# ---- fetch_stage ----
==> src/rtl/fetch_pkg.sv <==
// Shared types and constants for the instruction fetch stage.
package fetch_pkg;

  typedef enum logic [1:0] {
    S_REQ  = 2'd0,
    S_WAIT = 2'd1,
    S_HOLD = 2'd2,
    S_HALT = 2'd3
  } fetch_state_e;

  localparam logic [31:0] NOP_INSTR        = 32'h0000_0013;
  localparam logic [31:0] DEFAULT_RESET_PC = 32'h0000_0000;

endpackage

==> src/rtl/pc_reg.sv <==
// Program counter: async-reset register with +4 increment and redirect load.
module pc_reg #(
  parameter int ADDR_WIDTH = 32,
  parameter logic [ADDR_WIDTH-1:0] RESET_PC = '0
) (
  input  logic                  clk,
  input  logic                  rst,
  input  logic                  inc,
  input  logic                  load,
  input  logic [ADDR_WIDTH-1:0] load_pc,
  output logic [ADDR_WIDTH-1:0] pc
);

  // load has priority so a redirect always beats the sequential step
  always_ff @(posedge clk or negedge rst) begin
    if (!rst) begin
      pc <= RESET_PC;
    end else if (load) begin
      pc <= load_pc;
    end else if (inc) begin
      pc <= pc + ADDR_WIDTH'(4);
    end
  end

endmodule

==> src/rtl/fetch_stage.sv <==
// Single-outstanding instruction fetch with valid/ready output and PC redirect.
// Optional build macro FETCH_MISALIGN_CHECK_EN halts on a misaligned redirect target.
module fetch_stage
  import fetch_pkg::*;
#(
  parameter int ADDR_WIDTH = 32,
  parameter logic [ADDR_WIDTH-1:0] RESET_PC = ADDR_WIDTH'(DEFAULT_RESET_PC)
) (
  input  logic                  clk,
  input  logic                  rst,
  output logic                  imem_req,
  output logic [ADDR_WIDTH-1:0] imem_addr,
  input  logic                  imem_valid,
  input  logic [31:0]           imem_rdata,
  output logic                  instr_valid,
  input  logic                  instr_ready,
  output logic [31:0]           instr,
  output logic [ADDR_WIDTH-1:0] instr_pc,
  input  logic                  redirect,
  input  logic [ADDR_WIDTH-1:0] redirect_pc,
  output logic                  fetch_misalign
);

  fetch_state_e          state, state_nxt;
  logic                  drop, drop_nxt;
  logic                  pc_inc, pc_load, capture;
  logic                  misalign_hit;
  logic [ADDR_WIDTH-1:0] pc, target;

`ifdef FETCH_MISALIGN_CHECK_EN
  assign target         = redirect_pc;
  assign misalign_hit   = (redirect_pc[1:0] != 2'b00);
  assign fetch_misalign = (state == S_HALT);
`else
  assign target         = redirect_pc & ~ADDR_WIDTH'(3);
  assign misalign_hit   = 1'b0;
  assign fetch_misalign = 1'b0;
`endif

  pc_reg #(
    .ADDR_WIDTH (ADDR_WIDTH),
    .RESET_PC   (RESET_PC)
  ) u_pc_reg (
    .clk     (clk),
    .rst     (rst),
    .inc     (pc_inc),
    .load    (pc_load),
    .load_pc (target),
    .pc      (pc)
  );

  always_comb begin
    state_nxt = state;
    drop_nxt  = drop;
    pc_inc    = 1'b0;
    pc_load   = 1'b0;
    capture   = 1'b0;
    case (state)
      S_REQ:  state_nxt = S_WAIT;
      S_WAIT: begin
        if (imem_valid) begin
          drop_nxt = 1'b0;
          if (drop) begin
            state_nxt = S_REQ;
          end else begin
            capture   = 1'b1;
            pc_inc    = 1'b1;
            state_nxt = S_HOLD;
          end
        end
      end
      S_HOLD: if (instr_ready) state_nxt = S_REQ;
      S_HALT: state_nxt = S_HALT;
      default: state_nxt = S_REQ;
    endcase
    // Redirect overrides everything; a response still owed by memory must be
    // swallowed before the new-path request goes out.
    if (redirect && (state != S_HALT)) begin
      capture  = 1'b0;
      pc_inc   = 1'b0;
      drop_nxt = 1'b0;
      if (misalign_hit) begin
        state_nxt = S_HALT;
      end else begin
        pc_load = 1'b1;
        if ((state == S_WAIT) && !imem_valid) begin
          drop_nxt  = 1'b1;
          state_nxt = S_WAIT;
        end else begin
          state_nxt = S_REQ;
        end
      end
    end
  end

  always_ff @(posedge clk or negedge rst) begin
    if (!rst) begin
      state <= S_REQ;
      drop  <= 1'b0;
    end else begin
      state <= state_nxt;
      drop  <= drop_nxt;
    end
  end

  always_ff @(posedge clk or negedge rst) begin
    if (!rst) begin
      instr    <= NOP_INSTR;
      instr_pc <= RESET_PC;
    end else if (capture) begin
      instr    <= imem_rdata;
      instr_pc <= pc;
    end
  end

  // A request issued under a redirect would leave an orphan response behind.
  assign imem_req    = rst && (state == S_REQ) && !redirect;
  assign imem_addr   = pc;
  assign instr_valid = (state == S_HOLD);

endmodule

==> config.mk <==
export PLATFORM = sky130hd
export DESIGN_NAME = fetch_stage
export DESIGN_NICKNAME = d
export VERILOG_FILES = /design/src/rtl/fetch_pkg.sv /design/src/rtl/pc_reg.sv /design/src/rtl/fetch_stage.sv
export SDC_FILE = /design/constraint.sdc
export NUM_CORES = 1
export LEC_CHECK = 0
export ABC_CLOCK_PERIOD_IN_PS = 2550
export CAP_MARGIN = 15
export CORE_ASPECT_RATIO = 1.4
export CORE_UTILIZATION = 30
export DETAILED_ROUTE_END_ITERATION = 7
export REMOVE_ABC_BUFFERS = 1
export SKIP_CTS_REPAIR_TIMING = 1
export SYNTH_ARGS = -nofsm -noshare
export SYNTH_HDL_FRONTEND = slang
export SYNTH_SLANG_ARGS = --single-unit
==> constraint.sdc <==
create_clock -name clk -period 2.55 [get_ports clk]
set_input_delay 0.255 -clock clk [delete_from_list [all_inputs] [get_ports clk]]
set_output_delay 0.255 -clock clk [all_outputs]
set_load 0.02 [all_outputs]
# ---- button_conditioner ----
## src/rtl/button_conditioner.sv

```systemverilog
// Push-button front end: two-flop synchroniser, per-bit debounce, edge and
// long-press pulses, plus the power on/off latch driven by the top button.

module button_lane #(
    parameter int DEBOUNCE_CYCLES   = 20,
    parameter int LONG_PRESS_CYCLES = 1000
) (
    input  logic clk,
    input  logic reset,
    input  logic raw_i,
    output logic level_o,
    output logic press_o,
    output logic release_o,
    output logic long_o
);
    localparam logic [7:0]  DB_LAST  = 8'(DEBOUNCE_CYCLES - 1);
    localparam logic [15:0] HOLD_MAX = 16'(LONG_PRESS_CYCLES);

    logic        s1_q, s2_q;
    logic [7:0]  db_cnt_q, db_cnt_d;
    logic        level_q, level_d;
    logic [15:0] hold_q, hold_d;
    logic        press_q, release_q, long_q;
    logic        long_d;

    always_comb begin
        level_d  = level_q;
        db_cnt_d = '0;
        if (s2_q != level_q) begin
            if (db_cnt_q == DB_LAST) level_d = s2_q;
            else                     db_cnt_d = db_cnt_q + 8'd1;
        end
        // Hold count tracks the new level so the press cycle itself counts as 1.
        hold_d = '0;
        if (level_d) hold_d = (hold_q == HOLD_MAX) ? hold_q : hold_q + 16'd1;
        long_d = level_d && (hold_q == HOLD_MAX - 16'd1);
    end

    always_ff @(posedge clk or negedge reset) begin
        if (!reset) begin
            s1_q      <= 1'b0;
            s2_q      <= 1'b0;
            db_cnt_q  <= '0;
            level_q   <= 1'b0;
            hold_q    <= '0;
            press_q   <= 1'b0;
            release_q <= 1'b0;
            long_q    <= 1'b0;
        end else begin
            s1_q      <= raw_i;
            s2_q      <= s1_q;
            db_cnt_q  <= db_cnt_d;
            level_q   <= level_d;
            hold_q    <= hold_d;
            press_q   <= level_d & ~level_q;
            release_q <= ~level_d & level_q;
            long_q    <= long_d;
        end
    end

    assign level_o   = level_q;
    assign press_o   = press_q;
    assign release_o = release_q;
    assign long_o    = long_q;
endmodule

module button_conditioner #(
    parameter int N_BTN             = 5,
    parameter int DEBOUNCE_CYCLES   = 20,
    parameter int LONG_PRESS_CYCLES = 1000
) (
    input  logic             clk,
    input  logic             reset,
    input  logic [N_BTN-1:0] btn_raw,
    output logic [N_BTN-1:0] btn_level,
    output logic [N_BTN-1:0] btn_press,
    output logic [N_BTN-1:0] btn_release,
    output logic [N_BTN-1:0] btn_long,
    output logic             power_on
);
    localparam int P = N_BTN - 1;

    logic power_q, power_d;
    logic armed_q, armed_d;

    for (genvar k = 0; k < N_BTN; k++) begin : g_lane
        button_lane #(
            .DEBOUNCE_CYCLES  (DEBOUNCE_CYCLES),
            .LONG_PRESS_CYCLES(LONG_PRESS_CYCLES)
        ) u_lane (
            .clk      (clk),
            .reset    (reset),
            .raw_i    (btn_raw[k]),
            .level_o  (btn_level[k]),
            .press_o  (btn_press[k]),
            .release_o(btn_release[k]),
            .long_o   (btn_long[k])
        );
    end

    // armed remembers whether this press began with the car on; only such a
    // hold may switch it off.
    always_comb begin
        power_d = power_q;
        armed_d = armed_q;
        if (btn_press[P]) begin
            armed_d = power_q;
            if (!power_q) power_d = 1'b1;
        end else if (btn_long[P] && armed_q) begin
            power_d = 1'b0;
        end
    end

    always_ff @(posedge clk or negedge reset) begin
        if (!reset) begin
            power_q <= 1'b0;
            armed_q <= 1'b0;
        end else begin
            power_q <= power_d;
            armed_q <= armed_d;
        end
    end

    assign power_on = power_q;
endmodule

```

## config.mk

```make
export PLATFORM = sky130hd
export DESIGN_NAME = button_conditioner
export DESIGN_NICKNAME = d
export VERILOG_FILES = /design/src/rtl/button_conditioner.sv
export SDC_FILE = /design/constraint.sdc
export NUM_CORES = 1
export LEC_CHECK = 0
export CAP_MARGIN = 30
export CORE_MARGIN = 2
export CORE_UTILIZATION = 35
export DETAILED_ROUTE_END_ITERATION = 8
export PLACE_DENSITY = 0.53
export SLEW_MARGIN = 5
export SYNTH_ARGS = -nofsm -noshare
export SYNTH_HDL_FRONTEND = slang
export SYNTH_HIERARCHICAL = 1
export SYNTH_SLANG_ARGS = --single-unit
```

## constraint.sdc

```tcl
create_clock -name clk -period 2.19 [get_ports clk]
set_clock_uncertainty 0.1 [all_clocks]
set_input_delay 0.438 -clock clk [delete_from_list [all_inputs] [get_ports clk]]
set_output_delay 0.438 -clock clk [all_outputs]
set_load 0.1 [all_outputs]
```

# ---- tjmono_readout_emu ----
==> src/rtl/tjmono_readout_emu.sv <==
// tjmono_readout_emu: hit FIFO with freeze/token handshake and a fixed-latency
// 27-bit MSB-first serialiser, emulating the TJ-Monopix readout behaviour.
module tjmono_readout_emu #(
   parameter int DEPTH        = 16,
   parameter int READ_LATENCY = 2
) (
   input  logic       clk40_i,
   input  logic       rst_n_i,
   input  logic       hit_valid_i,
   input  logic [5:0] hit_col_i,
   input  logic [8:0] hit_row_i,
   input  logic [5:0] hit_le_i,
   input  logic [5:0] hit_te_i,
   output logic       hit_ready_o,
   input  logic       freeze_i,
   input  logic       read_i,
   output logic       token_o,
   output logic       data_out_o,
   output logic       busy_o,
   output logic [7:0] drop_cnt_o,
   output logic [7:0] proto_err_cnt_o
);
   localparam int AW = $clog2(DEPTH);
   localparam logic [AW:0] FULL = (AW+1)'(DEPTH);
   localparam logic [4:0] WAIT_INIT = 5'(READ_LATENCY - 2);
   typedef enum logic [1:0] {S_IDLE, S_WAIT, S_SHIFT} state_t;
   state_t state_q, state_d;
   logic [26:0] mem [DEPTH];
   logic [AW-1:0] wr_ptr_q, rd_ptr_q;
   logic [AW:0] occ_q, occ_d, frozen_q, frozen_d;
   logic [26:0] sh_q, sh_d;
   logic [4:0] cnt_q, cnt_d;
   logic freeze_q, token_q, token_d;
   logic [7:0] drop_q, perr_q;
   logic start, accept, drop;

   assign hit_ready_o = occ_q < FULL;
   assign start = read_i && token_q && state_q == S_IDLE;
   // a pop frees the slot in the same cycle, so a full buffer still takes the hit
   assign accept = hit_valid_i && (hit_ready_o || start);
   assign drop = hit_valid_i && !accept;
   assign occ_d = occ_q + (AW+1)'(accept) - (AW+1)'(start);
   assign frozen_d = !freeze_i ? '0 : !freeze_q ? occ_q : frozen_q - (AW+1)'(start);
   assign token_d = freeze_i && frozen_d != '0;
   assign token_o = token_q;
   assign drop_cnt_o = drop_q;
   assign proto_err_cnt_o = perr_q;

   always_ff @(posedge clk40_i)
      if (accept) mem[wr_ptr_q] <= {hit_col_i, hit_row_i, hit_le_i, hit_te_i};

   always_ff @(posedge clk40_i) begin
      if (!rst_n_i) begin
         state_q  <= S_IDLE;
         wr_ptr_q <= '0;
         rd_ptr_q <= '0;
         occ_q    <= '0;
         frozen_q <= '0;
         sh_q     <= '0;
         cnt_q    <= '0;
         freeze_q <= 1'b0;
         token_q  <= 1'b0;
         drop_q   <= '0;
         perr_q   <= '0;
      end else begin
         state_q  <= state_d;
         wr_ptr_q <= wr_ptr_q + AW'(accept);
         rd_ptr_q <= rd_ptr_q + AW'(start);
         occ_q    <= occ_d;
         frozen_q <= frozen_d;
         sh_q     <= sh_d;
         cnt_q    <= cnt_d;
         freeze_q <= freeze_i;
         token_q  <= token_d;
         drop_q   <= drop_q + 8'(drop && drop_q != 8'hff);
         perr_q   <= perr_q + 8'(read_i && !start && perr_q != 8'hff);
      end
   end

   always_comb begin
      state_d = state_q;
      cnt_d = cnt_q;
      sh_d = sh_q;
      case (state_q)
         S_IDLE: if (start) begin
            sh_d = mem[rd_ptr_q];
            state_d = READ_LATENCY == 1 ? S_SHIFT : S_WAIT;
            cnt_d = READ_LATENCY == 1 ? 5'd26 : WAIT_INIT;
         end
         S_WAIT: begin
            state_d = cnt_q == '0 ? S_SHIFT : S_WAIT;
            cnt_d = cnt_q == '0 ? 5'd26 : cnt_q - 5'd1;
         end
         S_SHIFT: begin
            state_d = cnt_q == '0 ? S_IDLE : S_SHIFT;
            cnt_d = cnt_q - 5'd1;
            sh_d = {sh_q[25:0], 1'b0};
         end
         default: state_d = S_IDLE;
      endcase
   end

   always_comb begin
      busy_o = state_q != S_IDLE;
      data_out_o = state_q == S_SHIFT && sh_q[26];
   end
endmodule

==> config.mk <==
export PLATFORM = sky130hd
export DESIGN_NAME = tjmono_readout_emu
export DESIGN_NICKNAME = d
export VERILOG_FILES = /design/src/rtl/tjmono_readout_emu.sv
export SDC_FILE = /design/constraint.sdc
export NUM_CORES = 1
export LEC_CHECK = 0
export ABC_AREA = 1
export CORE_MARGIN = 3
export CORE_UTILIZATION = 40
export DETAILED_ROUTE_END_ITERATION = 8
export GPL_ROUTABILITY_DRIVEN = 0
export PLACE_DENSITY = 0.64
export REMOVE_ABC_BUFFERS = 1
export SYNTH_ARGS = -nofsm -noshare
export SYNTH_HDL_FRONTEND = slang
export SYNTH_SLANG_ARGS = --single-unit
==> constraint.sdc <==
create_clock -name clk40_i -period 6.6 [get_ports clk40_i]
set_clock_uncertainty 0.05 [all_clocks]
set_input_delay 1.32 -clock clk40_i [delete_from_list [all_inputs] [get_ports clk40_i]]
set_output_delay 1.32 -clock clk40_i [all_outputs]
set_load 0.05 [all_outputs]
# ---- adpll_cfg_seq ----
===== src/rtl/adpll_pkg.sv =====
// Shared constants, parameter indices and sequencer state encoding for the ADPLL configuration slice.
package adpll_pkg;

  localparam int DATA_W     = 5;
  localparam int NUM_PARAMS = 6;
  localparam int PIDX_W     = 3;

  localparam logic [PIDX_W-1:0] PIDX_NDIV       = 3'd0;
  localparam logic [PIDX_W-1:0] PIDX_ALPHA      = 3'd1;
  localparam logic [PIDX_W-1:0] PIDX_BETA       = 3'd2;
  localparam logic [PIDX_W-1:0] PIDX_DCO_OFFSET = 3'd3;
  localparam logic [PIDX_W-1:0] PIDX_DCO_THRESH = 3'd4;
  localparam logic [PIDX_W-1:0] PIDX_KDCO       = 3'd5;

  typedef enum logic [2:0] {
    ST_IDLE    = 3'd0,
    ST_CLEAR   = 3'd1,
    ST_SETUP   = 3'd2,
    ST_PULSE   = 3'd3,
    ST_HOLD    = 3'd4,
    ST_SETTLE  = 3'd5,
    ST_MONITOR = 3'd6
  } seq_state_e;

  // The divider register in the core is only 4 bits wide, so its shadow drops the top bit.
  function automatic logic [DATA_W-1:0] param_mask(input logic [PIDX_W-1:0] idx,
                                                   input logic [DATA_W-1:0] value);
    if (idx == PIDX_NDIV) begin
      return {1'b0, value[3:0]};
    end
    return value;
  endfunction

endpackage


===== src/rtl/adpll_lock_det.sv =====
// Lock detector: counts consecutive small filter outputs and reports lock / loss of lock.
module adpll_lock_det
  import adpll_pkg::*;
#(
  parameter int LOCK_TOL = 2,
  parameter int LOCK_CNT = 16
) (
  input  logic              clk,
  input  logic              rst,
  input  logic              enable,
  input  logic              clear,
  input  logic [DATA_W-1:0] mon_dout,
  input  logic              mon_sign,
  output logic              locked,
  output logic              lock_lost
);

  localparam int CW = $clog2(LOCK_CNT + 1);
  localparam logic [CW-1:0]     CNT_MAX = CW'(LOCK_CNT);
  localparam logic [DATA_W-1:0] TOL     = DATA_W'(LOCK_TOL);

  logic [CW-1:0] cnt_q, cnt_d;
  logic          locked_q, locked_d;
  logic          lost_q, lost_d;
  logic          in_tol;
  logic          unused_sign;

  // Lock is judged on magnitude alone; the sign of the filter output carries no lock information.
  assign unused_sign = mon_sign;
  assign in_tol      = (mon_dout <= TOL);

  // Next-state of the run-length counter and lock flags; disabled or cleared means forget everything silently.
  always_comb begin
    cnt_d    = cnt_q;
    locked_d = locked_q;
    lost_d   = 1'b0;
    if (!enable || clear) begin
      cnt_d    = '0;
      locked_d = 1'b0;
    end else if (in_tol) begin
      if (cnt_q != CNT_MAX) begin
        cnt_d = cnt_q + 1'b1;
      end
      if (cnt_d == CNT_MAX) begin
        locked_d = 1'b1;
      end
    end else begin
      cnt_d = '0;
      if (locked_q) begin
        locked_d = 1'b0;
        lost_d   = 1'b1;
      end
    end
  end

  // Register the detector state.
  always_ff @(posedge clk) begin
    if (rst) begin
      cnt_q    <= '0;
      locked_q <= 1'b0;
      lost_q   <= 1'b0;
    end else begin
      cnt_q    <= cnt_d;
      locked_q <= locked_d;
      lost_q   <= lost_d;
    end
  end

  assign locked    = locked_q;
  assign lock_lost = lost_q;

endmodule


===== src/rtl/adpll_cfg_seq.sv =====
// Configuration sequencer: shadows the loop parameters, clears and programs the ADPLL core, then watches for lock.
module adpll_cfg_seq
  import adpll_pkg::*;
#(
  parameter int SETUP_CYC  = 2,
  parameter int PULSE_CYC  = 2,
  parameter int HOLD_CYC   = 2,
  parameter int SETTLE_CYC = 64,
  parameter int LOCK_TOL   = 2,
  parameter int LOCK_CNT   = 16
) (
  input  logic              clk,
  input  logic              rst,
  input  logic              cfg_we,
  input  logic [2:0]        cfg_addr,
  input  logic [DATA_W-1:0] cfg_wdata,
  input  logic              start,
  input  logic              abort,
  output logic              clr,
  output logic              pgm,
  output logic [2:0]        param_sel,
  output logic [DATA_W-1:0] pgm_value,
  input  logic [DATA_W-1:0] mon_dout,
  input  logic              mon_sign,
  output logic              busy,
  output logic              done,
  output logic              locked,
  output logic              lock_lost,
  output logic [2:0]        state_dbg
);

  localparam int CNT_W = 16;
  localparam logic [CNT_W-1:0] SETUP_LAST  = CNT_W'(SETUP_CYC - 1);
  localparam logic [CNT_W-1:0] PULSE_LAST  = CNT_W'(PULSE_CYC - 1);
  localparam logic [CNT_W-1:0] HOLD_LAST   = CNT_W'(HOLD_CYC - 1);
  localparam logic [CNT_W-1:0] SETTLE_LAST = CNT_W'(SETTLE_CYC - 1);

  seq_state_e        state_q, state_d;
  logic [CNT_W-1:0]  cnt_q, cnt_d;
  logic [PIDX_W-1:0] idx_q, idx_d;
  logic              done_q, done_d;
  logic [DATA_W-1:0] shadow_q [NUM_PARAMS];
  logic [DATA_W-1:0] shadow_d [NUM_PARAMS];
  logic              busy_w;
  logic              mon_en;

  // State register together with the phase counter, parameter index and done pulse.
  always_ff @(posedge clk) begin
    if (rst) begin
      state_q <= ST_IDLE;
      cnt_q   <= '0;
      idx_q   <= '0;
      done_q  <= 1'b0;
    end else begin
      state_q <= state_d;
      cnt_q   <= cnt_d;
      idx_q   <= idx_d;
      done_q  <= done_d;
    end
  end

  // Next-state logic: each phase lasts a fixed number of cycles, abort overrides everything.
  always_comb begin
    state_d = state_q;
    cnt_d   = cnt_q + 1'b1;
    idx_d   = idx_q;
    done_d  = 1'b0;
    if (abort) begin
      state_d = ST_IDLE;
      cnt_d   = '0;
      idx_d   = '0;
    end else begin
      unique case (state_q)
        ST_IDLE: begin
          cnt_d = '0;
          if (start) begin
            state_d = ST_CLEAR;
          end
        end
        ST_CLEAR: begin
          if (cnt_q == PULSE_LAST) begin
            state_d = ST_SETUP;
            cnt_d   = '0;
            idx_d   = '0;
          end
        end
        ST_SETUP: begin
          if (cnt_q == SETUP_LAST) begin
            state_d = ST_PULSE;
            cnt_d   = '0;
          end
        end
        ST_PULSE: begin
          if (cnt_q == PULSE_LAST) begin
            state_d = ST_HOLD;
            cnt_d   = '0;
          end
        end
        ST_HOLD: begin
          if (cnt_q == HOLD_LAST) begin
            cnt_d = '0;
            if (idx_q == PIDX_KDCO) begin
              state_d = ST_SETTLE;
            end else begin
              state_d = ST_SETUP;
              idx_d   = idx_q + 1'b1;
            end
          end
        end
        ST_SETTLE: begin
          if (cnt_q == SETTLE_LAST) begin
            state_d = ST_MONITOR;
            cnt_d   = '0;
            done_d  = 1'b1;
          end
        end
        ST_MONITOR: begin
          cnt_d = '0;
          if (start) begin
            state_d = ST_CLEAR;
          end
        end
        default: begin
          state_d = ST_IDLE;
          cnt_d   = '0;
          idx_d   = '0;
        end
      endcase
    end
  end

  // Output decode: the programming bus only carries a value while a parameter is being written.
  always_comb begin
    clr       = 1'b0;
    pgm       = 1'b0;
    param_sel = '0;
    pgm_value = '0;
    busy_w    = 1'b0;
    unique case (state_q)
      ST_CLEAR: begin
        clr    = 1'b1;
        busy_w = 1'b1;
      end
      ST_SETUP, ST_HOLD: begin
        param_sel = idx_q;
        pgm_value = shadow_q[idx_q];
        busy_w    = 1'b1;
      end
      ST_PULSE: begin
        pgm       = 1'b1;
        param_sel = idx_q;
        pgm_value = shadow_q[idx_q];
        busy_w    = 1'b1;
      end
      ST_SETTLE: begin
        busy_w = 1'b1;
      end
      default: begin
        busy_w = 1'b0;
      end
    endcase
  end

  // Shadow updates are refused while busy, which freezes the values being programmed.
  always_comb begin
    for (int i = 0; i < NUM_PARAMS; i++) begin
      shadow_d[i] = shadow_q[i];
      if (cfg_we && !busy_w && (cfg_addr == PIDX_W'(i))) begin
        shadow_d[i] = param_mask(PIDX_W'(i), cfg_wdata);
      end
    end
  end

  // Shadow register bank.
  always_ff @(posedge clk) begin
    for (int i = 0; i < NUM_PARAMS; i++) begin
      if (rst) begin
        shadow_q[i] <= '0;
      end else begin
        shadow_q[i] <= shadow_d[i];
      end
    end
  end

  assign mon_en    = (state_q == ST_MONITOR);
  assign busy      = busy_w;
  assign done      = done_q;
  assign state_dbg = state_q;

  // Leaving MONITOR by start or abort drops lock quietly, so the detector is cleared on either.
  adpll_lock_det #(
    .LOCK_TOL (LOCK_TOL),
    .LOCK_CNT (LOCK_CNT)
  ) u_lock_det (
    .clk       (clk),
    .rst       (rst),
    .enable    (mon_en),
    .clear     (abort | start),
    .mon_dout  (mon_dout),
    .mon_sign  (mon_sign),
    .locked    (locked),
    .lock_lost (lock_lost)
  );

endmodule


===== config.mk =====
export PLATFORM = sky130hd
export DESIGN_NAME = adpll_cfg_seq
export DESIGN_NICKNAME = d
export VERILOG_FILES = /design/src/rtl/adpll_pkg.sv /design/src/rtl/adpll_lock_det.sv /design/src/rtl/adpll_cfg_seq.sv
export SDC_FILE = /design/constraint.sdc
export NUM_CORES = 1
export LEC_CHECK = 0
export CAP_MARGIN = 20
export CORE_ASPECT_RATIO = 1.4
export CORE_MARGIN = 1
export CORE_UTILIZATION = 43
export CTS_CLUSTER_DIAMETER = 60
export CTS_CLUSTER_SIZE = 30
export DETAILED_ROUTE_END_ITERATION = 8
export GPL_TIMING_DRIVEN = 0
export PLACE_DENSITY = 0.71
export SYNTH_ARGS = -nofsm -noshare
export SYNTH_HDL_FRONTEND = slang
export SYNTH_SLANG_ARGS = --single-unit

===== constraint.sdc =====
create_clock -name clk -period 4.1 [get_ports clk]
set_input_delay 1.025 -clock clk [delete_from_list [all_inputs] [get_ports clk]]
set_output_delay 1.025 -clock clk [all_outputs]
set_load 0.1 [all_outputs]

**tjmono_readout_emu: cell classes on the final placement**

Fill, decap, tap and diode cells in grey.
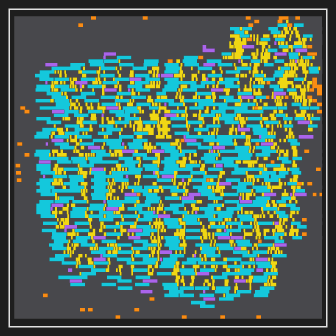
Orange stands for other buffers and delay cells, cells 62, share of their area 2.5%. Purple stands for clock drivers and dummy loads, cells 96, share of their area 6.9%. Yellow stands for all other logic, cells 1,569, share of their area 29%. Cyan stands for flops, cells 502, share of their area 61%.

==> flow_results.org, tjmono_readout_emu <==
* Flow results

** Run status
- Status :: finished clean

** Critical path
- Crit path max-delay family :: buffers and inverters
- Per STA, the endpoint of the critical path is data_out_o.
- CP Capture Type :: primary output

** Timing
- Headroom to the max-slew limit came out at 0.314.
- Maximum clock rate :: 266 MHz
- In the final timing run, aggregate negative setup slack is 0 ps.
- Hold Slack :: 420 ps

** Synth
- Most instantiated cells after synthesis :: nand2_1 (650), edfxtp_1 (432), inv_1 (366)

** Clock network
- Gates resized during post-CTS repair numbered 0.

** Placement
- During placement, the flow inserted port buffers numbering approximately 51.
- Post-DP HPWL :: 28,800 um

** Min path
- Hold-critical path endpoint :: cnt_q[1]$_SDFFE_PN0P_
- Looking at hold timing, the worst path starts from cnt_q[1]$_SDFFE_PN0P_.

** Power
- The power report attributes to the clock group a share of 0.364.
- Total power :: 0.00773 W
- VDD IR-drop max :: 0.188 mV

** Floorplan
- The floorplan step set the die height to between 200 and 250 um.
- According to the floorplan report, the placeable core area is ~0.053 sq mm.

** Layout
- The final layout report lists a non-clock buffer count of 62.
- Final layout net count :: 2,241
- Sequential cell area share :: 0.591

** Global route
- For this run, the total global-route usage over all layers was measured as 0.179.

** Detailed routing
- First DRT Iteration DRCs :: 1,255
tjmono_readout_emu: sequential cells by signal, summed over array words and instances, names as in the netlist:
signal           count
proto_err_cnt_o      8
wr_ptr_q             4
state_q              2
sh_q                27
mem                432
drop_cnt_o           8
cnt_q                5
occ_q                5
freeze_q             1
rd_ptr_q             4
token_o              1
frozen_q             5
tjmono_readout_emu: cells by family (layout without fill, tap and decap cells):
logic type      after synthesis  count (layout)  share of synthesized area
fa+ha+maj                    21              21                     0.0125
xor+xnor                      8               8                    0.00324
compound gates              133             133                     0.0311
simple gates               1037            1037                      0.201
buf+inv                     474             528                     0.0881
flops                       502             502                      0.664
tjmono_readout_emu: placed cells by master, fill, tap and decap left out, types with 3 or more instances in the layout:
cell type and n:
clkbuf_16 53, nor3_1 3, nand2_1 650, xnor2_1 5, nand3_1 341, bufinv_16 3
clkinv_2 12, clkdlybuf4s50_1 50, nor2_1 23, buf_4 11, nor2_4 16, inv_1 365
o21ai_0 48, ha_1 20, clkinv_1 9, dfxtp_1 67, xor2_1 3, edfxtp_1 432
clkbuf_1 15, clkbuf_8 3, a21oi_1 82
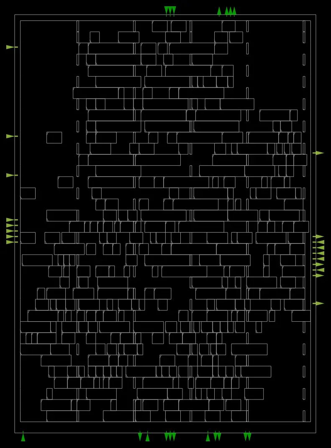
**Above:** adpll_cfg_seq (placed standard cells).
registers: 62
number of well taps: 95
placeable core area: 0.00694 sq mm

==> flow_results.org, adpll_cfg_seq <==
* Flow results

** Run status
- Status :: finished clean

** Critical path
- Delay of the slowest cell on the worst path :: about 900 ps
- Destination of the worst register-to-register timing path :: idx_q[2]$_SDFFE_PP0N_
- Destination of the critical timing path :: pgm_value[3]
- Per STA, the startpoint of the critical path is state_dbg[1]$_SDFFE_PP0P_.
- The slowest stage of the critical path belongs to the cell dlygate4sd2_1.
- Logic depth along the worst register-to-register path is recorded as 6.
- The report lists the cells along the critical path as clkbuf_1, nor2b_1, a21oi_1, a211oi_1, dlygate4sd2_1.

** Timing
- For the pin with the worst max-slew slack, the measured transition is 978 ps.
- For this run, the top clock speed supported by timing is roughly 260 MHz.
- The slew check shows that the tightest pin keeps a relative margin of 0.346.
- The final timing report lists clock skew as roughly 9.7 ps.

** Layout
- Final standard cell utilization of the core :: 0.535
- The finished layout holds 443 standard cells, fillers aside.
- Combinational cell area excluding buffers and inverters :: 0.00145 sq mm

** Placement
- The final weighted congestion recorded by global placement is 0.796.
- Prior to clock tree synthesis, the placed netlist has a worst setup slack of 269 ps.

** Detailed routing
- Detailed-route iteration 0 reported a violation count of 118.
- Top layer reached by signal wires :: met4

** Flow run
- Count of warning messages emitted by the tools :: 32

** Synth
- Most instantiated library cell after synthesis :: nor2_1
- Ranked by instance count, the synthesized netlist is headed by nor2_1 (42), and2_1 (34), dfxtp_1 (33).
- Of all flip-flops after synthesis, the portion carrying an async set or reset was 0.

** Global route
- The number of global-route vias before repair came to 2,116.
- Looking at the global route congestion table, the highest-usage layer is met2.
- For this run the aggregate overflow at the end of global routing stands at 0.

** Clock network
- The later pin in the worst-skew pair is clocked with a latency of ~340 ps.
adpll_cfg_seq: what timing repair did:
action	CTS	global route
hold buffers	0	0
setup endpoints to repair	5	3
gates resized	5	3
adpll_cfg_seq: kinds of logic after synthesis:
kind of cell,after synthesis
muxes,14
xor gates and xnor gates,18
and+or+nand+nor,144
adders and majority gates,7
buffers and inverters,23
DFF,62
AOI/OAI and AO/OA,31
adpll_cfg_seq: area by class of cell:
type	instances	area share
inverters	11	0.0111
repair buffers	33	0.0894
well taps	95	0.0320
clock inverters	1	0.00135
multi-input cells	214	0.390
plain buffers	12	0.0155
flip-flops and latches	62	0.413
clock buffers	15	0.0476
adpll_cfg_seq: power breakdown:
group | total (W) | switching [W] | internal, W
Sequential | 0.000670 | 0.00000585 | 0.000664
Clock | 0.000495 | 0.000226 | 0.000269
Combinational | 0.000171 | 0.000113 | 0.0000577
Total | 0.00133 | 0.000344 | 0.000991
adpll_cfg_seq: state kept, by name, indices dropped and copies added, names as in the netlist, named ones only:
register              flops
shadow_q                 29
cnt_q                    16
u_lock_det.cnt_q          5
idx_q                     3
state_dbg                 3
u_lock_det.locked         1
u_lock_det.lock_lost      1
done                      1
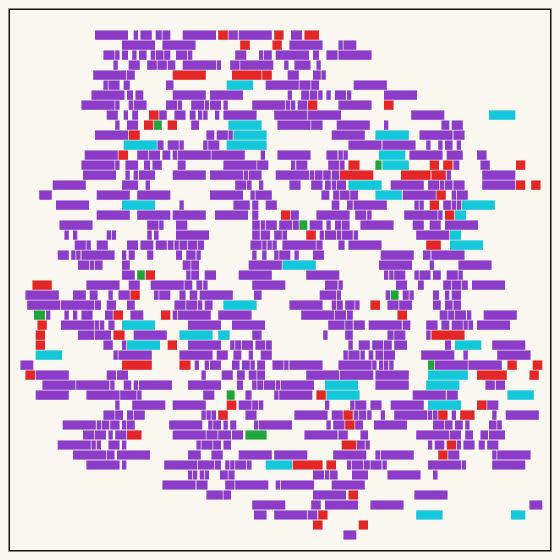
**Above:** button_conditioner (drive-strength map).
Red stands for drive 3 to 4, cells 68, share 8.9%, most used buf_4. Cyan stands for drive 6 and up, cells 33, share 4.3%, most used clkbuf_16. Green stands for drive 2, cells 9, share 1.2%, most used or2_2. Purple stands for drive 1 or less, cells 650, share 86%, most used dfrtp_1.

==> flow_results.org, button_conditioner <==
* Flow results

** Critical path
- Worst path bufs/invs :: 1
- The endpoint identified for the worst register-to-register timing path is g_lane[1].u_lane/long_o$_DFF_PN0_.

** Floorplan
- For this design the top-level I/O count stands at 28.

** Timing
- In the post-route analysis, the smallest setup slack over all paths is roughly 59 ps.
- Final Max Tran Viols :: 0
- Tightest Pin Transition :: between 400 and 500 ps
- Setup violations remaining at the end of the flow were counted as 0.
- Clock period minus final worst setup slack :: 2130 ps

** Power
- Power attributed to the clock group is 0.00284 W.
- Power in combinational cells :: 0.000141 W

** Global route
- Summed over all routing layers, the global router reports a total usage of 0.132.

** Detailed routing
- Final WL :: about 13,000 um
- In the routed design, unresolved DRC markers number 0.

** Flow run
- The report counts max-capacitance violations totalling 0.

** Placement
- Detailed placement reports a standard cell area of 0.00796 sq mm.
- # port buffers :: 27
- The pre-CTS setup check shows a worst slack of about 2.5 ps.

** Clock network
- For the worst-skew pair, the clock arrives at the later sink with an insertion delay of 420 ps.
- CTS Buf Count :: 17

** Run status
- The run finished with clean final reports.

** Synth
- The share of the Yosys chip area taken by registers is 0.532.
- Count of different cell masters after synthesis :: 32
- Ao+oa area frac :: 0.0135
- Yosys stat chip area :: 0.00715 sq mm
button_conditioner: per-stage QoR:
step           total power (W)  hold WS, ps  instances
4_1_cts                0.00597          251       1026
2_1_floorplan          0.00296         42.4        676
3_5_place_dp           0.00307          237        994
3_3_place_gp           0.00306          233        994
5_1_grt                0.00610          259       1030
6_report               0.00585          249       1030
button_conditioner: final cells by class:
type,instances,area [sq um]
inverter,25,93.8
tap,270,338
timing repair buffer,64,624
clock buffer,18,429
clock inverter,13,146
fill,1884,11500
multi-input combinational,488,3240
sequential,152,3800
button_conditioner: placed cells by master (no fill, tap or decap), drive strengths merged, types with 15 or more instances in the layout:
cell    count
clkbuf     18
nor2      110
dfrtp     152
nor3       20
nand4      35
buf        58
nand2      51
nand3      20
xor2       45
ha         15
nor4       25
inv        28
xnor2      55
button_conditioner: per-layer routing:
metal	global-route usage	share of wire
met1	0.175	0.49
met2	0.213	0.48
met3	0.0317	0.025
met4	0.0486	0.010
met5	0	0
button_conditioner: repair_timing:
action                                  CTS  global route
setup buffers                             0             4
hold buffers                              1             0
resized                                   2            11
pin swaps                                 0             1
endpoints found under the hold margin    41             0
endpoints found under the setup margin    2             8
**fetch_stage: cell classes on the final placement**

Fill, decap, tap and diode cells in grey.
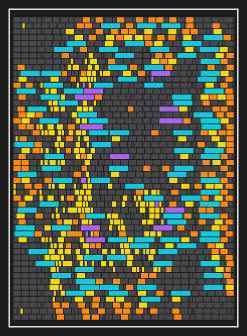
Purple stands for clock drivers and dummy loads, cells 16, share of their area 4.9%. Cyan stands for flops, cells 95, share of their area 38%. Yellow stands for all other logic, cells 259, share of their area 30%. Orange stands for other buffers and delay cells, cells 177, share of their area 28%.

==> flow_results.org, fetch_stage <==
* Flow results

** Run status
- Status :: finished clean

** Synth
- Share of flip-flops with an asynchronous set or reset after synthesis :: 1.00

** Global route
- The number of global-route vias before repair is 3,611.

** Layout
- Final standard cell utilization of the core :: 0.466
- Per the cell usage report, the commonest logic cell in the layout is clkdlybuf4s50_1.
- Storage element area :: 0.00238 sq mm
- Filler Cell Count :: 1,332

** Critical path
- Among cell families on the critical path, the largest total delay comes from simple AND/OR/NAND/NOR gates.
- STA classifies the critical path endpoint as a flop.

** Timing
- Looking at the max-slew report, the worst-margin pin has a slew of between 500 and 600 ps.

** Floorplan
- Placeable core area :: roughly 0.014 sq mm

** Detailed routing
- Detailed-route vias per instance :: 4.92
- Final WL :: between 10,000 and 15,000 um

** Power
- In this run the static leakage power is approximately 2.6 nW.

** Flow run
- In this run the tools logged warnings totalling 30.
[fetch_stage: through the flow]
step           std cells  power [W]  cell area (sq um)  setup TNS (ps)  setup slack (ps)
2_1_floorplan        354    0.00420               4250         -100400             -1620
3_5_place_dp         715    0.00586               6230               0               177
3_3_place_gp         715    0.00578               6230               0               212
5_1_grt              732    0.00761               6550               0              68.9
6_report             732    0.00721               6550               0               238
4_1_cts              731    0.00730               6540               0               224
[fetch_stage: power breakdown]
part           total, W  internal (W)  switching (W)
combinational   0.00324       0.00172        0.00152
sequential      0.00255       0.00213       0.000424
clock           0.00142      0.000859       0.000560
total           0.00721       0.00471        0.00250
[fetch_stage: kinds of logic after synthesis]
group | after synthesis | share of synthesized area
adder cells (fa/ha/maj) | 5 | 0.0144
AND-OR/OR-AND | 55 | 0.0833
multiplexers | 62 | 0.160
AND/OR/NAND/NOR | 115 | 0.140
other | 1 | 0.000861
XOR/XNOR | 11 | 0.0221
flip-flops | 95 | 0.547
buffers and inverters | 31 | 0.0319
[fetch_stage: layout make-up]
type                    count  area share
inverters                   6     0.00344
repair buffers            177       0.266
flip-flops and latches     95       0.364
well taps                 185      0.0354
clock buffers              12      0.0361
multi-input cells         253       0.284
clock inverters             4      0.0111

# ---- x_dl_edge_encoder ----
**x_dl_edge_encoder: drive-strength map**

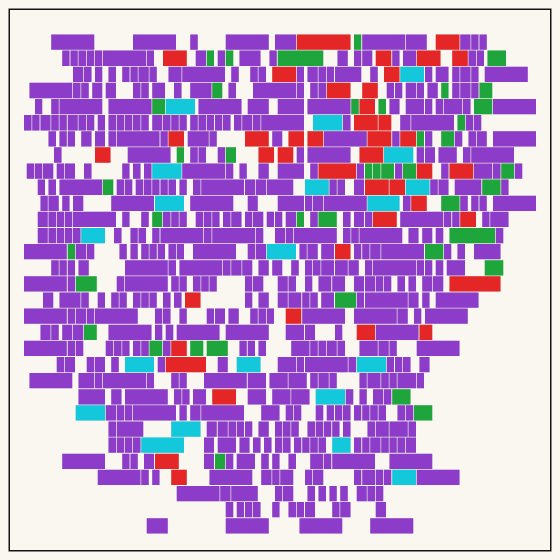

File: src/rtl/x_dl_pkg.sv
// -----------------------------------------------------------------------------
// x_dl_pkg
// Shared types and constants for the delay-line edge encoder.
//   enc_state_t   : encoder sequencing state (collect capture bits / send report)
//   NO_EDGE_IDX   : edge index reported when a capture holds no transition
//   REPORT_BYTES  : number of bytes in one UART report
//   report_byte() : selects one report byte from edge index and transition count
// -----------------------------------------------------------------------------
package x_dl_pkg;

   typedef enum logic {
      ST_COLLECT = 1'b0,
      ST_SEND    = 1'b1
   } enc_state_t;

   localparam logic [15:0] NO_EDGE_IDX  = 16'hFFFF;
   localparam logic [2:0]  REPORT_BYTES = 3'd4;

   // Report order: edge_idx lo, edge_idx hi, trans_cnt lo, trans_cnt hi.
   function automatic logic [7:0] report_byte(
      input logic [1:0]  idx,
      input logic [15:0] edge_idx,
      input logic [15:0] trans_cnt
   );
      logic [7:0] v;
      v = 8'h00;
      case (idx)
         2'd0: v = edge_idx[7:0];
         2'd1: v = edge_idx[15:8];
         2'd2: v = trans_cnt[7:0];
         2'd3: v = trans_cnt[15:8];
      endcase
      return v;
   endfunction

endpackage

File: src/rtl/x_dl_uart_tx.sv
// -----------------------------------------------------------------------------
// x_uart_tx
// 8N1 UART byte serialiser. A byte is accepted when i_valid is high and o_busy
// is low; the start bit is driven from the following cycle. o_busy drops during
// the final cycle of the stop bit so the next byte can follow with no idle gap.
//   i_clk   : clock, rising edge
//   i_rst   : synchronous active-high reset, line returns idle high
//   i_valid : byte strobe
//   i_data  : byte to send, LSB first
//   o_busy  : serialiser cannot take a byte this cycle
//   o_tx    : serial line, idle high
// -----------------------------------------------------------------------------
module x_uart_tx #(
   parameter int p_clk_hz = 12000000,
   parameter int p_baud   = 115200
) (
   input  logic       i_clk,
   input  logic       i_rst,
   input  logic       i_valid,
   input  logic [7:0] i_data,
   output logic       o_busy,
   output logic       o_tx
);

   localparam int BIT_CYC = p_clk_hz / p_baud;
   localparam int TMR_W   = (BIT_CYC > 1) ? $clog2(BIT_CYC) : 1;
   localparam logic [TMR_W-1:0] TMR_RELOAD = TMR_W'(BIT_CYC - 1);
   // slot 0 = start bit, 1..8 = data bits, 9 = stop bit
   localparam logic [3:0] STOP_SLOT = 4'd9;

   logic             r_busy;
   logic             r_tx;
   logic [8:0]       r_shift;
   logic [3:0]       r_slot;
   logic [TMR_W-1:0] r_timer;

   logic w_tc;
   logic w_last_cycle;
   logic w_load;

   assign w_tc         = (r_timer == '0);
   assign w_last_cycle = r_busy & w_tc & (r_slot == STOP_SLOT);
   assign w_load       = i_valid & (~r_busy | w_last_cycle);

   assign o_busy = r_busy & ~w_last_cycle;
   assign o_tx   = r_tx;

   always_ff @(posedge i_clk) begin
      if (i_rst) begin
         r_busy  <= 1'b0;
         r_tx    <= 1'b1;
         r_shift <= '1;
         r_slot  <= 4'd0;
         r_timer <= '0;
      end else if (w_load) begin
         r_busy  <= 1'b1;
         r_tx    <= 1'b0;
         r_shift <= {1'b1, i_data};
         r_slot  <= 4'd0;
         r_timer <= TMR_RELOAD;
      end else if (r_busy) begin
         if (!w_tc) begin
            r_timer <= r_timer - TMR_W'(1);
         end else if (r_slot == STOP_SLOT) begin
            r_busy <= 1'b0;
            r_tx   <= 1'b1;
         end else begin
            // shift register backfills with ones so the stop bit falls out last
            r_tx    <= r_shift[0];
            r_shift <= {1'b1, r_shift[8:1]};
            r_slot  <= r_slot + 4'd1;
            r_timer <= TMR_RELOAD;
         end
      end
   end

endmodule

File: src/rtl/x_dl_edge_encoder.sv
// -----------------------------------------------------------------------------
// x_dl_edge_encoder
// Collects one delay-line capture (tap 0 first), finds the tap index of the
// first transition and counts all transitions, then reports both as four UART
// bytes and returns to collecting.
//
//   state      | meaning
//   -----------+-----------------------------------------------------------
//   ST_COLLECT | o_ready high, accepting capture bits
//   ST_SEND    | o_ready low, streaming the four report bytes over UART
//
//   i_clk        : clock, rising edge
//   i_rst        : synchronous active-high reset, highest priority
//   i_valid      : capture bit valid
//   i_bit        : capture bit
//   i_last       : final bit of the capture
//   o_ready      : capture bits accepted this cycle
//   o_frame_done : one-cycle pulse after the last report stop bit
//   o_uart_tx    : 8N1 serial report, idle high
// -----------------------------------------------------------------------------
module x_dl_edge_encoder
   import x_dl_pkg::*;
#(
   parameter int p_dl_length = 4096,
   parameter int p_clk_hz    = 12000000,
   parameter int p_baud      = 115200
) (
   input  logic i_clk,
   input  logic i_rst,
   input  logic i_valid,
   input  logic i_bit,
   input  logic i_last,
   output logic o_ready,
   output logic o_frame_done,
   output logic o_uart_tx
);

   localparam logic [15:0] LAST_TAP = 16'(p_dl_length - 1);

   enc_state_t  r_state;
   enc_state_t  w_state_nxt;

   logic [15:0] r_tap_idx;
   logic [15:0] r_edge_idx;
   logic [15:0] r_trans_cnt;
   logic        r_prev_bit;
   logic        r_edge_found;
   logic        r_frame_done;
   logic [2:0]  r_byte_idx;

   logic        w_accept;
   logic        w_trans;
   logic        w_cap_end;
   logic        w_uart_valid;
   logic        w_uart_busy;
   logic        w_frame_end;
   logic [15:0] w_edge_rpt;
   logic [7:0]  w_uart_data;

   assign w_accept  = i_valid & (r_state == ST_COLLECT);
   // tap 0 has no predecessor in this capture, so it never counts as a transition
   assign w_trans   = w_accept & (r_tap_idx != 16'd0) & (i_bit != r_prev_bit);
   assign w_cap_end = w_accept & (i_last | (r_tap_idx == LAST_TAP));

   assign w_edge_rpt  = r_edge_found ? r_edge_idx : NO_EDGE_IDX;
   assign w_uart_data = report_byte(r_byte_idx[1:0], w_edge_rpt, r_trans_cnt);

   assign o_frame_done = r_frame_done;

   always_ff @(posedge i_clk) begin
      if (i_rst) begin
         r_state <= ST_COLLECT;
      end else begin
         r_state <= w_state_nxt;
      end
   end

   always_comb begin
      w_state_nxt  = r_state;
      o_ready      = 1'b0;
      w_uart_valid = 1'b0;
      w_frame_end  = 1'b0;
      case (r_state)
         ST_COLLECT: begin
            o_ready = 1'b1;
            if (w_cap_end) begin
               w_state_nxt = ST_SEND;
            end
         end
         ST_SEND: begin
            if (!w_uart_busy) begin
               if (r_byte_idx < REPORT_BYTES) begin
                  w_uart_valid = 1'b1;
               end else begin
                  // serialiser idle with all bytes issued: last stop bit just ended
                  w_frame_end = 1'b1;
                  w_state_nxt = ST_COLLECT;
               end
            end
         end
      endcase
   end

   always_ff @(posedge i_clk) begin
      if (i_rst) begin
         r_tap_idx    <= 16'd0;
         r_edge_idx   <= 16'd0;
         r_trans_cnt  <= 16'd0;
         r_prev_bit   <= 1'b0;
         r_edge_found <= 1'b0;
         r_frame_done <= 1'b0;
         r_byte_idx   <= 3'd0;
      end else begin
         r_frame_done <= w_frame_end;
         if (w_frame_end) begin
            r_tap_idx    <= 16'd0;
            r_edge_idx   <= 16'd0;
            r_trans_cnt  <= 16'd0;
            r_edge_found <= 1'b0;
            r_byte_idx   <= 3'd0;
         end else begin
            if (w_uart_valid) begin
               r_byte_idx <= r_byte_idx + 3'd1;
            end
            if (w_accept) begin
               r_tap_idx  <= r_tap_idx + 16'd1;
               r_prev_bit <= i_bit;
               if (w_trans) begin
                  r_trans_cnt <= r_trans_cnt + 16'd1;
                  if (!r_edge_found) begin
                     r_edge_found <= 1'b1;
                     r_edge_idx   <= r_tap_idx;
                  end
               end
            end
         end
      end
   end

   x_uart_tx #(
      .p_clk_hz (p_clk_hz),
      .p_baud   (p_baud)
   ) u_uart_tx (
      .i_clk   (i_clk),
      .i_rst   (i_rst),
      .i_valid (w_uart_valid),
      .i_data  (w_uart_data),
      .o_busy  (w_uart_busy),
      .o_tx    (o_uart_tx)
   );

endmodule

File: config.mk
export PLATFORM = sky130hd
export DESIGN_NAME = x_dl_edge_encoder
export DESIGN_NICKNAME = d
export VERILOG_FILES = /design/src/rtl/x_dl_pkg.sv /design/src/rtl/x_dl_uart_tx.sv /design/src/rtl/x_dl_edge_encoder.sv
export SDC_FILE = /design/constraint.sdc
export NUM_CORES = 1
export LEC_CHECK = 0
export ABC_AREA = 1
export CORE_MARGIN = 2
export CORE_UTILIZATION = 56
export DETAILED_ROUTE_END_ITERATION = 8
export GPL_TIMING_DRIVEN = 0
export PLACE_DENSITY = 0.82
export RECOVER_POWER = 50
export SLEW_MARGIN = 20
export SYNTH_ARGS = -nofsm -noshare
export SYNTH_HDL_FRONTEND = slang
export SYNTH_HIERARCHICAL = 1
export SYNTH_SLANG_ARGS = --single-unit
File: constraint.sdc
create_clock -name i_clk -period 2 [get_ports i_clk]
set_input_delay 0.3 -clock i_clk [delete_from_list [all_inputs] [get_ports i_clk]]
set_output_delay 0.3 -clock i_clk [all_outputs]
set_load 0.02 [all_outputs]
# ---- conv_output_drain ----
File: config.mk
export PLATFORM = sky130hd
export DESIGN_NAME = conv_output_drain
export DESIGN_NICKNAME = d
export VERILOG_FILES = /design/src/rtl/conv_output_drain.sv
export SDC_FILE = /design/constraint.sdc
export NUM_CORES = 1
export LEC_CHECK = 0
export CAP_MARGIN = 5
export CORE_MARGIN = 2
export CORE_UTILIZATION = 45
export DETAILED_ROUTE_END_ITERATION = 12
export PLACE_DENSITY = 0.85
export SETUP_SLACK_MARGIN = 0.05
export SLEW_MARGIN = 20
export SYNTH_ARGS = -nofsm -noshare
export SYNTH_HDL_FRONTEND = slang
export SYNTH_SLANG_ARGS = --single-unit
export TNS_END_PERCENT = 20
File: constraint.sdc
create_clock -name i_clock -period 3.4 [get_ports i_clock]
set_input_delay 0.68 -clock i_clock [delete_from_list [all_inputs] [get_ports i_clock]]
set_output_delay 0.68 -clock i_clock [all_outputs]
set_load 0.01 [all_outputs]
File: src/rtl/conv_output_drain.sv
// conv_output_drain: drains the output feature banks bank-major after a layer
// completes and serialises the words onto a valid/ready stream. A two-entry
// FIFO absorbs the one-cycle BRAM read latency so backpressure never loses or
// repeats a word.
module conv_output_drain #(
    parameter int DATA_WIDTH        = 32,
    parameter int OUTPUT_BRAM_NUM   = 4,
    parameter int OUTPUT_BRAM_DEPTH = 1024,
    parameter int ADDR_WIDTH        = $clog2(OUTPUT_BRAM_DEPTH),
    parameter int BANK_WIDTH        = $clog2(OUTPUT_BRAM_NUM)
) (
    input  logic                  i_clock,
    input  logic                  i_reset,
    input  logic                  i_start,
    input  logic [ADDR_WIDTH:0]   i_word_count,
    output logic                  o_busy,
    output logic                  o_done,
    output logic [0:0]            o_renable [OUTPUT_BRAM_NUM],
    output logic [ADDR_WIDTH-1:0] o_raddress,
    input  logic [DATA_WIDTH-1:0] i_bram_data [OUTPUT_BRAM_NUM],
    output logic [DATA_WIDTH-1:0] o_tdata,
    output logic                  o_tvalid,
    input  logic                  i_tready,
    output logic                  o_tlast
);

    localparam int CNT_W = ADDR_WIDTH + 1;
    localparam logic [CNT_W-1:0]      DEPTH_CNT = CNT_W'(OUTPUT_BRAM_DEPTH);
    localparam logic [BANK_WIDTH-1:0] LAST_BANK = BANK_WIDTH'(OUTPUT_BRAM_NUM - 1);

    typedef enum logic [1:0] {
        S_IDLE,
        S_READ,
        S_FLUSH,
        S_DONE
    } state_t;

    // Requests beyond the bank depth are clamped to a full bank.
    function automatic logic [CNT_W-1:0] clamp_count(input logic [CNT_W-1:0] c);
        return (c > DEPTH_CNT) ? DEPTH_CNT : c;
    endfunction

    state_t                  state_q, state_d;
    logic [CNT_W-1:0]        count_q, count_d;
    logic [BANK_WIDTH-1:0]   bank_q, bank_d;
    logic [ADDR_WIDTH-1:0]   addr_q, addr_d;

    // Read in flight: issued last cycle, data arrives on i_bram_data this cycle.
    logic                    infl_q;
    logic [BANK_WIDTH-1:0]   infl_bank_q;
    logic                    infl_last_q;

    // Two-entry FIFO holding read data until the stream accepts it.
    logic [DATA_WIDTH-1:0]   fifo_data_q [2];
    logic                    fifo_last_q [2];
    logic                    wr_ptr_q;
    logic                    rd_ptr_q;
    logic [1:0]              occ_q, occ_d;

    logic                    pop;
    logic                    push;
    logic                    issue;
    logic                    end_of_bank;
    logic                    last_read;
    logic [CNT_W-1:0]        start_count;

    // Issue and handshake decisions; a read is allowed only while the FIFO
    // plus the in-flight slot still has room after this cycle's pop.
    always_comb begin
        pop         = (occ_q != 2'd0) && i_tready;
        push        = infl_q;
        issue       = (state_q == S_READ) &&
                      (({1'b0, occ_q} + {2'b00, infl_q} - {2'b00, pop}) < 3'd2);
        end_of_bank = ({1'b0, addr_q} == (count_q - CNT_W'(1)));
        last_read   = end_of_bank && (bank_q == LAST_BANK);
        start_count = clamp_count(i_word_count);
    end

    // Next-state logic for the drain FSM and its bank/address walk.
    always_comb begin
        state_d = state_q;
        count_d = count_q;
        bank_d  = bank_q;
        addr_d  = addr_q;
        case (state_q)
            S_IDLE: begin
                if (i_start) begin
                    count_d = start_count;
                    bank_d  = '0;
                    addr_d  = '0;
                    state_d = (start_count == '0) ? S_DONE : S_READ;
                end
            end
            S_READ: begin
                if (issue) begin
                    if (end_of_bank) begin
                        addr_d = '0;
                        bank_d = bank_q + BANK_WIDTH'(1);
                        if (last_read) begin
                            state_d = S_FLUSH;
                        end
                    end else begin
                        addr_d = addr_q + ADDR_WIDTH'(1);
                    end
                end
            end
            S_FLUSH: begin
                // Exit as soon as the final beat is being accepted so o_done
                // follows the last beat by one cycle.
                if (!infl_q && ((occ_q == 2'd0) || ((occ_q == 2'd1) && pop))) begin
                    state_d = S_DONE;
                end
            end
            S_DONE: begin
                state_d = S_IDLE;
            end
            default: begin
                state_d = S_IDLE;
            end
        endcase
    end

    // FIFO occupancy bookkeeping; push and pop may coincide at any fill level.
    always_comb begin
        occ_d = occ_q + {1'b0, push} - {1'b0, pop};
    end

    // Control state, in-flight tracking and FIFO pointers.
    always_ff @(posedge i_clock) begin
        if (i_reset) begin
            state_q     <= S_IDLE;
            count_q     <= '0;
            bank_q      <= '0;
            addr_q      <= '0;
            infl_q      <= 1'b0;
            infl_bank_q <= '0;
            infl_last_q <= 1'b0;
            wr_ptr_q    <= 1'b0;
            rd_ptr_q    <= 1'b0;
            occ_q       <= 2'd0;
        end else begin
            state_q     <= state_d;
            count_q     <= count_d;
            bank_q      <= bank_d;
            addr_q      <= addr_d;
            infl_q      <= issue;
            infl_bank_q <= bank_q;
            infl_last_q <= last_read;
            occ_q       <= occ_d;
            if (push) begin
                wr_ptr_q <= ~wr_ptr_q;
            end
            if (pop) begin
                rd_ptr_q <= ~rd_ptr_q;
            end
        end
    end

    // FIFO storage: captures the bank word one cycle after its read.
    always_ff @(posedge i_clock) begin
        if (push) begin
            fifo_data_q[wr_ptr_q] <= i_bram_data[infl_bank_q];
            fifo_last_q[wr_ptr_q] <= infl_last_q;
        end
    end

    // Output drive: BRAM enables follow the issue decision, the stream comes
    // straight from the FIFO head and is forced to zero while empty.
    always_comb begin
        for (int b = 0; b < OUTPUT_BRAM_NUM; b++) begin
            o_renable[b] = issue && (bank_q == BANK_WIDTH'(b));
        end
        o_raddress = addr_q;
        o_busy     = (state_q != S_IDLE);
        o_done     = (state_q == S_DONE);
        o_tvalid   = (occ_q != 2'd0);
        o_tdata    = o_tvalid ? fifo_data_q[rd_ptr_q] : '0;
        o_tlast    = o_tvalid && fifo_last_q[rd_ptr_q];
    end

endmodule

# ---- wb_port_arbiter_flat ----
--- config.mk ---
export PLATFORM = sky130hd
export DESIGN_NAME = wb_port_arbiter_flat
export DESIGN_NICKNAME = d
export VERILOG_FILES = /design/src/rtl/wb_port_arbiter_pkg.sv /design/src/rtl/wb_port_arbiter_if.sv /design/src/rtl/reg_16bit.sv /design/src/rtl/wb_port_arbiter.sv /design/src/flat_wrapper.sv
export SDC_FILE = /design/constraint.sdc
export NUM_CORES = 1
export LEC_CHECK = 0
export CAP_MARGIN = 15
export CORE_MARGIN = 1
export CORE_UTILIZATION = 40
export CTS_CLUSTER_SIZE = 20
export DETAILED_ROUTE_END_ITERATION = 16
export PLACE_DENSITY = 0.89
export SYNTH_ARGS = -nofsm -noshare
export SYNTH_HDL_FRONTEND = slang
export SYNTH_SLANG_ARGS = --single-unit
--- constraint.sdc ---
create_clock -name clock -period 1.48 [get_ports clock]
set_input_delay 0.148 -clock clock [delete_from_list [all_inputs] [get_ports clock]]
set_output_delay 0.148 -clock clock [all_outputs]
set_load 0.02 [all_outputs]
--- src/rtl/wb_port_arbiter_pkg.sv ---
`default_nettype none
// ============================================================================
// Module   : wb_port_arbiter_pkg
// Brief    : Shared constants and arbiter state type for the register-file
//            write-port arbiter.
// Revision : 1.0 - initial release
// ============================================================================
package wb_port_arbiter_pkg;

    localparam int c_data_w       = 16;  // register data width
    localparam int c_reg_aw       = 3;   // register number width (8 registers)
    localparam int c_starve_limit = 4;   // lost cycles before a forced grant
    localparam int c_cnt_w        = 4;   // wait counter width

    // ARB: normal priority arbitration; FORCE: one-cycle pipeline stall
    typedef enum logic [0:0] {
        ARB   = 1'b0,
        FORCE = 1'b1
    } arb_state_t;

endpackage
`default_nettype wire

--- src/rtl/wb_port_arbiter_if.sv ---
`default_nettype none
// ============================================================================
// Module   : wb_port_arbiter_if
// Brief    : Pipeline writeback, multi-cycle handshake and register-file
//            write bundle seen by the write-port arbiter.
// Revision : 1.0 - initial release
// ============================================================================
interface wb_port_arbiter_if
    import wb_port_arbiter_pkg::*;
#(
    parameter int DATA_W = c_data_w,
    parameter int REG_AW = c_reg_aw
) ();

    logic              pipe_wr_en;
    logic [REG_AW-1:0] pipe_rd;
    logic [DATA_W-1:0] pipe_data;
    logic              mc_valid;
    logic [REG_AW-1:0] mc_rd;
    logic [DATA_W-1:0] mc_data;
    logic              mc_ready;
    logic              pipe_stall;
    logic              rf_we;
    logic [REG_AW-1:0] rf_waddr;
    logic [DATA_W-1:0] rf_wdata;

    // Sources and register file side
    modport master (
        output pipe_wr_en, pipe_rd, pipe_data, mc_valid, mc_rd, mc_data,
        input  mc_ready, pipe_stall, rf_we, rf_waddr, rf_wdata
    );

    // Arbiter side
    modport slave (
        input  pipe_wr_en, pipe_rd, pipe_data, mc_valid, mc_rd, mc_data,
        output mc_ready, pipe_stall, rf_we, rf_waddr, rf_wdata
    );

endinterface
`default_nettype wire

--- src/rtl/reg_16bit.sv ---
`default_nettype none
// ============================================================================
// Module   : reg_16bit
// Brief    : Width-parameterised enabled register with asynchronous
//            active-high reset to zero.
// Revision : 1.0 - initial release
// ============================================================================
module reg_16bit #(
    parameter int WIDTH = 16
) (
    input  wire logic             clk,
    input  wire logic             rst,
    input  wire logic             i_en,
    input  wire logic [WIDTH-1:0] i_d,
    output logic      [WIDTH-1:0] o_q
);

    // Capture the input when enabled; clear immediately on reset
    always_ff @(posedge clk or posedge rst) begin
        if (rst) begin
            o_q <= '0;
        end else if (i_en) begin
            o_q <= i_d;
        end
    end

endmodule
`default_nettype wire

--- src/rtl/wb_port_arbiter.sv ---
`default_nettype none
// ============================================================================
// Module   : wb_port_arbiter
// Brief    : Arbitrates the single register-file write port between the
//            in-order pipeline writeback (priority) and a long-latency
//            multi-cycle unit. A starvation counter forces a one-cycle
//            pipeline stall so a waiting multi-cycle result is retired.
//            Optional macro WB_ARB_PERF_EN adds saturating stall / wait
//            performance counters.
// Revision : 1.0 - initial release
// ============================================================================
module wb_port_arbiter
    import wb_port_arbiter_pkg::*;
#(
    parameter int DATA_W       = c_data_w,
    parameter int REG_AW       = c_reg_aw,
    parameter int STARVE_LIMIT = c_starve_limit,  // legal 1..15
    parameter int CNT_W        = c_cnt_w
) (
    input  wire logic         clock,
    input  wire logic         clear_n,
    wb_port_arbiter_if.slave  bus
`ifdef WB_ARB_PERF_EN
    ,
    output logic [15:0]       stall_cnt,
    output logic [15:0]       mc_wait_cnt
`endif
);

    // Counter value on the last lost cycle before a forced grant
    localparam logic [CNT_W-1:0] c_starve_last = CNT_W'(STARVE_LIMIT - 1);

    arb_state_t        r_state;
    arb_state_t        w_next_state;
    logic [CNT_W-1:0]  r_wait_cnt;
    logic [CNT_W-1:0]  w_next_cnt;
    logic              w_sel_pipe;
    logic              w_mc_ready;
    logic              w_mc_grant;
    logic              w_we;
    logic [REG_AW-1:0] w_waddr;
    logic [DATA_W-1:0] w_wdata;
    logic              w_rst;

    // State and starvation counter register
    always_ff @(posedge clock or negedge clear_n) begin
        if (!clear_n) begin
            r_state    <= ARB;
            r_wait_cnt <= '0;
        end else begin
            r_state    <= w_next_state;
            r_wait_cnt <= w_next_cnt;
        end
    end

    // Grant decision, starvation counting and next state
    always_comb begin
        w_next_state = r_state;
        w_next_cnt   = r_wait_cnt;
        w_sel_pipe   = 1'b0;
        w_mc_ready   = 1'b0;
        case (r_state)
            ARB: begin
                if (bus.pipe_wr_en) begin
                    w_sel_pipe = 1'b1;
                end else if (bus.mc_valid) begin
                    w_mc_ready = 1'b1;
                end
                if (bus.mc_valid && !w_mc_ready) begin
                    if (r_wait_cnt == c_starve_last) begin
                        w_next_state = FORCE;
                        w_next_cnt   = '0;
                    end else begin
                        w_next_cnt = r_wait_cnt + CNT_W'(1);
                    end
                end else begin
                    w_next_cnt = '0;
                end
            end
            FORCE: begin
                // Pipeline is held this cycle; its inputs are ignored
                w_mc_ready   = bus.mc_valid;
                w_next_state = ARB;
                w_next_cnt   = '0;
            end
            default: begin
                w_next_state = ARB;
                w_next_cnt   = '0;
            end
        endcase
    end

    // Ready is held low for the whole reset window, whatever the inputs
    assign w_mc_grant     = clear_n & w_mc_ready;
    assign bus.mc_ready   = w_mc_grant;
    assign bus.pipe_stall = (r_state == FORCE);

    // Write-port mux; an idle cycle presents zeros with the enable low
    assign w_we    = w_sel_pipe | w_mc_grant;
    assign w_waddr = w_sel_pipe ? bus.pipe_rd   : (w_mc_grant ? bus.mc_rd   : '0);
    assign w_wdata = w_sel_pipe ? bus.pipe_data : (w_mc_grant ? bus.mc_data : '0);
    assign w_rst   = ~clear_n;

    reg_16bit #(.WIDTH(1)) u_rf_we (
        .clk  (clock),
        .rst  (w_rst),
        .i_en (1'b1),
        .i_d  (w_we),
        .o_q  (bus.rf_we)
    );

    reg_16bit #(.WIDTH(REG_AW)) u_rf_waddr (
        .clk  (clock),
        .rst  (w_rst),
        .i_en (1'b1),
        .i_d  (w_waddr),
        .o_q  (bus.rf_waddr)
    );

    reg_16bit #(.WIDTH(DATA_W)) u_rf_wdata (
        .clk  (clock),
        .rst  (w_rst),
        .i_en (1'b1),
        .i_d  (w_wdata),
        .o_q  (bus.rf_wdata)
    );

`ifdef WB_ARB_PERF_EN
    logic [15:0] r_stall_cnt;
    logic [15:0] r_mc_wait_cnt;

    // Saturating counts of forced stalls and of lost multi-cycle cycles
    always_ff @(posedge clock or negedge clear_n) begin
        if (!clear_n) begin
            r_stall_cnt   <= '0;
            r_mc_wait_cnt <= '0;
        end else begin
            if ((r_state == FORCE) && (r_stall_cnt != 16'hFFFF)) begin
                r_stall_cnt <= r_stall_cnt + 16'd1;
            end
            if (bus.mc_valid && !w_mc_grant && (r_mc_wait_cnt != 16'hFFFF)) begin
                r_mc_wait_cnt <= r_mc_wait_cnt + 16'd1;
            end
        end
    end

    assign stall_cnt   = r_stall_cnt;
    assign mc_wait_cnt = r_mc_wait_cnt;
`endif

endmodule
`default_nettype wire

--- src/flat_wrapper.sv ---
// flat-port wrapper written by rule: the top's interface ports become plain ports
module wb_port_arbiter_flat import wb_port_arbiter_pkg::*;
#(
    parameter int DATA_W       = c_data_w,
    parameter int REG_AW       = c_reg_aw,
    parameter int STARVE_LIMIT = c_starve_limit,                
    parameter int CNT_W        = c_cnt_w
)
  (clock, clear_n, bus_pipe_wr_en, bus_pipe_rd, bus_pipe_data, bus_mc_valid, bus_mc_rd, bus_mc_data, bus_mc_ready, bus_pipe_stall, bus_rf_we, bus_rf_waddr, bus_rf_wdata);
  wb_port_arbiter_if #(.DATA_W(DATA_W), .REG_AW(REG_AW)) bus_i ();
  input  wire logic clock;
  input  wire logic clear_n;
  input wire logic [$bits(bus_i.pipe_wr_en)-1:0] bus_pipe_wr_en;
  input wire logic [$bits(bus_i.pipe_rd)-1:0] bus_pipe_rd;
  input wire logic [$bits(bus_i.pipe_data)-1:0] bus_pipe_data;
  input wire logic [$bits(bus_i.mc_valid)-1:0] bus_mc_valid;
  input wire logic [$bits(bus_i.mc_rd)-1:0] bus_mc_rd;
  input wire logic [$bits(bus_i.mc_data)-1:0] bus_mc_data;
  output wire logic [$bits(bus_i.mc_ready)-1:0] bus_mc_ready;
  output wire logic [$bits(bus_i.pipe_stall)-1:0] bus_pipe_stall;
  output wire logic [$bits(bus_i.rf_we)-1:0] bus_rf_we;
  output wire logic [$bits(bus_i.rf_waddr)-1:0] bus_rf_waddr;
  output wire logic [$bits(bus_i.rf_wdata)-1:0] bus_rf_wdata;
  assign bus_i.pipe_wr_en = bus_pipe_wr_en;
  assign bus_i.pipe_rd = bus_pipe_rd;
  assign bus_i.pipe_data = bus_pipe_data;
  assign bus_i.mc_valid = bus_mc_valid;
  assign bus_i.mc_rd = bus_mc_rd;
  assign bus_i.mc_data = bus_mc_data;
  assign bus_mc_ready = bus_i.mc_ready;
  assign bus_pipe_stall = bus_i.pipe_stall;
  assign bus_rf_we = bus_i.rf_we;
  assign bus_rf_waddr = bus_i.rf_waddr;
  assign bus_rf_wdata = bus_i.rf_wdata;
  wb_port_arbiter #(.DATA_W(DATA_W), .REG_AW(REG_AW), .STARVE_LIMIT(STARVE_LIMIT), .CNT_W(CNT_W)) u_core (.clock(clock), .clear_n(clear_n), .bus(bus_i));
endmodule
# ---- spi_maestro_byte_flat ----
==> src/rtl/spi_maestro_byte_pkg.sv <==
// spi_pkg: shared FSM state type, SPI mode constants and default sizing for spi_maestro_byte.
// No ports.
package spi_pkg;
    typedef enum logic [1:0] {REPOSO, PREPARA, ALTO, BAJO} estado_t;
    localparam bit CPOL = 1'b0;
    localparam bit CPHA = 1'b0;
    localparam int ANCHO_DEF = 8;
    localparam int DIV_DEF = 4;
endpackage

==> src/rtl/spi_maestro_byte_if.sv <==
// spi_maestro_byte_if: control handshake and SPI pins of the byte engine.
// Signals: inicio, dato_tx, ocupado, listo, dato_rx (control side); sclk, mosi, miso, cs_n (pin side).
// master = the engine, slave = the environment driving it.
interface spi_maestro_byte_if #(parameter int ANCHO = spi_pkg::ANCHO_DEF);
    logic             inicio;
    logic [ANCHO-1:0] dato_tx;
    logic             miso;
    logic             sclk;
    logic             mosi;
    logic             cs_n;
    logic             ocupado;
    logic             listo;
    logic [ANCHO-1:0] dato_rx;
    modport master (input inicio, dato_tx, miso, output sclk, mosi, cs_n, ocupado, listo, dato_rx);
    modport slave (output inicio, dato_tx, miso, input sclk, mosi, cs_n, ocupado, listo, dato_rx);
endinterface

==> src/rtl/spi_maestro_byte_divisor.sv <==
// spi_divisor_fase: phase timer, fin_fase pulses once every DIV clk cycles after reiniciar.
// Ports: clk, rst (async, active-low), reiniciar (restart count), fin_fase (end-of-phase pulse).
module spi_divisor_fase #(
    parameter int DIV = 4
) (
    input  logic clk,
    input  logic rst,
    input  logic reiniciar,
    output logic fin_fase
);
    localparam int W = (DIV > 1) ? $clog2(DIV) : 1;
    localparam logic [W-1:0] ULT = W'(DIV - 1);
    logic [W-1:0] cnt;
    always_ff @(posedge clk or negedge rst) begin
        if (!rst) cnt <= '0;
        else      cnt <= (reiniciar || fin_fase) ? '0 : cnt + 1'b1;
    end
    assign fin_fase = (cnt == ULT);
endmodule

==> src/rtl/spi_maestro_byte.sv <==
// spi_maestro_byte: SPI mode-0 MSB-first word engine with programmable sclk divider.
// Ports: clk, rst (async, active-low), bus (spi_maestro_byte_if.master: inicio/dato_tx in,
// ocupado/listo/dato_rx out, sclk/mosi/cs_n out, miso in). All outputs come straight from flops.
module spi_maestro_byte
    import spi_pkg::*;
#(
    parameter int ANCHO = ANCHO_DEF,
    parameter int DIV   = DIV_DEF
) (
    input  logic clk,
    input  logic rst,
    spi_maestro_byte_if.master bus
);
    localparam int BW = $clog2(ANCHO + 1);
    localparam logic [BW-1:0] ULT = BW'(ANCHO);
    estado_t          estado, estado_n;
    logic             fin_fase, reiniciar;
    logic [ANCHO-1:0] tx, rx, rx_q;
    logic [BW-1:0]    bits;
    logic             sclk_q, cs_q, ocupado_q, listo_q;
    spi_divisor_fase #(.DIV(DIV)) u_div (
        .clk       (clk),
        .rst       (rst),
        .reiniciar (reiniciar),
        .fin_fase  (fin_fase)
    );
    always_comb begin
        estado_n = estado;
        case (estado)
            REPOSO:  estado_n = bus.inicio ? PREPARA : REPOSO;
            PREPARA: estado_n = fin_fase ? ALTO : PREPARA;
            ALTO:    estado_n = fin_fase ? BAJO : ALTO;
            BAJO:    estado_n = fin_fase ? ((bits < ULT) ? ALTO : REPOSO) : BAJO;
            default: estado_n = REPOSO;
        endcase
    end
    // every state change restarts the phase timer, including acceptance from REPOSO
    assign reiniciar = (estado_n != estado);
    always_ff @(posedge clk or negedge rst) begin
        if (!rst) begin
            estado    <= REPOSO;
            tx        <= '0;
            rx        <= '0;
            rx_q      <= '0;
            bits      <= '0;
            sclk_q    <= 1'b0;
            cs_q      <= 1'b1;
            ocupado_q <= 1'b0;
            listo_q   <= 1'b0;
        end else begin
            estado    <= estado_n;
            sclk_q    <= (estado_n == ALTO);
            cs_q      <= (estado_n == REPOSO);
            ocupado_q <= (estado_n != REPOSO);
            listo_q   <= (estado == BAJO) && (estado_n == REPOSO);
            if (estado == REPOSO && estado_n == PREPARA) begin
                tx   <= bus.dato_tx;
                bits <= '0;
            end
            if (reiniciar && estado_n == ALTO) begin
                rx   <= {rx[ANCHO-2:0], bus.miso};
                bits <= bits + 1'b1;
            end
            // the final bit is not shifted out so mosi keeps the LSB until cs_n rises
            if (estado == ALTO && estado_n == BAJO && bits < ULT) tx <= tx << 1;
            // tx is cleared in REPOSO so mosi idles low
            if (estado == BAJO && estado_n == REPOSO) begin
                rx_q <= rx;
                tx   <= '0;
            end
        end
    end
    assign bus.sclk    = sclk_q;
    assign bus.mosi    = tx[ANCHO-1];
    assign bus.cs_n    = cs_q;
    assign bus.ocupado = ocupado_q;
    assign bus.listo   = listo_q;
    assign bus.dato_rx = rx_q;
endmodule

==> src/flat_wrapper.sv <==
// flat-port wrapper written by rule: the top's interface ports become plain ports
module spi_maestro_byte_flat import spi_pkg::*;
#(
    parameter int ANCHO = ANCHO_DEF,
    parameter int DIV   = DIV_DEF
)
  (clk, rst, bus_inicio, bus_dato_tx, bus_miso, bus_sclk, bus_mosi, bus_cs_n, bus_ocupado, bus_listo, bus_dato_rx);
  spi_maestro_byte_if #(.ANCHO(ANCHO)) bus_i ();
  input  logic clk;
  input  logic rst;
  input wire logic [$bits(bus_i.inicio)-1:0] bus_inicio;
  input wire logic [$bits(bus_i.dato_tx)-1:0] bus_dato_tx;
  input wire logic [$bits(bus_i.miso)-1:0] bus_miso;
  output wire logic [$bits(bus_i.sclk)-1:0] bus_sclk;
  output wire logic [$bits(bus_i.mosi)-1:0] bus_mosi;
  output wire logic [$bits(bus_i.cs_n)-1:0] bus_cs_n;
  output wire logic [$bits(bus_i.ocupado)-1:0] bus_ocupado;
  output wire logic [$bits(bus_i.listo)-1:0] bus_listo;
  output wire logic [$bits(bus_i.dato_rx)-1:0] bus_dato_rx;
  assign bus_i.inicio = bus_inicio;
  assign bus_i.dato_tx = bus_dato_tx;
  assign bus_i.miso = bus_miso;
  assign bus_sclk = bus_i.sclk;
  assign bus_mosi = bus_i.mosi;
  assign bus_cs_n = bus_i.cs_n;
  assign bus_ocupado = bus_i.ocupado;
  assign bus_listo = bus_i.listo;
  assign bus_dato_rx = bus_i.dato_rx;
  spi_maestro_byte #(.ANCHO(ANCHO), .DIV(DIV)) u_core (.clk(clk), .rst(rst), .bus(bus_i));
endmodule
==> config.mk <==
export PLATFORM = sky130hd
export DESIGN_NAME = spi_maestro_byte_flat
export DESIGN_NICKNAME = d
export VERILOG_FILES = /design/src/rtl/spi_maestro_byte_pkg.sv /design/src/rtl/spi_maestro_byte_if.sv /design/src/rtl/spi_maestro_byte_divisor.sv /design/src/rtl/spi_maestro_byte.sv /design/src/flat_wrapper.sv
export SDC_FILE = /design/constraint.sdc
export NUM_CORES = 1
export LEC_CHECK = 0
export CORE_MARGIN = 2
export CORE_UTILIZATION = 40
export DETAILED_ROUTE_END_ITERATION = 8
export PLACE_DENSITY = 0.76
export SLEW_MARGIN = 25
export SYNTH_ARGS = -nofsm -noshare
export SYNTH_HDL_FRONTEND = slang
export SYNTH_HIERARCHICAL = 1
export SYNTH_SLANG_ARGS = --single-unit
==> constraint.sdc <==
create_clock -name clk -period 1.4 [get_ports clk]
set_input_delay 0.28 -clock clk [delete_from_list [all_inputs] [get_ports clk]]
set_output_delay 0.28 -clock clk [all_outputs]
set_load 0.02 [all_outputs]
**conv_output_drain: port wiring**

The bar under the picture is 20 um long.
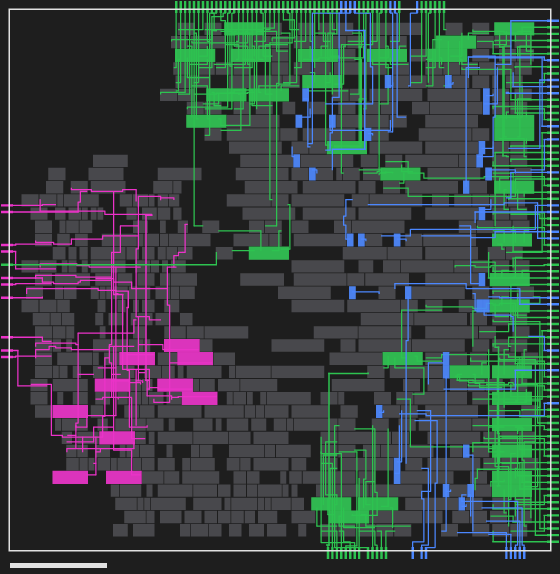
Blue stands for `o_tdata`, bits 32, direction output, end cells 32, wire 1,050 um. Green stands for `i_bram_data`, bits 128, direction input, end cells 32, wire 3,390 um. Magenta stands for `o_raddress`, bits 10, direction output, end cells 10, wire 860 um.

**conv_output_drain: wiring by layer**

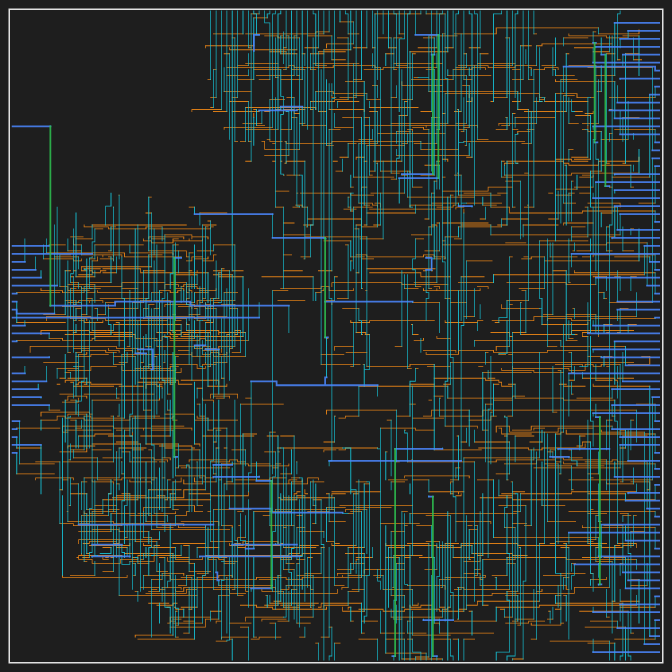
Green stands for met4, wire length 275 um. Blue stands for met3, wire length 959 um. Cyan stands for met2, wire length 7,610 um. Orange stands for met1, wire length 5,390 um.
Vias: 4,166
All-Layer GR Usage: 0.230
final WL: 14,200 um

==> flow_results.org, conv_output_drain <==
* Flow results

** Timing
- Setup Viol. Count Final :: 0
- Maximum clock rate :: 306 MHz

** Layout
- Antenna diode count :: 0
- Cell area after layout :: 0.00775 sq mm

** Power
- Power in combinational cells :: 0.00204 W

** Critical path
- Data arrival time at the worst-slack endpoint :: 2590 ps

** Detailed routing
- Per the detail_route log, the uppermost layer with routed signals is met4.
- The script logs the mean routed wire length per placed instance as 18.8 um.
- First drt pass iteration count :: 6

** Placement
- Post-DP HPWL :: 10,800 um

** Global route
- Routing usage on met1 :: 0.258

** Clock network
- Once the clock tree was built, the resizer swapped 33 gates to a different size.

** Synth
- The synthesized instance count is 407.
- edfxtp_1 is the most common cell in the netlist.

** Run status
- The flow ran to the end, and the final reports show no timing, DRC or antenna violations.
-- conv_output_drain: cell families (layout without fill, tap and decap cells) --
logic type               Yosys count  count (layout)  share of synthesized area
buffers and inverters             36             241                     0.0273
AND/OR/NAND/NOR                  127             127                      0.129
AND-OR/OR-AND                     46              46                     0.0603
adder cells (fa/ha/maj)           13              13                     0.0328
flip-flops                       100             100                      0.514
XOR/XNOR                          19              19                     0.0321
multiplexers                      66              66                      0.205
-- conv_output_drain: state kept, by name, summed over array words and instances, names as in the netlist, named ones only --
name and flops:
infl_last_q 1, fifo_last_q 2, infl_bank_q 2, fifo_data_q 64, wr_ptr_q 1, count_q 11, o_raddress 10, infl_q 1
state_q 2, occ_q 2, bank_q 2, rd_ptr_q 1
-- conv_output_drain: final cells by class --
class | count | area (sq um)
clock buffers | 10 | 229
clock inverters | 6 | 56.3
fillers | 793 | 3570
inverters | 13 | 48.8
multi-input cells | 271 | 2500
flip-flops and latches | 100 | 2670
well taps | 143 | 179
repair buffers | 212 | 2080
**spi_maestro_byte_flat: wiring by layer**

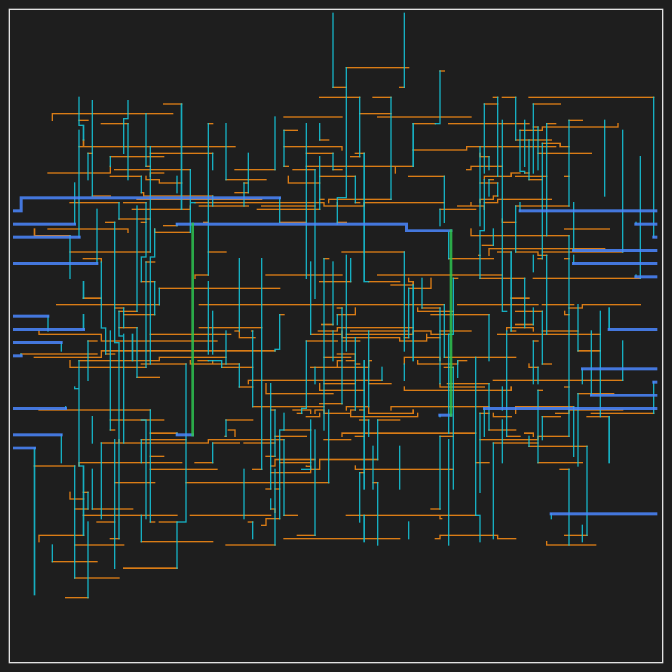
Cyan stands for met2, wire length 1,280 um. Blue stands for met3, wire length 193 um. Green stands for met4, wire length 40.8 um. Orange stands for met1, wire length 1,290 um.

**spi_maestro_byte_flat: drive-strength map**

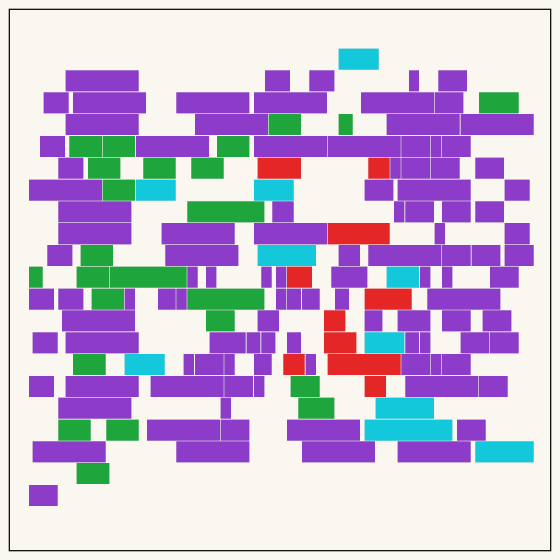
Cyan stands for drive 6 and up, cells 10, share 6.5%, most used clkbuf_8. Red stands for drive 3 to 4, cells 10, share 6.5%, most used buf_4. Purple stands for drive 1 or less, cells 109, share 71%, most used dfrtp_1. Green stands for drive 2, cells 24, share 16%, most used mux2_2.

==> flow_results.org, spi_maestro_byte_flat <==
* Flow results

** Run status
- Status :: finished clean

** Power
- The internal power of the cells totals 0.00259 W.
- The power report lists the combinational group at roughly 0.0012 W.
- For this design the static power due to leakage is 0.963 nW.

** Floorplan
- The vertical die dimension reported for this design is 67.3 um.
- Placeable core area :: about 0.004 sq mm
- According to the floorplan log, the row count is 23.
- The chip occupies 0.00453 sq mm.

** Critical path
- Listed in order, past its start point the critical path passes ha_4, and4bb_1, buf_6, mux2i_2, mux2i_1.
- Depth of the worst register-to-register path :: 5

** Global route
- Global-route met2 utilization :: 0.244
- All-Layer GR Usage :: 0.152

** Synth
- The synthesis stat section lists a flop and latch total of 36.
- Dominant kind of combinational cell :: multiplexers
- The synthesized design contains 0 enable-type register cells.
- The biggest area contributor in the post-synthesis netlist is dfrtp_1.

** Detailed routing
- Vias :: 976
- Detailed routing placed a total of 193 um of wire on met3.
spi_maestro_byte_flat: flip-flops by register name (all words and copies together), names as in the netlist, 2 cells and up:
| name | count |
|---|---|
| u_core/bits | 4 |
| u_core/bus.dato_rx | 8 |
| u_core/estado | 2 |
| u_core/rx | 8 |
| u_core/tx | 8 |
| u_core/u_div/cnt | 2 |
spi_maestro_byte_flat: stage by stage:
step	setup TNS (ps)	util
floorplan	-112	-
global placement	-1100	0.495
detailed placement	-1230	0.495
CTS	0	0.522
global route	-189	0.522
finish	0	0.522
spi_maestro_byte_flat: worst max-delay path by stage:
stage / endpoint / slack, ps / cells past startpoint
floorplan: u_core/rx[0]$_DFFE_PN0P_ / -10 / 5
global placement: u_core/u_div/cnt[1]$_DFF_PN0_ / -100 / 4
detailed placement: u_core/bus.ocupado$_DFF_PN0_ / -100 / 4
CTS: bus_cs_n / 2 / 1
global route: u_core/tx[7]$_DFFE_PN0P_ / -60 / 5
finish: u_core/tx[7]$_DFFE_PN0P_ / 20 / 5
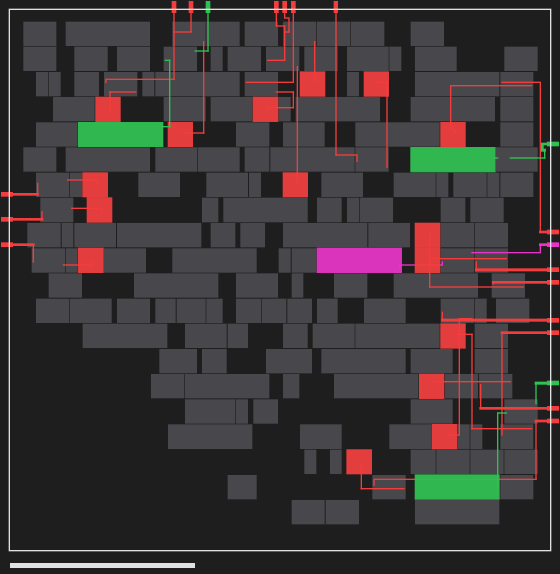
**Above:** wb_port_arbiter_flat (port wiring).
The bar under the picture is 20 um long.
Green stands for `bus_rf_waddr`, bits 3, direction output, end cells 3, wire 32.9 um. Magenta stands for `bus_rf_we`, bits 1, direction output, end cells 1, wire 14.1 um. Red stands for `bus_pipe_data`, bits 16, direction input, end cells 16, wire 321 um.

==> flow_results.org, wb_port_arbiter_flat <==
* Flow results

** Clock network
- Looking at the clock tree report, the root buffer type is clkbuf_4.
- The CTS log lists the clock sinks for this run as 25.

** Floorplan
- Die boundary height :: 58.3 um

** Synth
- The synthesized netlist occupies a cell area of 0.00127 sq mm.
- Proportion of synthesized area in mux cells :: 0.00789
- Nets at Floorplan :: 150
- Most instantiated library cell after synthesis :: dfrtp_1
- Per the synth stats, the flop cell with the highest instance count is dfrtp_1.

** Layout
- Counting the inverters off the clock network in the layout gives 19.
- The fraction of final cell area spent on non-clock buffers in this run is 0.345.
- Filler Cell Count :: 246
- Final layout net count :: 215

** Run status
- The run finished with clean final reports.

** Power
- Biggest consumer :: registers

** Global route
- Grt peak-use layer :: met2

** Timing
- Hold-check failures listed in the final report amount to 0.

** Detailed routing
- Top layer reached by signal wires :: met4

** Critical path
- Depth of the worst register-to-register path :: 3
wb_port_arbiter_flat: state kept, by name (all words and copies together) (netlist names):
| signal | count |
|---|---|
| u_core.bus.pipe_stall | 1 |
| u_core.u_rf_wdata.o_q | 16 |
| u_core.r_wait_cnt | 4 |
| u_core.u_rf_we.o_q | 1 |
| u_core.u_rf_waddr.o_q | 3 |
wb_port_arbiter_flat: layout by cell type (no fill, tap or decap):
master | synthesis | layout
mux2i_1 | 1 | 1
nand3_1 | 1 | 1
a211oi_1 | 1 | 1
ha_1 | 1 | 1
nand2_1 | 1 | 1
clkdlybuf4s50_1 | 0 | 55
nand4bb_1 | 1 | 1
nand4b_1 | 1 | 1
buf_4 | 2 | 5
nand3b_1 | 21 | 21
dlygate4sd2_1 | 0 | 1
a21oi_1 | 1 | 1
inv_1 | 19 | 19
clkinv_2 | 0 | 1
clkdlybuf4s15_1 | 0 | 1
nor2b_4 | 1 | 1
dlymetal6s2s_1 | 0 | 6
nor2_1 | 2 | 2
nor4b_2 | 1 | 1
and3_1 | 1 | 1
o31ai_2 | 19 | 19
dfrtp_1 | 25 | 25
clkbuf_4 | 0 | 3
nand2b_1 | 2 | 2
**x_dl_edge_encoder: wiring by layer**

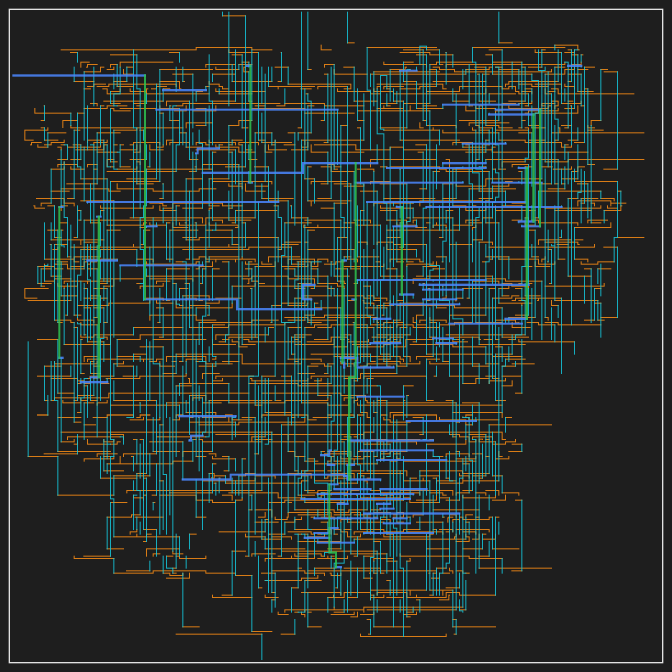
Cyan stands for met2, wire length 5,100 um. Orange stands for met1, wire length 4,440 um. Blue stands for met3, wire length 562 um. Green stands for met4, wire length 228 um.
final WL: 10,300 um
All-Layer GR Usage: 0.250
wire per inst: 13.3 um
Vias: 4,107

About 'drive-strength map' of x_dl_edge_encoder:
Cyan stands for drive 6 and up, cells 20, share 2.9%, most used clkbuf_8. Red stands for drive 3 to 4, cells 42, share 6.2%, most used buf_4. Green stands for drive 2, cells 41, share 6.0%, most used inv_2. Purple stands for drive 1 or less, cells 577, share 85%, most used nand2_1.

==> flow_results.org, x_dl_edge_encoder <==
* Flow results

** Layout
- The layout stage reports a final design area of roughly 0.0049 sq mm.
- Filler Cell Count :: 616
- Layout cell share with drive strength beyond 1 :: 0.151

** Timing
- Final hold analysis gives a worst-case slack of 477 ps.
- Final total negative setup slack :: 0 ps
- Pins over their slew limit in the final report were tallied at 0.

** Global route
- The number of antenna violations at the first check in global routing was 0.

** Detailed routing
- Routed length on met1 :: around 4400 um

** Clock network
- Per the CTS log, the buffer count on the longest clock path is 2.
- Number of setup buffers added after CTS :: 9

** Placement
- Worst-case setup slack after placement :: -316 ps

** Run status
- Status :: finished clean

** Power
- Seq. pwr :: roughly 0.0019 W
- Of the total power, combinational logic draws 0.392.
- Power in combinational cells :: 0.00193 W

** Synth
- Of the total synthesized cell area, the portion taken by AND-OR and OR-AND cells is 0.118.
- Synthesis handed over a netlist of 641 instances.
- The most common cell in the synthesized netlist is nand2_1.

** Critical path
- Critical path origin :: u_uart_tx/r_slot[1]$_SDFFE_PP0P_
- The endpoint identified for the worst register-to-register timing path is u_uart_tx/o_tx$_SDFFE_PP1P_.
## x_dl_edge_encoder: critical path: stages, from the launching register on
cell and delay (ps):
dfxtp_2 360, inv_1 50, ha_1 180, nand2_1 80, nand2_2 60, buf_6 130
nand2_4 70, nor2_4 50, inv_2 90, nor2_4 40, buf_6 130, or2_2 260
nand2_1 110, nor2_1 70, nand2_1 60, nand3_1 80
## x_dl_edge_encoder: sequential cells by signal, indices dropped and copies added (netlist names)
register and cells:
r_edge_idx 16, r_tap_idx 16, r_trans_cnt 16, u_uart_tx/r_shift 8, u_uart_tx/r_timer 7, u_uart_tx/r_slot 4
r_byte_idx 3, o_frame_done 1, r_edge_found 1, r_prev_bit 1, r_state 1, u_uart_tx/o_tx 1
u_uart_tx/r_busy 1
## x_dl_edge_encoder: layout make-up
type | count | area (sq um) | area share
Buffer | 18 | 138 | 0.0283
Clock buffer | 12 | 155 | 0.0319
Timing Repair Buffer | 23 | 194 | 0.0399
Clock inverter | 4 | 32.5 | 0.00670
Sequential cell | 76 | 1530 | 0.315
Tap cell | 99 | 124 | 0.0255
Inverter | 93 | 354 | 0.0729
Multi-Input combinational cell | 454 | 2330 | 0.480

# ---- mac_sequencer_flat ----
**mac_sequencer_flat: port wiring**

The bar under the picture is 20 um long.
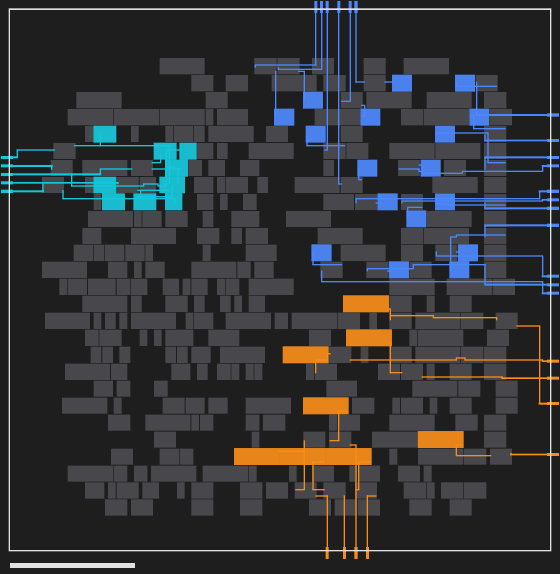

## config.mk

```make
export PLATFORM = sky130hd
export DESIGN_NAME = mac_sequencer_flat
export DESIGN_NICKNAME = d
export VERILOG_FILES = /design/src/rtl/mac_sequencer_if.sv /design/src/rtl/mac_sequencer.sv /design/src/flat_wrapper.sv
export SDC_FILE = /design/constraint.sdc
export NUM_CORES = 1
export LEC_CHECK = 0
export CAP_MARGIN = 10
export CORE_MARGIN = 5
export CORE_UTILIZATION = 40
export DETAILED_ROUTE_END_ITERATION = 8
export PLACE_DENSITY_LB_ADDON = 0.08
export REMOVE_ABC_BUFFERS = 1
export SETUP_SLACK_MARGIN = 0.15
export SLEW_MARGIN = 0
export SYNTH_ARGS = -nofsm -noshare
export SYNTH_HDL_FRONTEND = slang
export SYNTH_SLANG_ARGS = --single-unit
```

## constraint.sdc

```tcl
create_clock -name clk -period 4.3 [get_ports clk]
set_clock_uncertainty 0.05 [all_clocks]
set_input_delay 0.86 -clock clk [delete_from_list [all_inputs] [get_ports clk]]
set_output_delay 0.86 -clock clk [all_outputs]
set_load 0.05 [all_outputs]
```

## src/rtl/mac_sequencer_if.sv

```systemverilog
// mac_sequencer_if: control, operand-RAM, MAC and result signals of one dot-product sequencer.
interface mac_sequencer_if #(
    parameter int DATA_WIDTH = 8,
    parameter int ADDR_WIDTH = 4
);
    logic                    start;
    logic [ADDR_WIDTH:0]     len;
    logic                    busy;
    logic                    rd_en;
    logic [ADDR_WIDTH-1:0]   rd_addr;
    logic [DATA_WIDTH-1:0]   op_a;
    logic [DATA_WIDTH-1:0]   op_b;
    logic [DATA_WIDTH-1:0]   mac_num_1;
    logic [DATA_WIDTH-1:0]   mac_num_2;
    logic                    mac_en;
    logic                    mac_clear;
    logic [2*DATA_WIDTH:0]   mac_result;
    logic [2*DATA_WIDTH:0]   result;
    logic                    result_valid;
    logic                    result_ready;

    modport master (
        input  start, len, op_a, op_b, mac_result, result_ready,
        output busy, rd_en, rd_addr, mac_num_1, mac_num_2, mac_en, mac_clear, result, result_valid
    );
    modport slave (
        output start, len, op_a, op_b, mac_result, result_ready,
        input  busy, rd_en, rd_addr, mac_num_1, mac_num_2, mac_en, mac_clear, result, result_valid
    );
endinterface

```

## src/rtl/mac_sequencer.sv

```systemverilog
// mac_sequencer: drives one dot-product pass through a registered MAC and returns the sum.
// Optional MAC_SEQUENCER_ABORT_EN adds an abort input that cancels a pass in flight.
module mac_sequencer #(
    parameter int DATA_WIDTH = 8,
    parameter int ADDR_WIDTH = 4,
    parameter int MAC_LAT    = 2
) (
    input logic clk,
    input logic reset,
`ifdef MAC_SEQUENCER_ABORT_EN
    input logic abort,
`endif
    mac_sequencer_if.master bus
);
    typedef enum logic [2:0] {IDLE, CLEAR, FETCH, DRAIN, DONE} state_t;

    // DRAIN covers the operand register stage, the MAC latency and one settle cycle
    localparam logic [ADDR_WIDTH:0] DRAIN_LAST = (ADDR_WIDTH+1)'(MAC_LAT + 2);

    state_t              state;
    logic [ADDR_WIDTH:0] cnt;
    logic [ADDR_WIDTH:0] len_r;
    logic                dv;
    logic                clr;

    assign bus.mac_clear = reset | clr;

    always_ff @(posedge clk) begin
        if (reset) begin
            state            <= IDLE;
            cnt              <= '0;
            len_r            <= '0;
            dv               <= 1'b0;
            clr              <= 1'b0;
            bus.busy         <= 1'b0;
            bus.rd_en        <= 1'b0;
            bus.rd_addr      <= '0;
            bus.mac_num_1    <= DATA_WIDTH'(0);
            bus.mac_num_2    <= DATA_WIDTH'(0);
            bus.mac_en       <= 1'b0;
            bus.result       <= (2*DATA_WIDTH+1)'(0);
            bus.result_valid <= 1'b0;
        end else begin
            dv         <= bus.rd_en;
            bus.mac_en <= dv;
            clr        <= 1'b0;
            if (dv) begin
                bus.mac_num_1 <= bus.op_a;
                bus.mac_num_2 <= bus.op_b;
            end
            case (state)
                IDLE: if (bus.start) begin
                    bus.busy <= 1'b1;
                    len_r    <= bus.len;
                    if (bus.len == '0) begin
                        state            <= DONE;
                        bus.result       <= '0;
                        bus.result_valid <= 1'b1;
                    end else begin
                        state <= CLEAR;
                        clr   <= 1'b1;
                    end
                end
                CLEAR: begin
                    state       <= FETCH;
                    bus.rd_en   <= 1'b1;
                    bus.rd_addr <= '0;
                    cnt         <= (ADDR_WIDTH+1)'(1);
                end
                FETCH: if (cnt == len_r) begin
                    state     <= DRAIN;
                    bus.rd_en <= 1'b0;
                    cnt       <= '0;
                end else begin
                    bus.rd_addr <= cnt[ADDR_WIDTH-1:0];
                    cnt         <= cnt + 1'b1;
                end
                DRAIN: if (cnt == DRAIN_LAST) begin
                    state            <= DONE;
                    bus.result       <= bus.mac_result;
                    bus.result_valid <= 1'b1;
                end else begin
                    cnt <= cnt + 1'b1;
                end
                DONE: if (bus.result_ready) begin
                    state            <= IDLE;
                    bus.result_valid <= 1'b0;
                    bus.busy         <= 1'b0;
                end
                default: state <= IDLE;
            endcase
`ifdef MAC_SEQUENCER_ABORT_EN
            if (abort && (state == CLEAR || state == FETCH || state == DRAIN)) begin
                state      <= IDLE;
                bus.rd_en  <= 1'b0;
                bus.mac_en <= 1'b0;
                dv         <= 1'b0;
                clr        <= 1'b1;
                bus.busy   <= 1'b0;
            end
`endif
        end
    end
endmodule
```

## src/flat_wrapper.sv

```systemverilog
// flat-port wrapper written by rule: the top's interface ports become plain ports
module mac_sequencer_flat 
#(
    parameter int DATA_WIDTH = 8,
    parameter int ADDR_WIDTH = 4,
    parameter int MAC_LAT    = 2
)
  (clk, reset, bus_start, bus_len, bus_op_a, bus_op_b, bus_mac_result, bus_result_ready, bus_busy, bus_rd_en, bus_rd_addr, bus_mac_num_1, bus_mac_num_2, bus_mac_en, bus_mac_clear, bus_result, bus_result_valid);
  mac_sequencer_if #(.DATA_WIDTH(DATA_WIDTH), .ADDR_WIDTH(ADDR_WIDTH)) bus_i ();
  input logic clk;
  input logic reset;
  input wire logic [$bits(bus_i.start)-1:0] bus_start;
  input wire logic [$bits(bus_i.len)-1:0] bus_len;
  input wire logic [$bits(bus_i.op_a)-1:0] bus_op_a;
  input wire logic [$bits(bus_i.op_b)-1:0] bus_op_b;
  input wire logic [$bits(bus_i.mac_result)-1:0] bus_mac_result;
  input wire logic [$bits(bus_i.result_ready)-1:0] bus_result_ready;
  output wire logic [$bits(bus_i.busy)-1:0] bus_busy;
  output wire logic [$bits(bus_i.rd_en)-1:0] bus_rd_en;
  output wire logic [$bits(bus_i.rd_addr)-1:0] bus_rd_addr;
  output wire logic [$bits(bus_i.mac_num_1)-1:0] bus_mac_num_1;
  output wire logic [$bits(bus_i.mac_num_2)-1:0] bus_mac_num_2;
  output wire logic [$bits(bus_i.mac_en)-1:0] bus_mac_en;
  output wire logic [$bits(bus_i.mac_clear)-1:0] bus_mac_clear;
  output wire logic [$bits(bus_i.result)-1:0] bus_result;
  output wire logic [$bits(bus_i.result_valid)-1:0] bus_result_valid;
  assign bus_i.start = bus_start;
  assign bus_i.len = bus_len;
  assign bus_i.op_a = bus_op_a;
  assign bus_i.op_b = bus_op_b;
  assign bus_i.mac_result = bus_mac_result;
  assign bus_i.result_ready = bus_result_ready;
  assign bus_busy = bus_i.busy;
  assign bus_rd_en = bus_i.rd_en;
  assign bus_rd_addr = bus_i.rd_addr;
  assign bus_mac_num_1 = bus_i.mac_num_1;
  assign bus_mac_num_2 = bus_i.mac_num_2;
  assign bus_mac_en = bus_i.mac_en;
  assign bus_mac_clear = bus_i.mac_clear;
  assign bus_result = bus_i.result;
  assign bus_result_valid = bus_i.result_valid;
  mac_sequencer #(.DATA_WIDTH(DATA_WIDTH), .ADDR_WIDTH(ADDR_WIDTH), .MAC_LAT(MAC_LAT)) u_core (.clk(clk), .reset(reset), .bus(bus_i));
endmodule
```

# ---- reset_sequencer ----
--- src/rtl/core_config_pkg.sv ---
// Shared configuration for the reset sequencer: default sizing, the reset-cause
// encoding reported on the status path, and the sequencer state type.
package core_config_pkg;

  localparam int unsigned RST_STAGES      = 3;
  localparam int unsigned RST_HOLD_CYCLES = 8;
  localparam int unsigned RST_STAGE_DELAY = 4;
  localparam int unsigned RST_ACK_TIMEOUT = 64;

  typedef enum logic [1:0] {
    RST_POR = 2'b00,
    RST_SW  = 2'b01,
    RST_WDT = 2'b10,
    RST_DBG = 2'b11
  } rst_cause_t;

  typedef enum logic [1:0] {
    ASSERT,
    WAIT_ACK,
    GAP,
    RUN
  } rstseq_state_t;

  // Largest of three cycle counts; sizes the shared down-counter.
  function automatic int unsigned max3(input int unsigned a, input int unsigned b,
                                       input int unsigned c);
    int unsigned m;
    m = a;
    if (b > m) m = b;
    if (c > m) m = c;
    return m;
  endfunction

endpackage

--- src/rtl/reset_sequencer.sv ---
// Releases per-domain resets in ascending order (stage 0 first). Each stage
// waits for its ready handshake or a timeout, then a gap before the next one.
// Software, watchdog and debug requests restart the whole sequence and record
// the winning cause; timeout flags survive restarts and clear only on rst_n.
module reset_sequencer
  import core_config_pkg::*;
#(
  parameter int unsigned NUM_STAGES  = RST_STAGES,
  parameter int unsigned HOLD_CYCLES = RST_HOLD_CYCLES,
  parameter int unsigned STAGE_DELAY = RST_STAGE_DELAY,
  parameter int unsigned ACK_TIMEOUT = RST_ACK_TIMEOUT
) (
  input  logic                  clk,
  input  logic                  rst_n,
  input  logic                  sw_rst_req,
  input  logic                  wdt_rst_req,
  input  logic                  dbg_rst_req,
  input  logic [NUM_STAGES-1:0] stage_ready,
  output logic [NUM_STAGES-1:0] stage_rst_n,
  output logic                  seq_done,
  output logic [1:0]            rst_cause,
  output logic [NUM_STAGES-1:0] timeout_flags
);

  localparam int unsigned CNT_MAX = max3(HOLD_CYCLES, STAGE_DELAY, ACK_TIMEOUT);
  localparam int unsigned CNT_W   = ($clog2(CNT_MAX) > 0) ? $clog2(CNT_MAX) : 1;
  localparam int unsigned IDX_W   = ($clog2(NUM_STAGES) > 0) ? $clog2(NUM_STAGES) : 1;

  localparam logic [CNT_W-1:0] HOLD_LOAD  = CNT_W'(HOLD_CYCLES - 1);
  localparam logic [CNT_W-1:0] DELAY_LOAD = CNT_W'(STAGE_DELAY - 1);
  localparam logic [CNT_W-1:0] ACK_LOAD   = CNT_W'(ACK_TIMEOUT - 1);
  localparam logic [IDX_W-1:0] LAST_IDX   = IDX_W'(NUM_STAGES - 1);

  rstseq_state_t           state_q, state_d;
  logic [CNT_W-1:0]        cnt_q, cnt_d;
  logic [IDX_W-1:0]        idx_q, idx_d;
  logic [IDX_W-1:0]        idx_nxt;
  logic [NUM_STAGES-1:0]   srst_q, srst_d;
  logic                    done_q, done_d;
  rst_cause_t              cause_q, cause_d;
  logic [NUM_STAGES-1:0]   tflags_q, tflags_d;
  logic                    any_req;
  logic                    ack;

  assign any_req = sw_rst_req | wdt_rst_req | dbg_rst_req;
  assign idx_nxt = idx_q + IDX_W'(1);

  // State, counter, index and all outputs are registered together.
  always_ff @(posedge clk or negedge rst_n) begin
    if (!rst_n) begin
      state_q  <= ASSERT;
      cnt_q    <= HOLD_LOAD;
      idx_q    <= '0;
      srst_q   <= '0;
      done_q   <= 1'b0;
      cause_q  <= RST_POR;
      tflags_q <= '0;
    end else begin
      state_q  <= state_d;
      cnt_q    <= cnt_d;
      idx_q    <= idx_d;
      srst_q   <= srst_d;
      done_q   <= done_d;
      cause_q  <= cause_d;
      tflags_q <= tflags_d;
    end
  end

  // Next-state: a request pre-empts every state; otherwise step the sequence.
  always_comb begin
    state_d  = state_q;
    cnt_d    = cnt_q;
    idx_d    = idx_q;
    srst_d   = srst_q;
    done_d   = done_q;
    cause_d  = cause_q;
    tflags_d = tflags_q;
    ack      = 1'b0;

    if (any_req) begin
      if (wdt_rst_req)      cause_d = RST_WDT;
      else if (dbg_rst_req) cause_d = RST_DBG;
      else                  cause_d = RST_SW;
      srst_d  = '0;
      done_d  = 1'b0;
      idx_d   = '0;
      cnt_d   = HOLD_LOAD;
      state_d = ASSERT;
    end else begin
      unique case (state_q)
        ASSERT: begin
          srst_d = '0;
          if (cnt_q == '0) begin
            srst_d[idx_q] = 1'b1;
            cnt_d         = ACK_LOAD;
            state_d       = WAIT_ACK;
          end else begin
            cnt_d = cnt_q - CNT_W'(1);
          end
        end
        WAIT_ACK: begin
          if (stage_ready[idx_q]) begin
            ack = 1'b1;
          end else if (cnt_q == '0) begin
            tflags_d[idx_q] = 1'b1;
            ack             = 1'b1;
          end else begin
            cnt_d = cnt_q - CNT_W'(1);
          end
          if (ack) begin
            if (idx_q == LAST_IDX) begin
              done_d  = 1'b1;
              state_d = RUN;
            end else begin
              cnt_d   = DELAY_LOAD;
              state_d = GAP;
            end
          end
        end
        GAP: begin
          if (cnt_q == '0) begin
            idx_d           = idx_nxt;
            srst_d[idx_nxt] = 1'b1;
            cnt_d           = ACK_LOAD;
            state_d         = WAIT_ACK;
          end else begin
            cnt_d = cnt_q - CNT_W'(1);
          end
        end
        RUN: begin
          state_d = RUN;
        end
        default: begin
          state_d = ASSERT;
        end
      endcase
    end
  end

  assign stage_rst_n   = srst_q;
  assign seq_done      = done_q;
  assign rst_cause     = cause_q;
  assign timeout_flags = tflags_q;

endmodule
--- config.mk ---
export PLATFORM = sky130hd
export DESIGN_NAME = reset_sequencer
export DESIGN_NICKNAME = d
export VERILOG_FILES = /design/src/rtl/core_config_pkg.sv /design/src/rtl/reset_sequencer.sv
export SDC_FILE = /design/constraint.sdc
export NUM_CORES = 1
export LEC_CHECK = 0
export CAP_MARGIN = 20
export CORE_MARGIN = 1
export CORE_UTILIZATION = 58
export DETAILED_ROUTE_END_ITERATION = 10
export PLACE_DENSITY_LB_ADDON = 0.25
export SETUP_SLACK_MARGIN = 0.02
export SYNTH_ARGS = -nofsm -noshare
export SYNTH_HDL_FRONTEND = slang
export SYNTH_SLANG_ARGS = --single-unit
--- constraint.sdc ---
create_clock -name clk -period 5.1 [get_ports clk]
set_clock_uncertainty 0.1 [all_clocks]
set_input_delay 1.275 -clock clk [delete_from_list [all_inputs] [get_ports clk]]
set_output_delay 1.275 -clock clk [all_outputs]
set_load 0.05 [all_outputs]
# ---- sub_arbiter ----
$ cat config.mk
export PLATFORM = sky130hd
export DESIGN_NAME = sub_arbiter
export DESIGN_NICKNAME = d
export VERILOG_FILES = /design/src/rtl/sub_arbiter_pkg.sv /design/src/rtl/sub_arbiter_sub_unit.sv /design/src/rtl/sub_arbiter.sv
export SDC_FILE = /design/constraint.sdc
export NUM_CORES = 1
export LEC_CHECK = 0
export ABC_AREA = 0
export CAP_MARGIN = 30
export CORE_UTILIZATION = 48
export CTS_CLUSTER_SIZE = 14
export DETAILED_ROUTE_END_ITERATION = 7
export PLACE_DENSITY_LB_ADDON = 0.25
export SLEW_MARGIN = 20
export SYNTH_ARGS = -nofsm -noshare
export SYNTH_HDL_FRONTEND = slang
export SYNTH_HIERARCHICAL = 1
export SYNTH_SLANG_ARGS = --single-unit
$ cat constraint.sdc
create_clock -name clk -period 4.6 [get_ports clk]
set_clock_uncertainty 0.05 [all_clocks]
set_input_delay 0.92 -clock clk [delete_from_list [all_inputs] [get_ports clk]]
set_output_delay 0.92 -clock clk [all_outputs]
set_load 0.005 [all_outputs]
$ cat src/rtl/sub_arbiter_pkg.sv
// Shared encodings and defaults for the shared-subtractor arbiter slice.
package sub_arbiter_pkg;

    localparam logic [1:0] IDLE = 2'd0;
    localparam logic [1:0] EXEC = 2'd1;
    localparam logic [1:0] RESP = 2'd2;

    localparam int DEFAULT_WIDTH   = 16;
    localparam int DEFAULT_NUM_REQ = 4;

endpackage

$ cat src/rtl/sub_arbiter_sub_unit.sv
// Registered WIDTH-bit subtractor producing a - b and an unsigned borrow.
module sub_unit
    import sub_arbiter_pkg::*;
#(
    parameter int WIDTH = DEFAULT_WIDTH
) (
    input  logic             clk,
    input  logic             rst,
    input  logic             en,
    input  logic [WIDTH-1:0] a,
    input  logic [WIDTH-1:0] b,
    output logic [WIDTH-1:0] diff,
    output logic             borrow
);

    logic [WIDTH:0]   sum_next;
    logic [WIDTH-1:0] diff_reg;
    logic             borrow_reg;

    // a + ~b + 1: carry-out low means a < b
    assign sum_next = {1'b0, a} + {1'b0, ~b} + (WIDTH + 1)'(1);

    always_ff @(posedge clk) begin
        if (rst) begin
            diff_reg   <= '0;
            borrow_reg <= 1'b0;
        end else if (en) begin
            diff_reg   <= sum_next[WIDTH-1:0];
            borrow_reg <= ~sum_next[WIDTH];
        end
    end

    assign diff   = diff_reg;
    assign borrow = borrow_reg;

endmodule

$ cat src/rtl/sub_arbiter.sv
// Round-robin arbiter sharing one registered subtractor among NUM_REQ requesters,
// one transaction in flight, results tagged with the owning requester index.
module sub_arbiter
    import sub_arbiter_pkg::*;
#(
    parameter int NUM_REQ = DEFAULT_NUM_REQ,
    parameter int WIDTH   = DEFAULT_WIDTH
) (
    input  logic                       clk,
    input  logic                       rst,
    input  logic [NUM_REQ-1:0]         req_valid,
    output logic [NUM_REQ-1:0]         req_ready,
    input  logic [NUM_REQ*WIDTH-1:0]   req_a,
    input  logic [NUM_REQ*WIDTH-1:0]   req_b,
    output logic                       rsp_valid,
    input  logic                       rsp_ready,
    output logic [$clog2(NUM_REQ)-1:0] rsp_id,
    output logic [WIDTH-1:0]           rsp_diff,
    output logic                       rsp_borrow,
    output logic                       rsp_zero,
    output logic                       busy
);

    localparam int ID_W = $clog2(NUM_REQ);

    logic [1:0]       state_reg;
    logic [ID_W-1:0]  rr_ptr_reg;
    logic [ID_W-1:0]  id_reg;
    logic [WIDTH-1:0] op_a_reg;
    logic [WIDTH-1:0] op_b_reg;
    logic             zero_reg;

    logic [WIDTH-1:0] a_arr [NUM_REQ];
    logic [WIDTH-1:0] b_arr [NUM_REQ];

    logic             grant_found;
    logic [ID_W-1:0]  grant_idx;
    logic [ID_W-1:0]  cand;

    generate
        for (genvar gi = 0; gi < NUM_REQ; gi++) begin : g_unpack
            assign a_arr[gi] = req_a[gi*WIDTH +: WIDTH];
            assign b_arr[gi] = req_b[gi*WIDTH +: WIDTH];
        end
    endgenerate

    // Search starts at rr_ptr and wraps modulo NUM_REQ; first valid wins.
    always_comb begin
        grant_found = 1'b0;
        grant_idx   = '0;
        cand        = '0;
        for (int k = 0; k < NUM_REQ; k++) begin
            cand = ID_W'((int'(rr_ptr_reg) + k) % NUM_REQ);
            if (!grant_found && req_valid[cand]) begin
                grant_found = 1'b1;
                grant_idx   = cand;
            end
        end
    end

    // Gated by rst so no requester sees a handshake while reset is applied.
    always_comb begin
        req_ready = '0;
        if (!rst && state_reg == IDLE && grant_found)
            req_ready[grant_idx] = 1'b1;
    end

    always_ff @(posedge clk) begin
        if (rst) begin
            state_reg  <= IDLE;
            rr_ptr_reg <= '0;
            id_reg     <= '0;
            op_a_reg   <= '0;
            op_b_reg   <= '0;
            zero_reg   <= 1'b0;
        end else begin
            case (state_reg)
                IDLE: begin
                    if (grant_found) begin
                        op_a_reg  <= a_arr[grant_idx];
                        op_b_reg  <= b_arr[grant_idx];
                        id_reg    <= grant_idx;
                        state_reg <= EXEC;
                    end
                end
                EXEC: begin
                    // a - b truncates to zero exactly when the operands match
                    zero_reg  <= (op_a_reg == op_b_reg);
                    state_reg <= RESP;
                end
                RESP: begin
                    if (rsp_ready) begin
                        state_reg  <= IDLE;
                        rr_ptr_reg <= (id_reg == ID_W'(NUM_REQ - 1)) ? '0 : id_reg + ID_W'(1);
                    end
                end
                default: state_reg <= IDLE;
            endcase
        end
    end

    sub_unit #(
        .WIDTH (WIDTH)
    ) u_sub_unit (
        .clk    (clk),
        .rst    (rst),
        .en     (state_reg == EXEC),
        .a      (op_a_reg),
        .b      (op_b_reg),
        .diff   (rsp_diff),
        .borrow (rsp_borrow)
    );

    assign rsp_valid = (state_reg == RESP);
    assign rsp_id    = id_reg;
    assign rsp_zero  = zero_reg;
    assign busy      = (state_reg != IDLE);

endmodule

**reset_sequencer: wiring by layer**

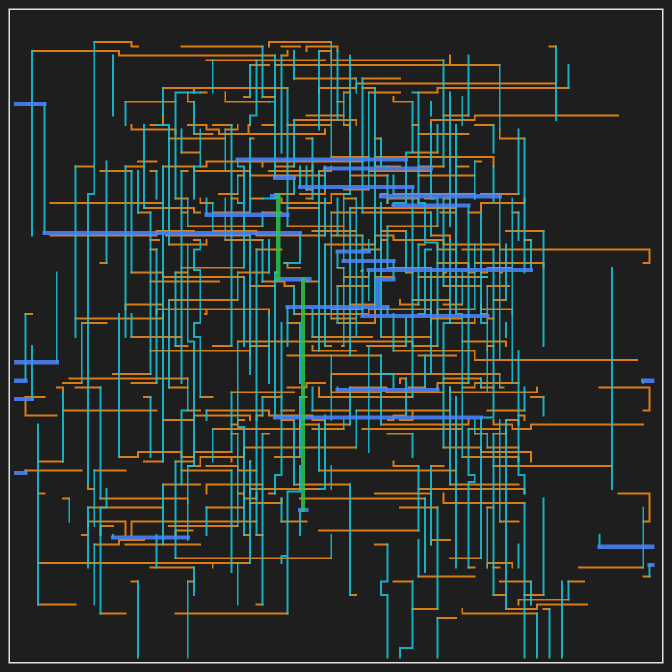
Orange stands for met1, wire length 1,130 um. Green stands for met4, wire length 23.1 um. Blue stands for met3, wire length 150 um. Cyan stands for met2, wire length 1,360 um.
All-Layer GR Usage: 0.261
wire per inst: 15.2 um
Vias: 1,068
final WL: 2660 um

**reset_sequencer: drive-strength map**

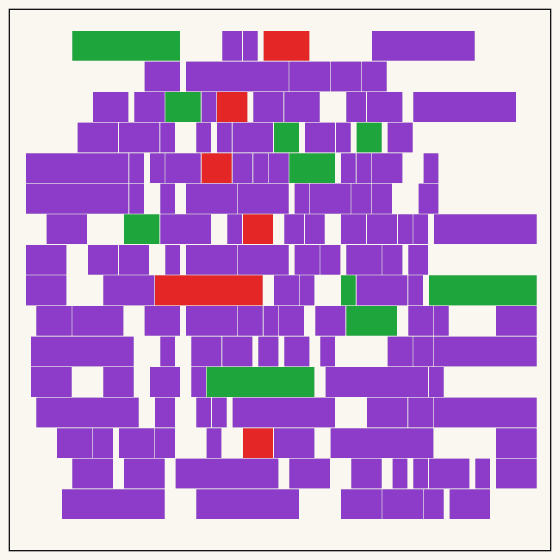
Purple stands for drive 1 or less, cells 132, share 89%. Green stands for drive 2, cells 10, share 6.8%, most used dfstp_2. Red stands for drive 3 to 4, cells 6, share 4.1%, most used clkbuf_4.
non-clock buffer total of the final layout: 16
cell area after layout: 0.00144 sq mm
synth-to-layout area growth: 16.7%

==> flow_results.org, reset_sequencer <==
* Flow results

** Run status
- The run finished with clean final reports.

** Min path
- Startpoint of the most critical hold path :: timeout_flags[2]$_DFFE_PN0P_

** Timing
- For the final routed database, the setup TNS stands at 0 ps.
- The final timing report derives a shortest allowable period of 2990 ps.
- Max-Slew Margin vs Limit :: 0.437
- The end-of-flow timing check tallies setup violations at 0.

** Floorplan
- The report lists the number of standard-cell rows as 16.
- From bottom edge to top edge, the die measures 48.1 um.
- The horizontal die dimension reported for this design is slightly below 50 um.
- Per the OpenROAD floorplan log, the area of the die is 0.00231 sq mm.

** Placement
- Worst-case setup slack after placement :: 1780 ps

** Critical path
- Critical path origin :: sw_rst_req
- Depth of the worst register-to-register path :: 9

** Clock network
- Clock-pin slew of the registers on the worst-case setup and hold paths :: 110 ps
- The tree is rooted in a clkbuf_4.

** Power
- Power in combinational cells :: 0.0000255 W
- Power attributed to the clock group is around 0.000081 W.
- Per the OpenROAD power report, switching power amounts to 0.0000672 W.
- The power report attributes to the clock group a share of 0.312.
- Total power for the finished layout comes to 0.000260 W.
- VDD IR-drop max :: 0.161 mV

** Synth
- The area fraction of the largest cell type after synthesis is 0.325.
- Of the total synthesized cell area, the portion taken by full adders, half adders and majority gates is 0.0915.
- After synthesis the cells add up to roughly 0.0012 sq mm.

** Global route
- The first global-routing pass estimated 4170 um of wire.
- Via count of the first global-routing pass :: 916
- Pin count of the biggest net entering global routing :: 20

** Detailed routing
- First DRT Iteration DRCs :: 44
- DRC violation count after routing :: 0
[reset_sequencer: layer usage]
layer | track usage | vias up | part of all wire
li1 | - | 508 | -
met1 | 0.353 | 511 | 0.42
met2 | 0.419 | 45 | 0.51
met3 | 0.0453 | 4 | 0.056
met4 | 0.0944 | 0 | 0.0086
met5 | 0 | - | 0
[reset_sequencer: synthesized netlist by cell type, drive strengths merged]
library cell and number:
a211oi 1, xnor2 2, o22ai 1, o221ai 2, o31a 4, nor3b 4
nand2b 2, a21oi 10, o311a 1, nand2 12, clkbuf 5, nor2b 1
a22oi 1, a221oi 1, a31oi 3, ha 9, mux2 1, o21ai 3
nand3b 1, dfstp 3, or2 2, or4 1, a21o 4, or3 3
a211o 2, o31ai 1, mux2i 4, inv 9, nor2 14, nand3 3
o211ai 1, dfrtp 16, nor4 2, nor3 4
[reset_sequencer: layout make-up]
type,count,area (sq um)
well taps,27,33.8
fillers,149,546
clock buffers,3,22.5
repair buffers,16,160
flip-flops and latches,19,479
inverters,9,33.8
clock inverters,1,7.51
multi-input cells,100,699
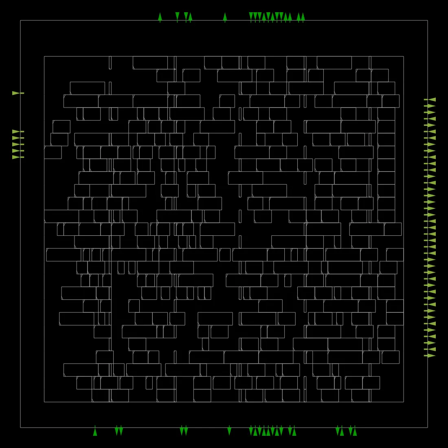
**Above:** mac_sequencer_flat (placed standard cells).
sequential cell area share: 0.343
final standard cell utilization of the core: 0.583
registers: 56
post-route insts no fill: 379
number of standard-cell rows in the floorplan: 27

**mac_sequencer_flat: cell classes on the final placement**

Fill, decap, tap and diode cells in grey.
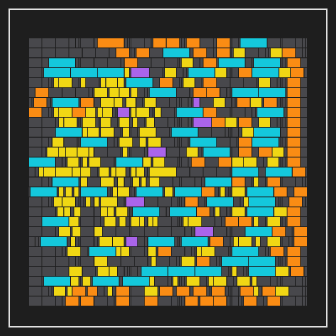
Purple stands for clock drivers and dummy loads, cells 8, share of their area 2.9%. Yellow stands for all other logic, cells 159, share of their area 35%. Cyan stands for flops, cells 56, share of their area 35%. Orange stands for other buffers and delay cells, cells 84, share of their area 27%.
cell area after layout: 0.00327 sq mm
placeable core area: 0.00561 sq mm

Notes on 'port wiring' of mac_sequencer_flat above:
Cyan stands for `bus_len`, bits 5, direction input, end cells 10, wire 151 um. Orange stands for `bus_mac_num_2`, bits 8, direction output, end cells 8, wire 197 um. Blue stands for `bus_mac_result`, bits 17, direction input, end cells 17, wire 448 um.

==> flow_results.org, mac_sequencer_flat <==
* Flow results

** Layout
- The largest registers in the layout are u_core.bus.result (17), u_core.bus.mac_num_1 (8), u_core.bus.mac_num_2 (8).
- The register with the most flip-flops in the layout has 17 of them.
- Per the layout report, the design carries between 500 and 600 filler cells.

** Global route
- All-Layer GR Usage :: 0.153

** Clock network
- The root buffer cell chosen for the clock tree is clkbuf_8.
- Count of instances resized after the clock tree is built :: 0
- TritonCTS clock tree :: done

** Critical path
- The worst setup path is launched from a primary input.

** Synth
- Most instantiated library cell after synthesis :: dfxtp_1
- Number of storage elements in the synthesis netlist :: about 56
- Of the post-synthesis cell area, the dominant cell type holds 0.479.

** Power
- Biggest consumer :: registers
- Clock Power :: a little under 0.0003 W
- Seq. pwr :: 0.000597 W

** Run status
- Status :: finished clean

** Timing
- Maximum clock rate :: 370 MHz
[mac_sequencer_flat: area by class of cell]
| cell class | instances | area share |
|---|---|---|
| clock buffers | 5 | 0.0211 |
| clock inverters | 3 | 0.00689 |
| inverters | 3 | 0.00345 |
| multi-input cells | 156 | 0.338 |
| flip-flops and latches | 56 | 0.343 |
| well taps | 72 | 0.0276 |
| repair buffers | 84 | 0.260 |
[mac_sequencer_flat: routing by layer]
metal | GRT usage | up-vias | wire length, um
met5 | 0 | - | 0
met4 | 0.0609 | 0 | 107
met3 | 0.0409 | 8 | 383
met2 | 0.229 | 58 | 2430
met1 | 0.209 | 895 | 2700
li1 | - | 985 | -
[mac_sequencer_flat: path summary, 6_finish.rpt]
kind                                                          from                            endpoint  cells past startpoint
worst max-delay path                                         reset                       bus_mac_clear                      3
worst min-delay path            u_core.bus.result[15]$_SDFFE_PP0P_  u_core.bus.result[15]$_SDFFE_PP0P_                      1
worst max register to register          u_core.cnt[0]$_SDFFE_PP0P_   u_core.bus.result[5]$_SDFFE_PP0P_                      6
worst min register to register  u_core.bus.result[15]$_SDFFE_PP0P_  u_core.bus.result[15]$_SDFFE_PP0P_                      1
**sub_arbiter: port wiring**

The bar under the picture is 20 um long.
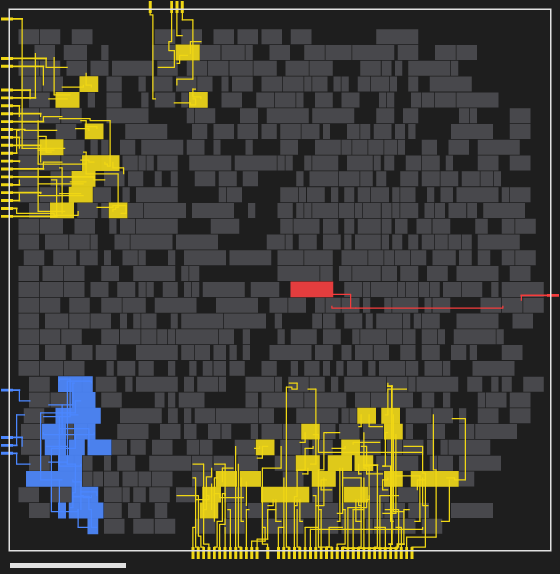
Yellow stands for `req_a`, bits 64, direction input, end cells 32, wire 1,210 um. Blue stands for `req_valid`, bits 4, direction input, end cells 20, wire 193 um. Red stands for `rsp_zero`, bits 1, direction output, end cells 1, wire 40.9 um.

==> flow_results.org, sub_arbiter <==
* Flow results

** Synth
- Per the synthesis report, the number of distinct cell types is 60.
- Most used DFF post-synth :: dfxtp_1
- Area fraction of the dominant cell type after synthesis :: 0.282
- The synthesis report gives the async set-or-reset register share as 0.

** Power
- In this run the power density over the cells is around 300 mW/mm^2.
- Seq. pwr :: between 0.0006 and 0.0007 W
- Net Sw Frac :: 0.363

** Clock network
- Library cell used as clock root buffer :: clkbuf_8
- Worst skew pair latency :: 300 ps

** Detailed routing
- The routed layout has 4,143 vias.
- Routed length on met2 :: 5830 um

** Run status
- The flow ran to the end, and the final reports show no timing, DRC or antenna violations.

** Layout
- The layout has 6 clock buffers.
- Filler Cell Count :: 638

** Timing
- Final Max Tran Viols :: 0
- Hold Slack :: just over 400 ps

** Critical path
- The worst setup path is launched from a primary input.

** Min path
- Startpoint of the most critical hold path :: u_sub_unit/diff[10]$_SDFFE_PP0P_

** Floorplan
- Num ports :: 161
sub_arbiter: worst reg2reg max path: stages (launching register included):
cell and delay [ps]:
dfxtp_1 430, inv_1 70, ha_1 340, nor2b_1 170
o211ai_1 290, a211oi_1 160, o41ai_1 520, nor2_1 110
o41ai_1 250
sub_arbiter: through the flow:
| step | power (W) | util | cell area (sq um) | std cells |
|---|---|---|---|---|
| after detailed placement | 0.00146 | 0.710 | 5600 | 712 |
| after global placement | 0.00143 | 0.708 | 5580 | 711 |
| after floorplan | 0.00115 | - | 3980 | 475 |
| final | 0.00175 | 0.722 | 5700 | 720 |
| after global routing | 0.00187 | 0.722 | 5700 | 720 |
| after CTS | 0.00175 | 0.722 | 5700 | 720 |
sub_arbiter: logic make-up (layout without fill, tap and decap cells):
logic type / Yosys count / after routing / synth area share
adders and majority gates: 18 / 18 / 0.0585
xor gates and xnor gates: 26 / 26 / 0.0573
muxes: 38 / 38 / 0.105
buffers and inverters: 53 / 196 / 0.0639
and+or+nand+nor: 145 / 145 / 0.169
AOI/OAI and AO/OA: 139 / 139 / 0.265
DFF: 56 / 56 / 0.282


==> screenshots <==
Placed standard cells.
panel A
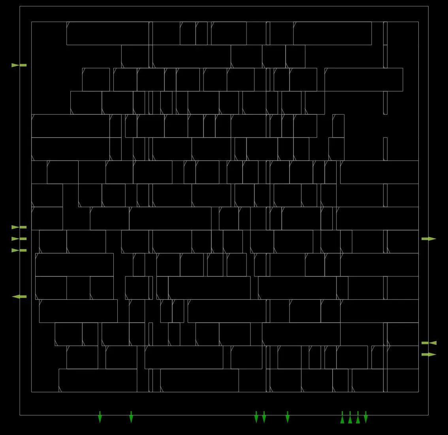
panel B
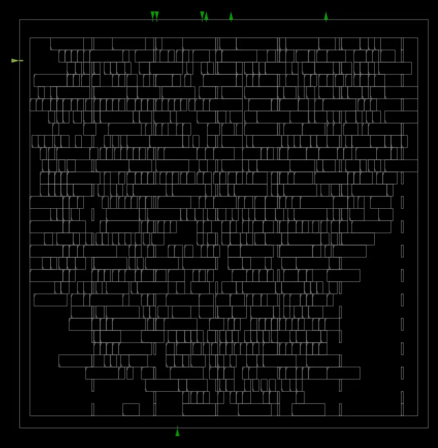
panel C
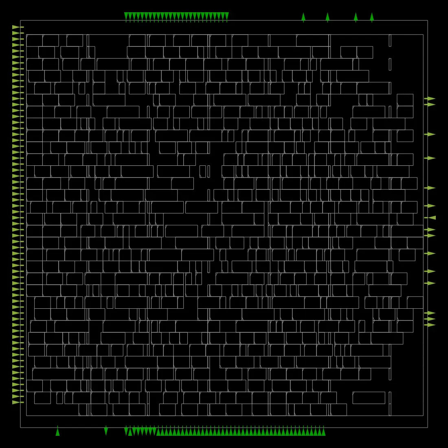
panel D
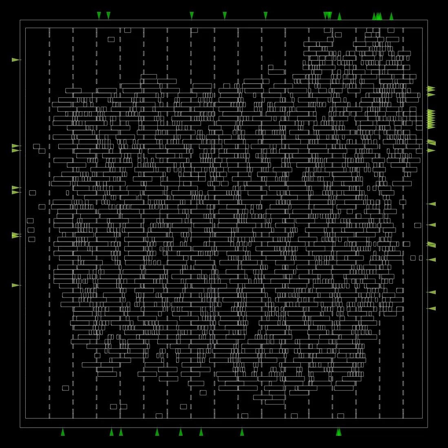
panel E
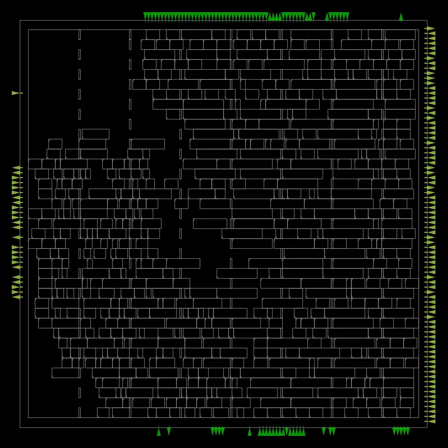
panel F
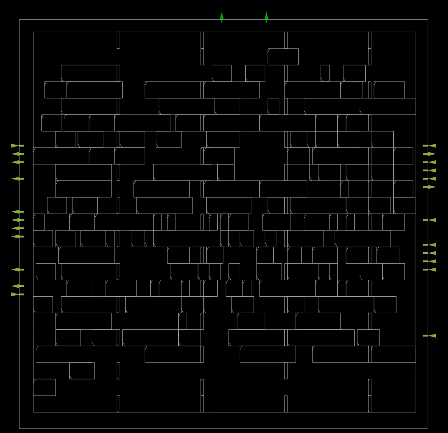
conv_output_drain: panel E
x_dl_edge_encoder: panel B
reset_sequencer: panel A
spi_maestro_byte_flat: panel F
sub_arbiter: panel C
tjmono_readout_emu: panel D
- most cells: panel D


## Gallery

Placed standard cells.
(a)
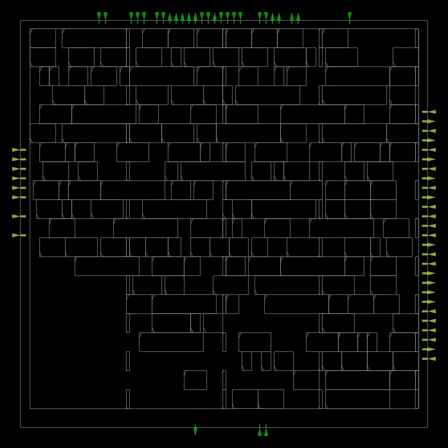
(b)
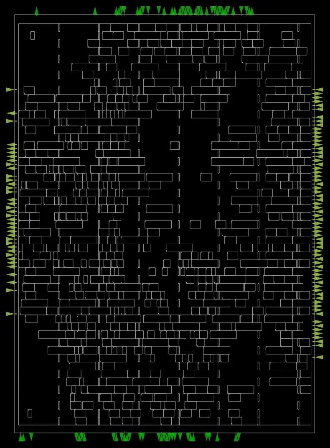
(c)
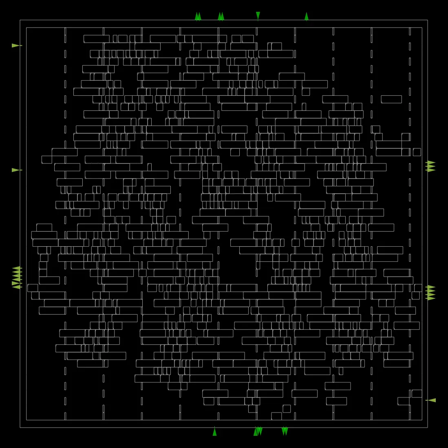
For wb_port_arbiter_flat, see (a).
For button_conditioner, see (c).
For fetch_stage, see (b).
The one with the most sequential cells is (c).
The one with the highest utilization is (a).

Power figures rest on the tool's default switching activity, not on a simulated workload.
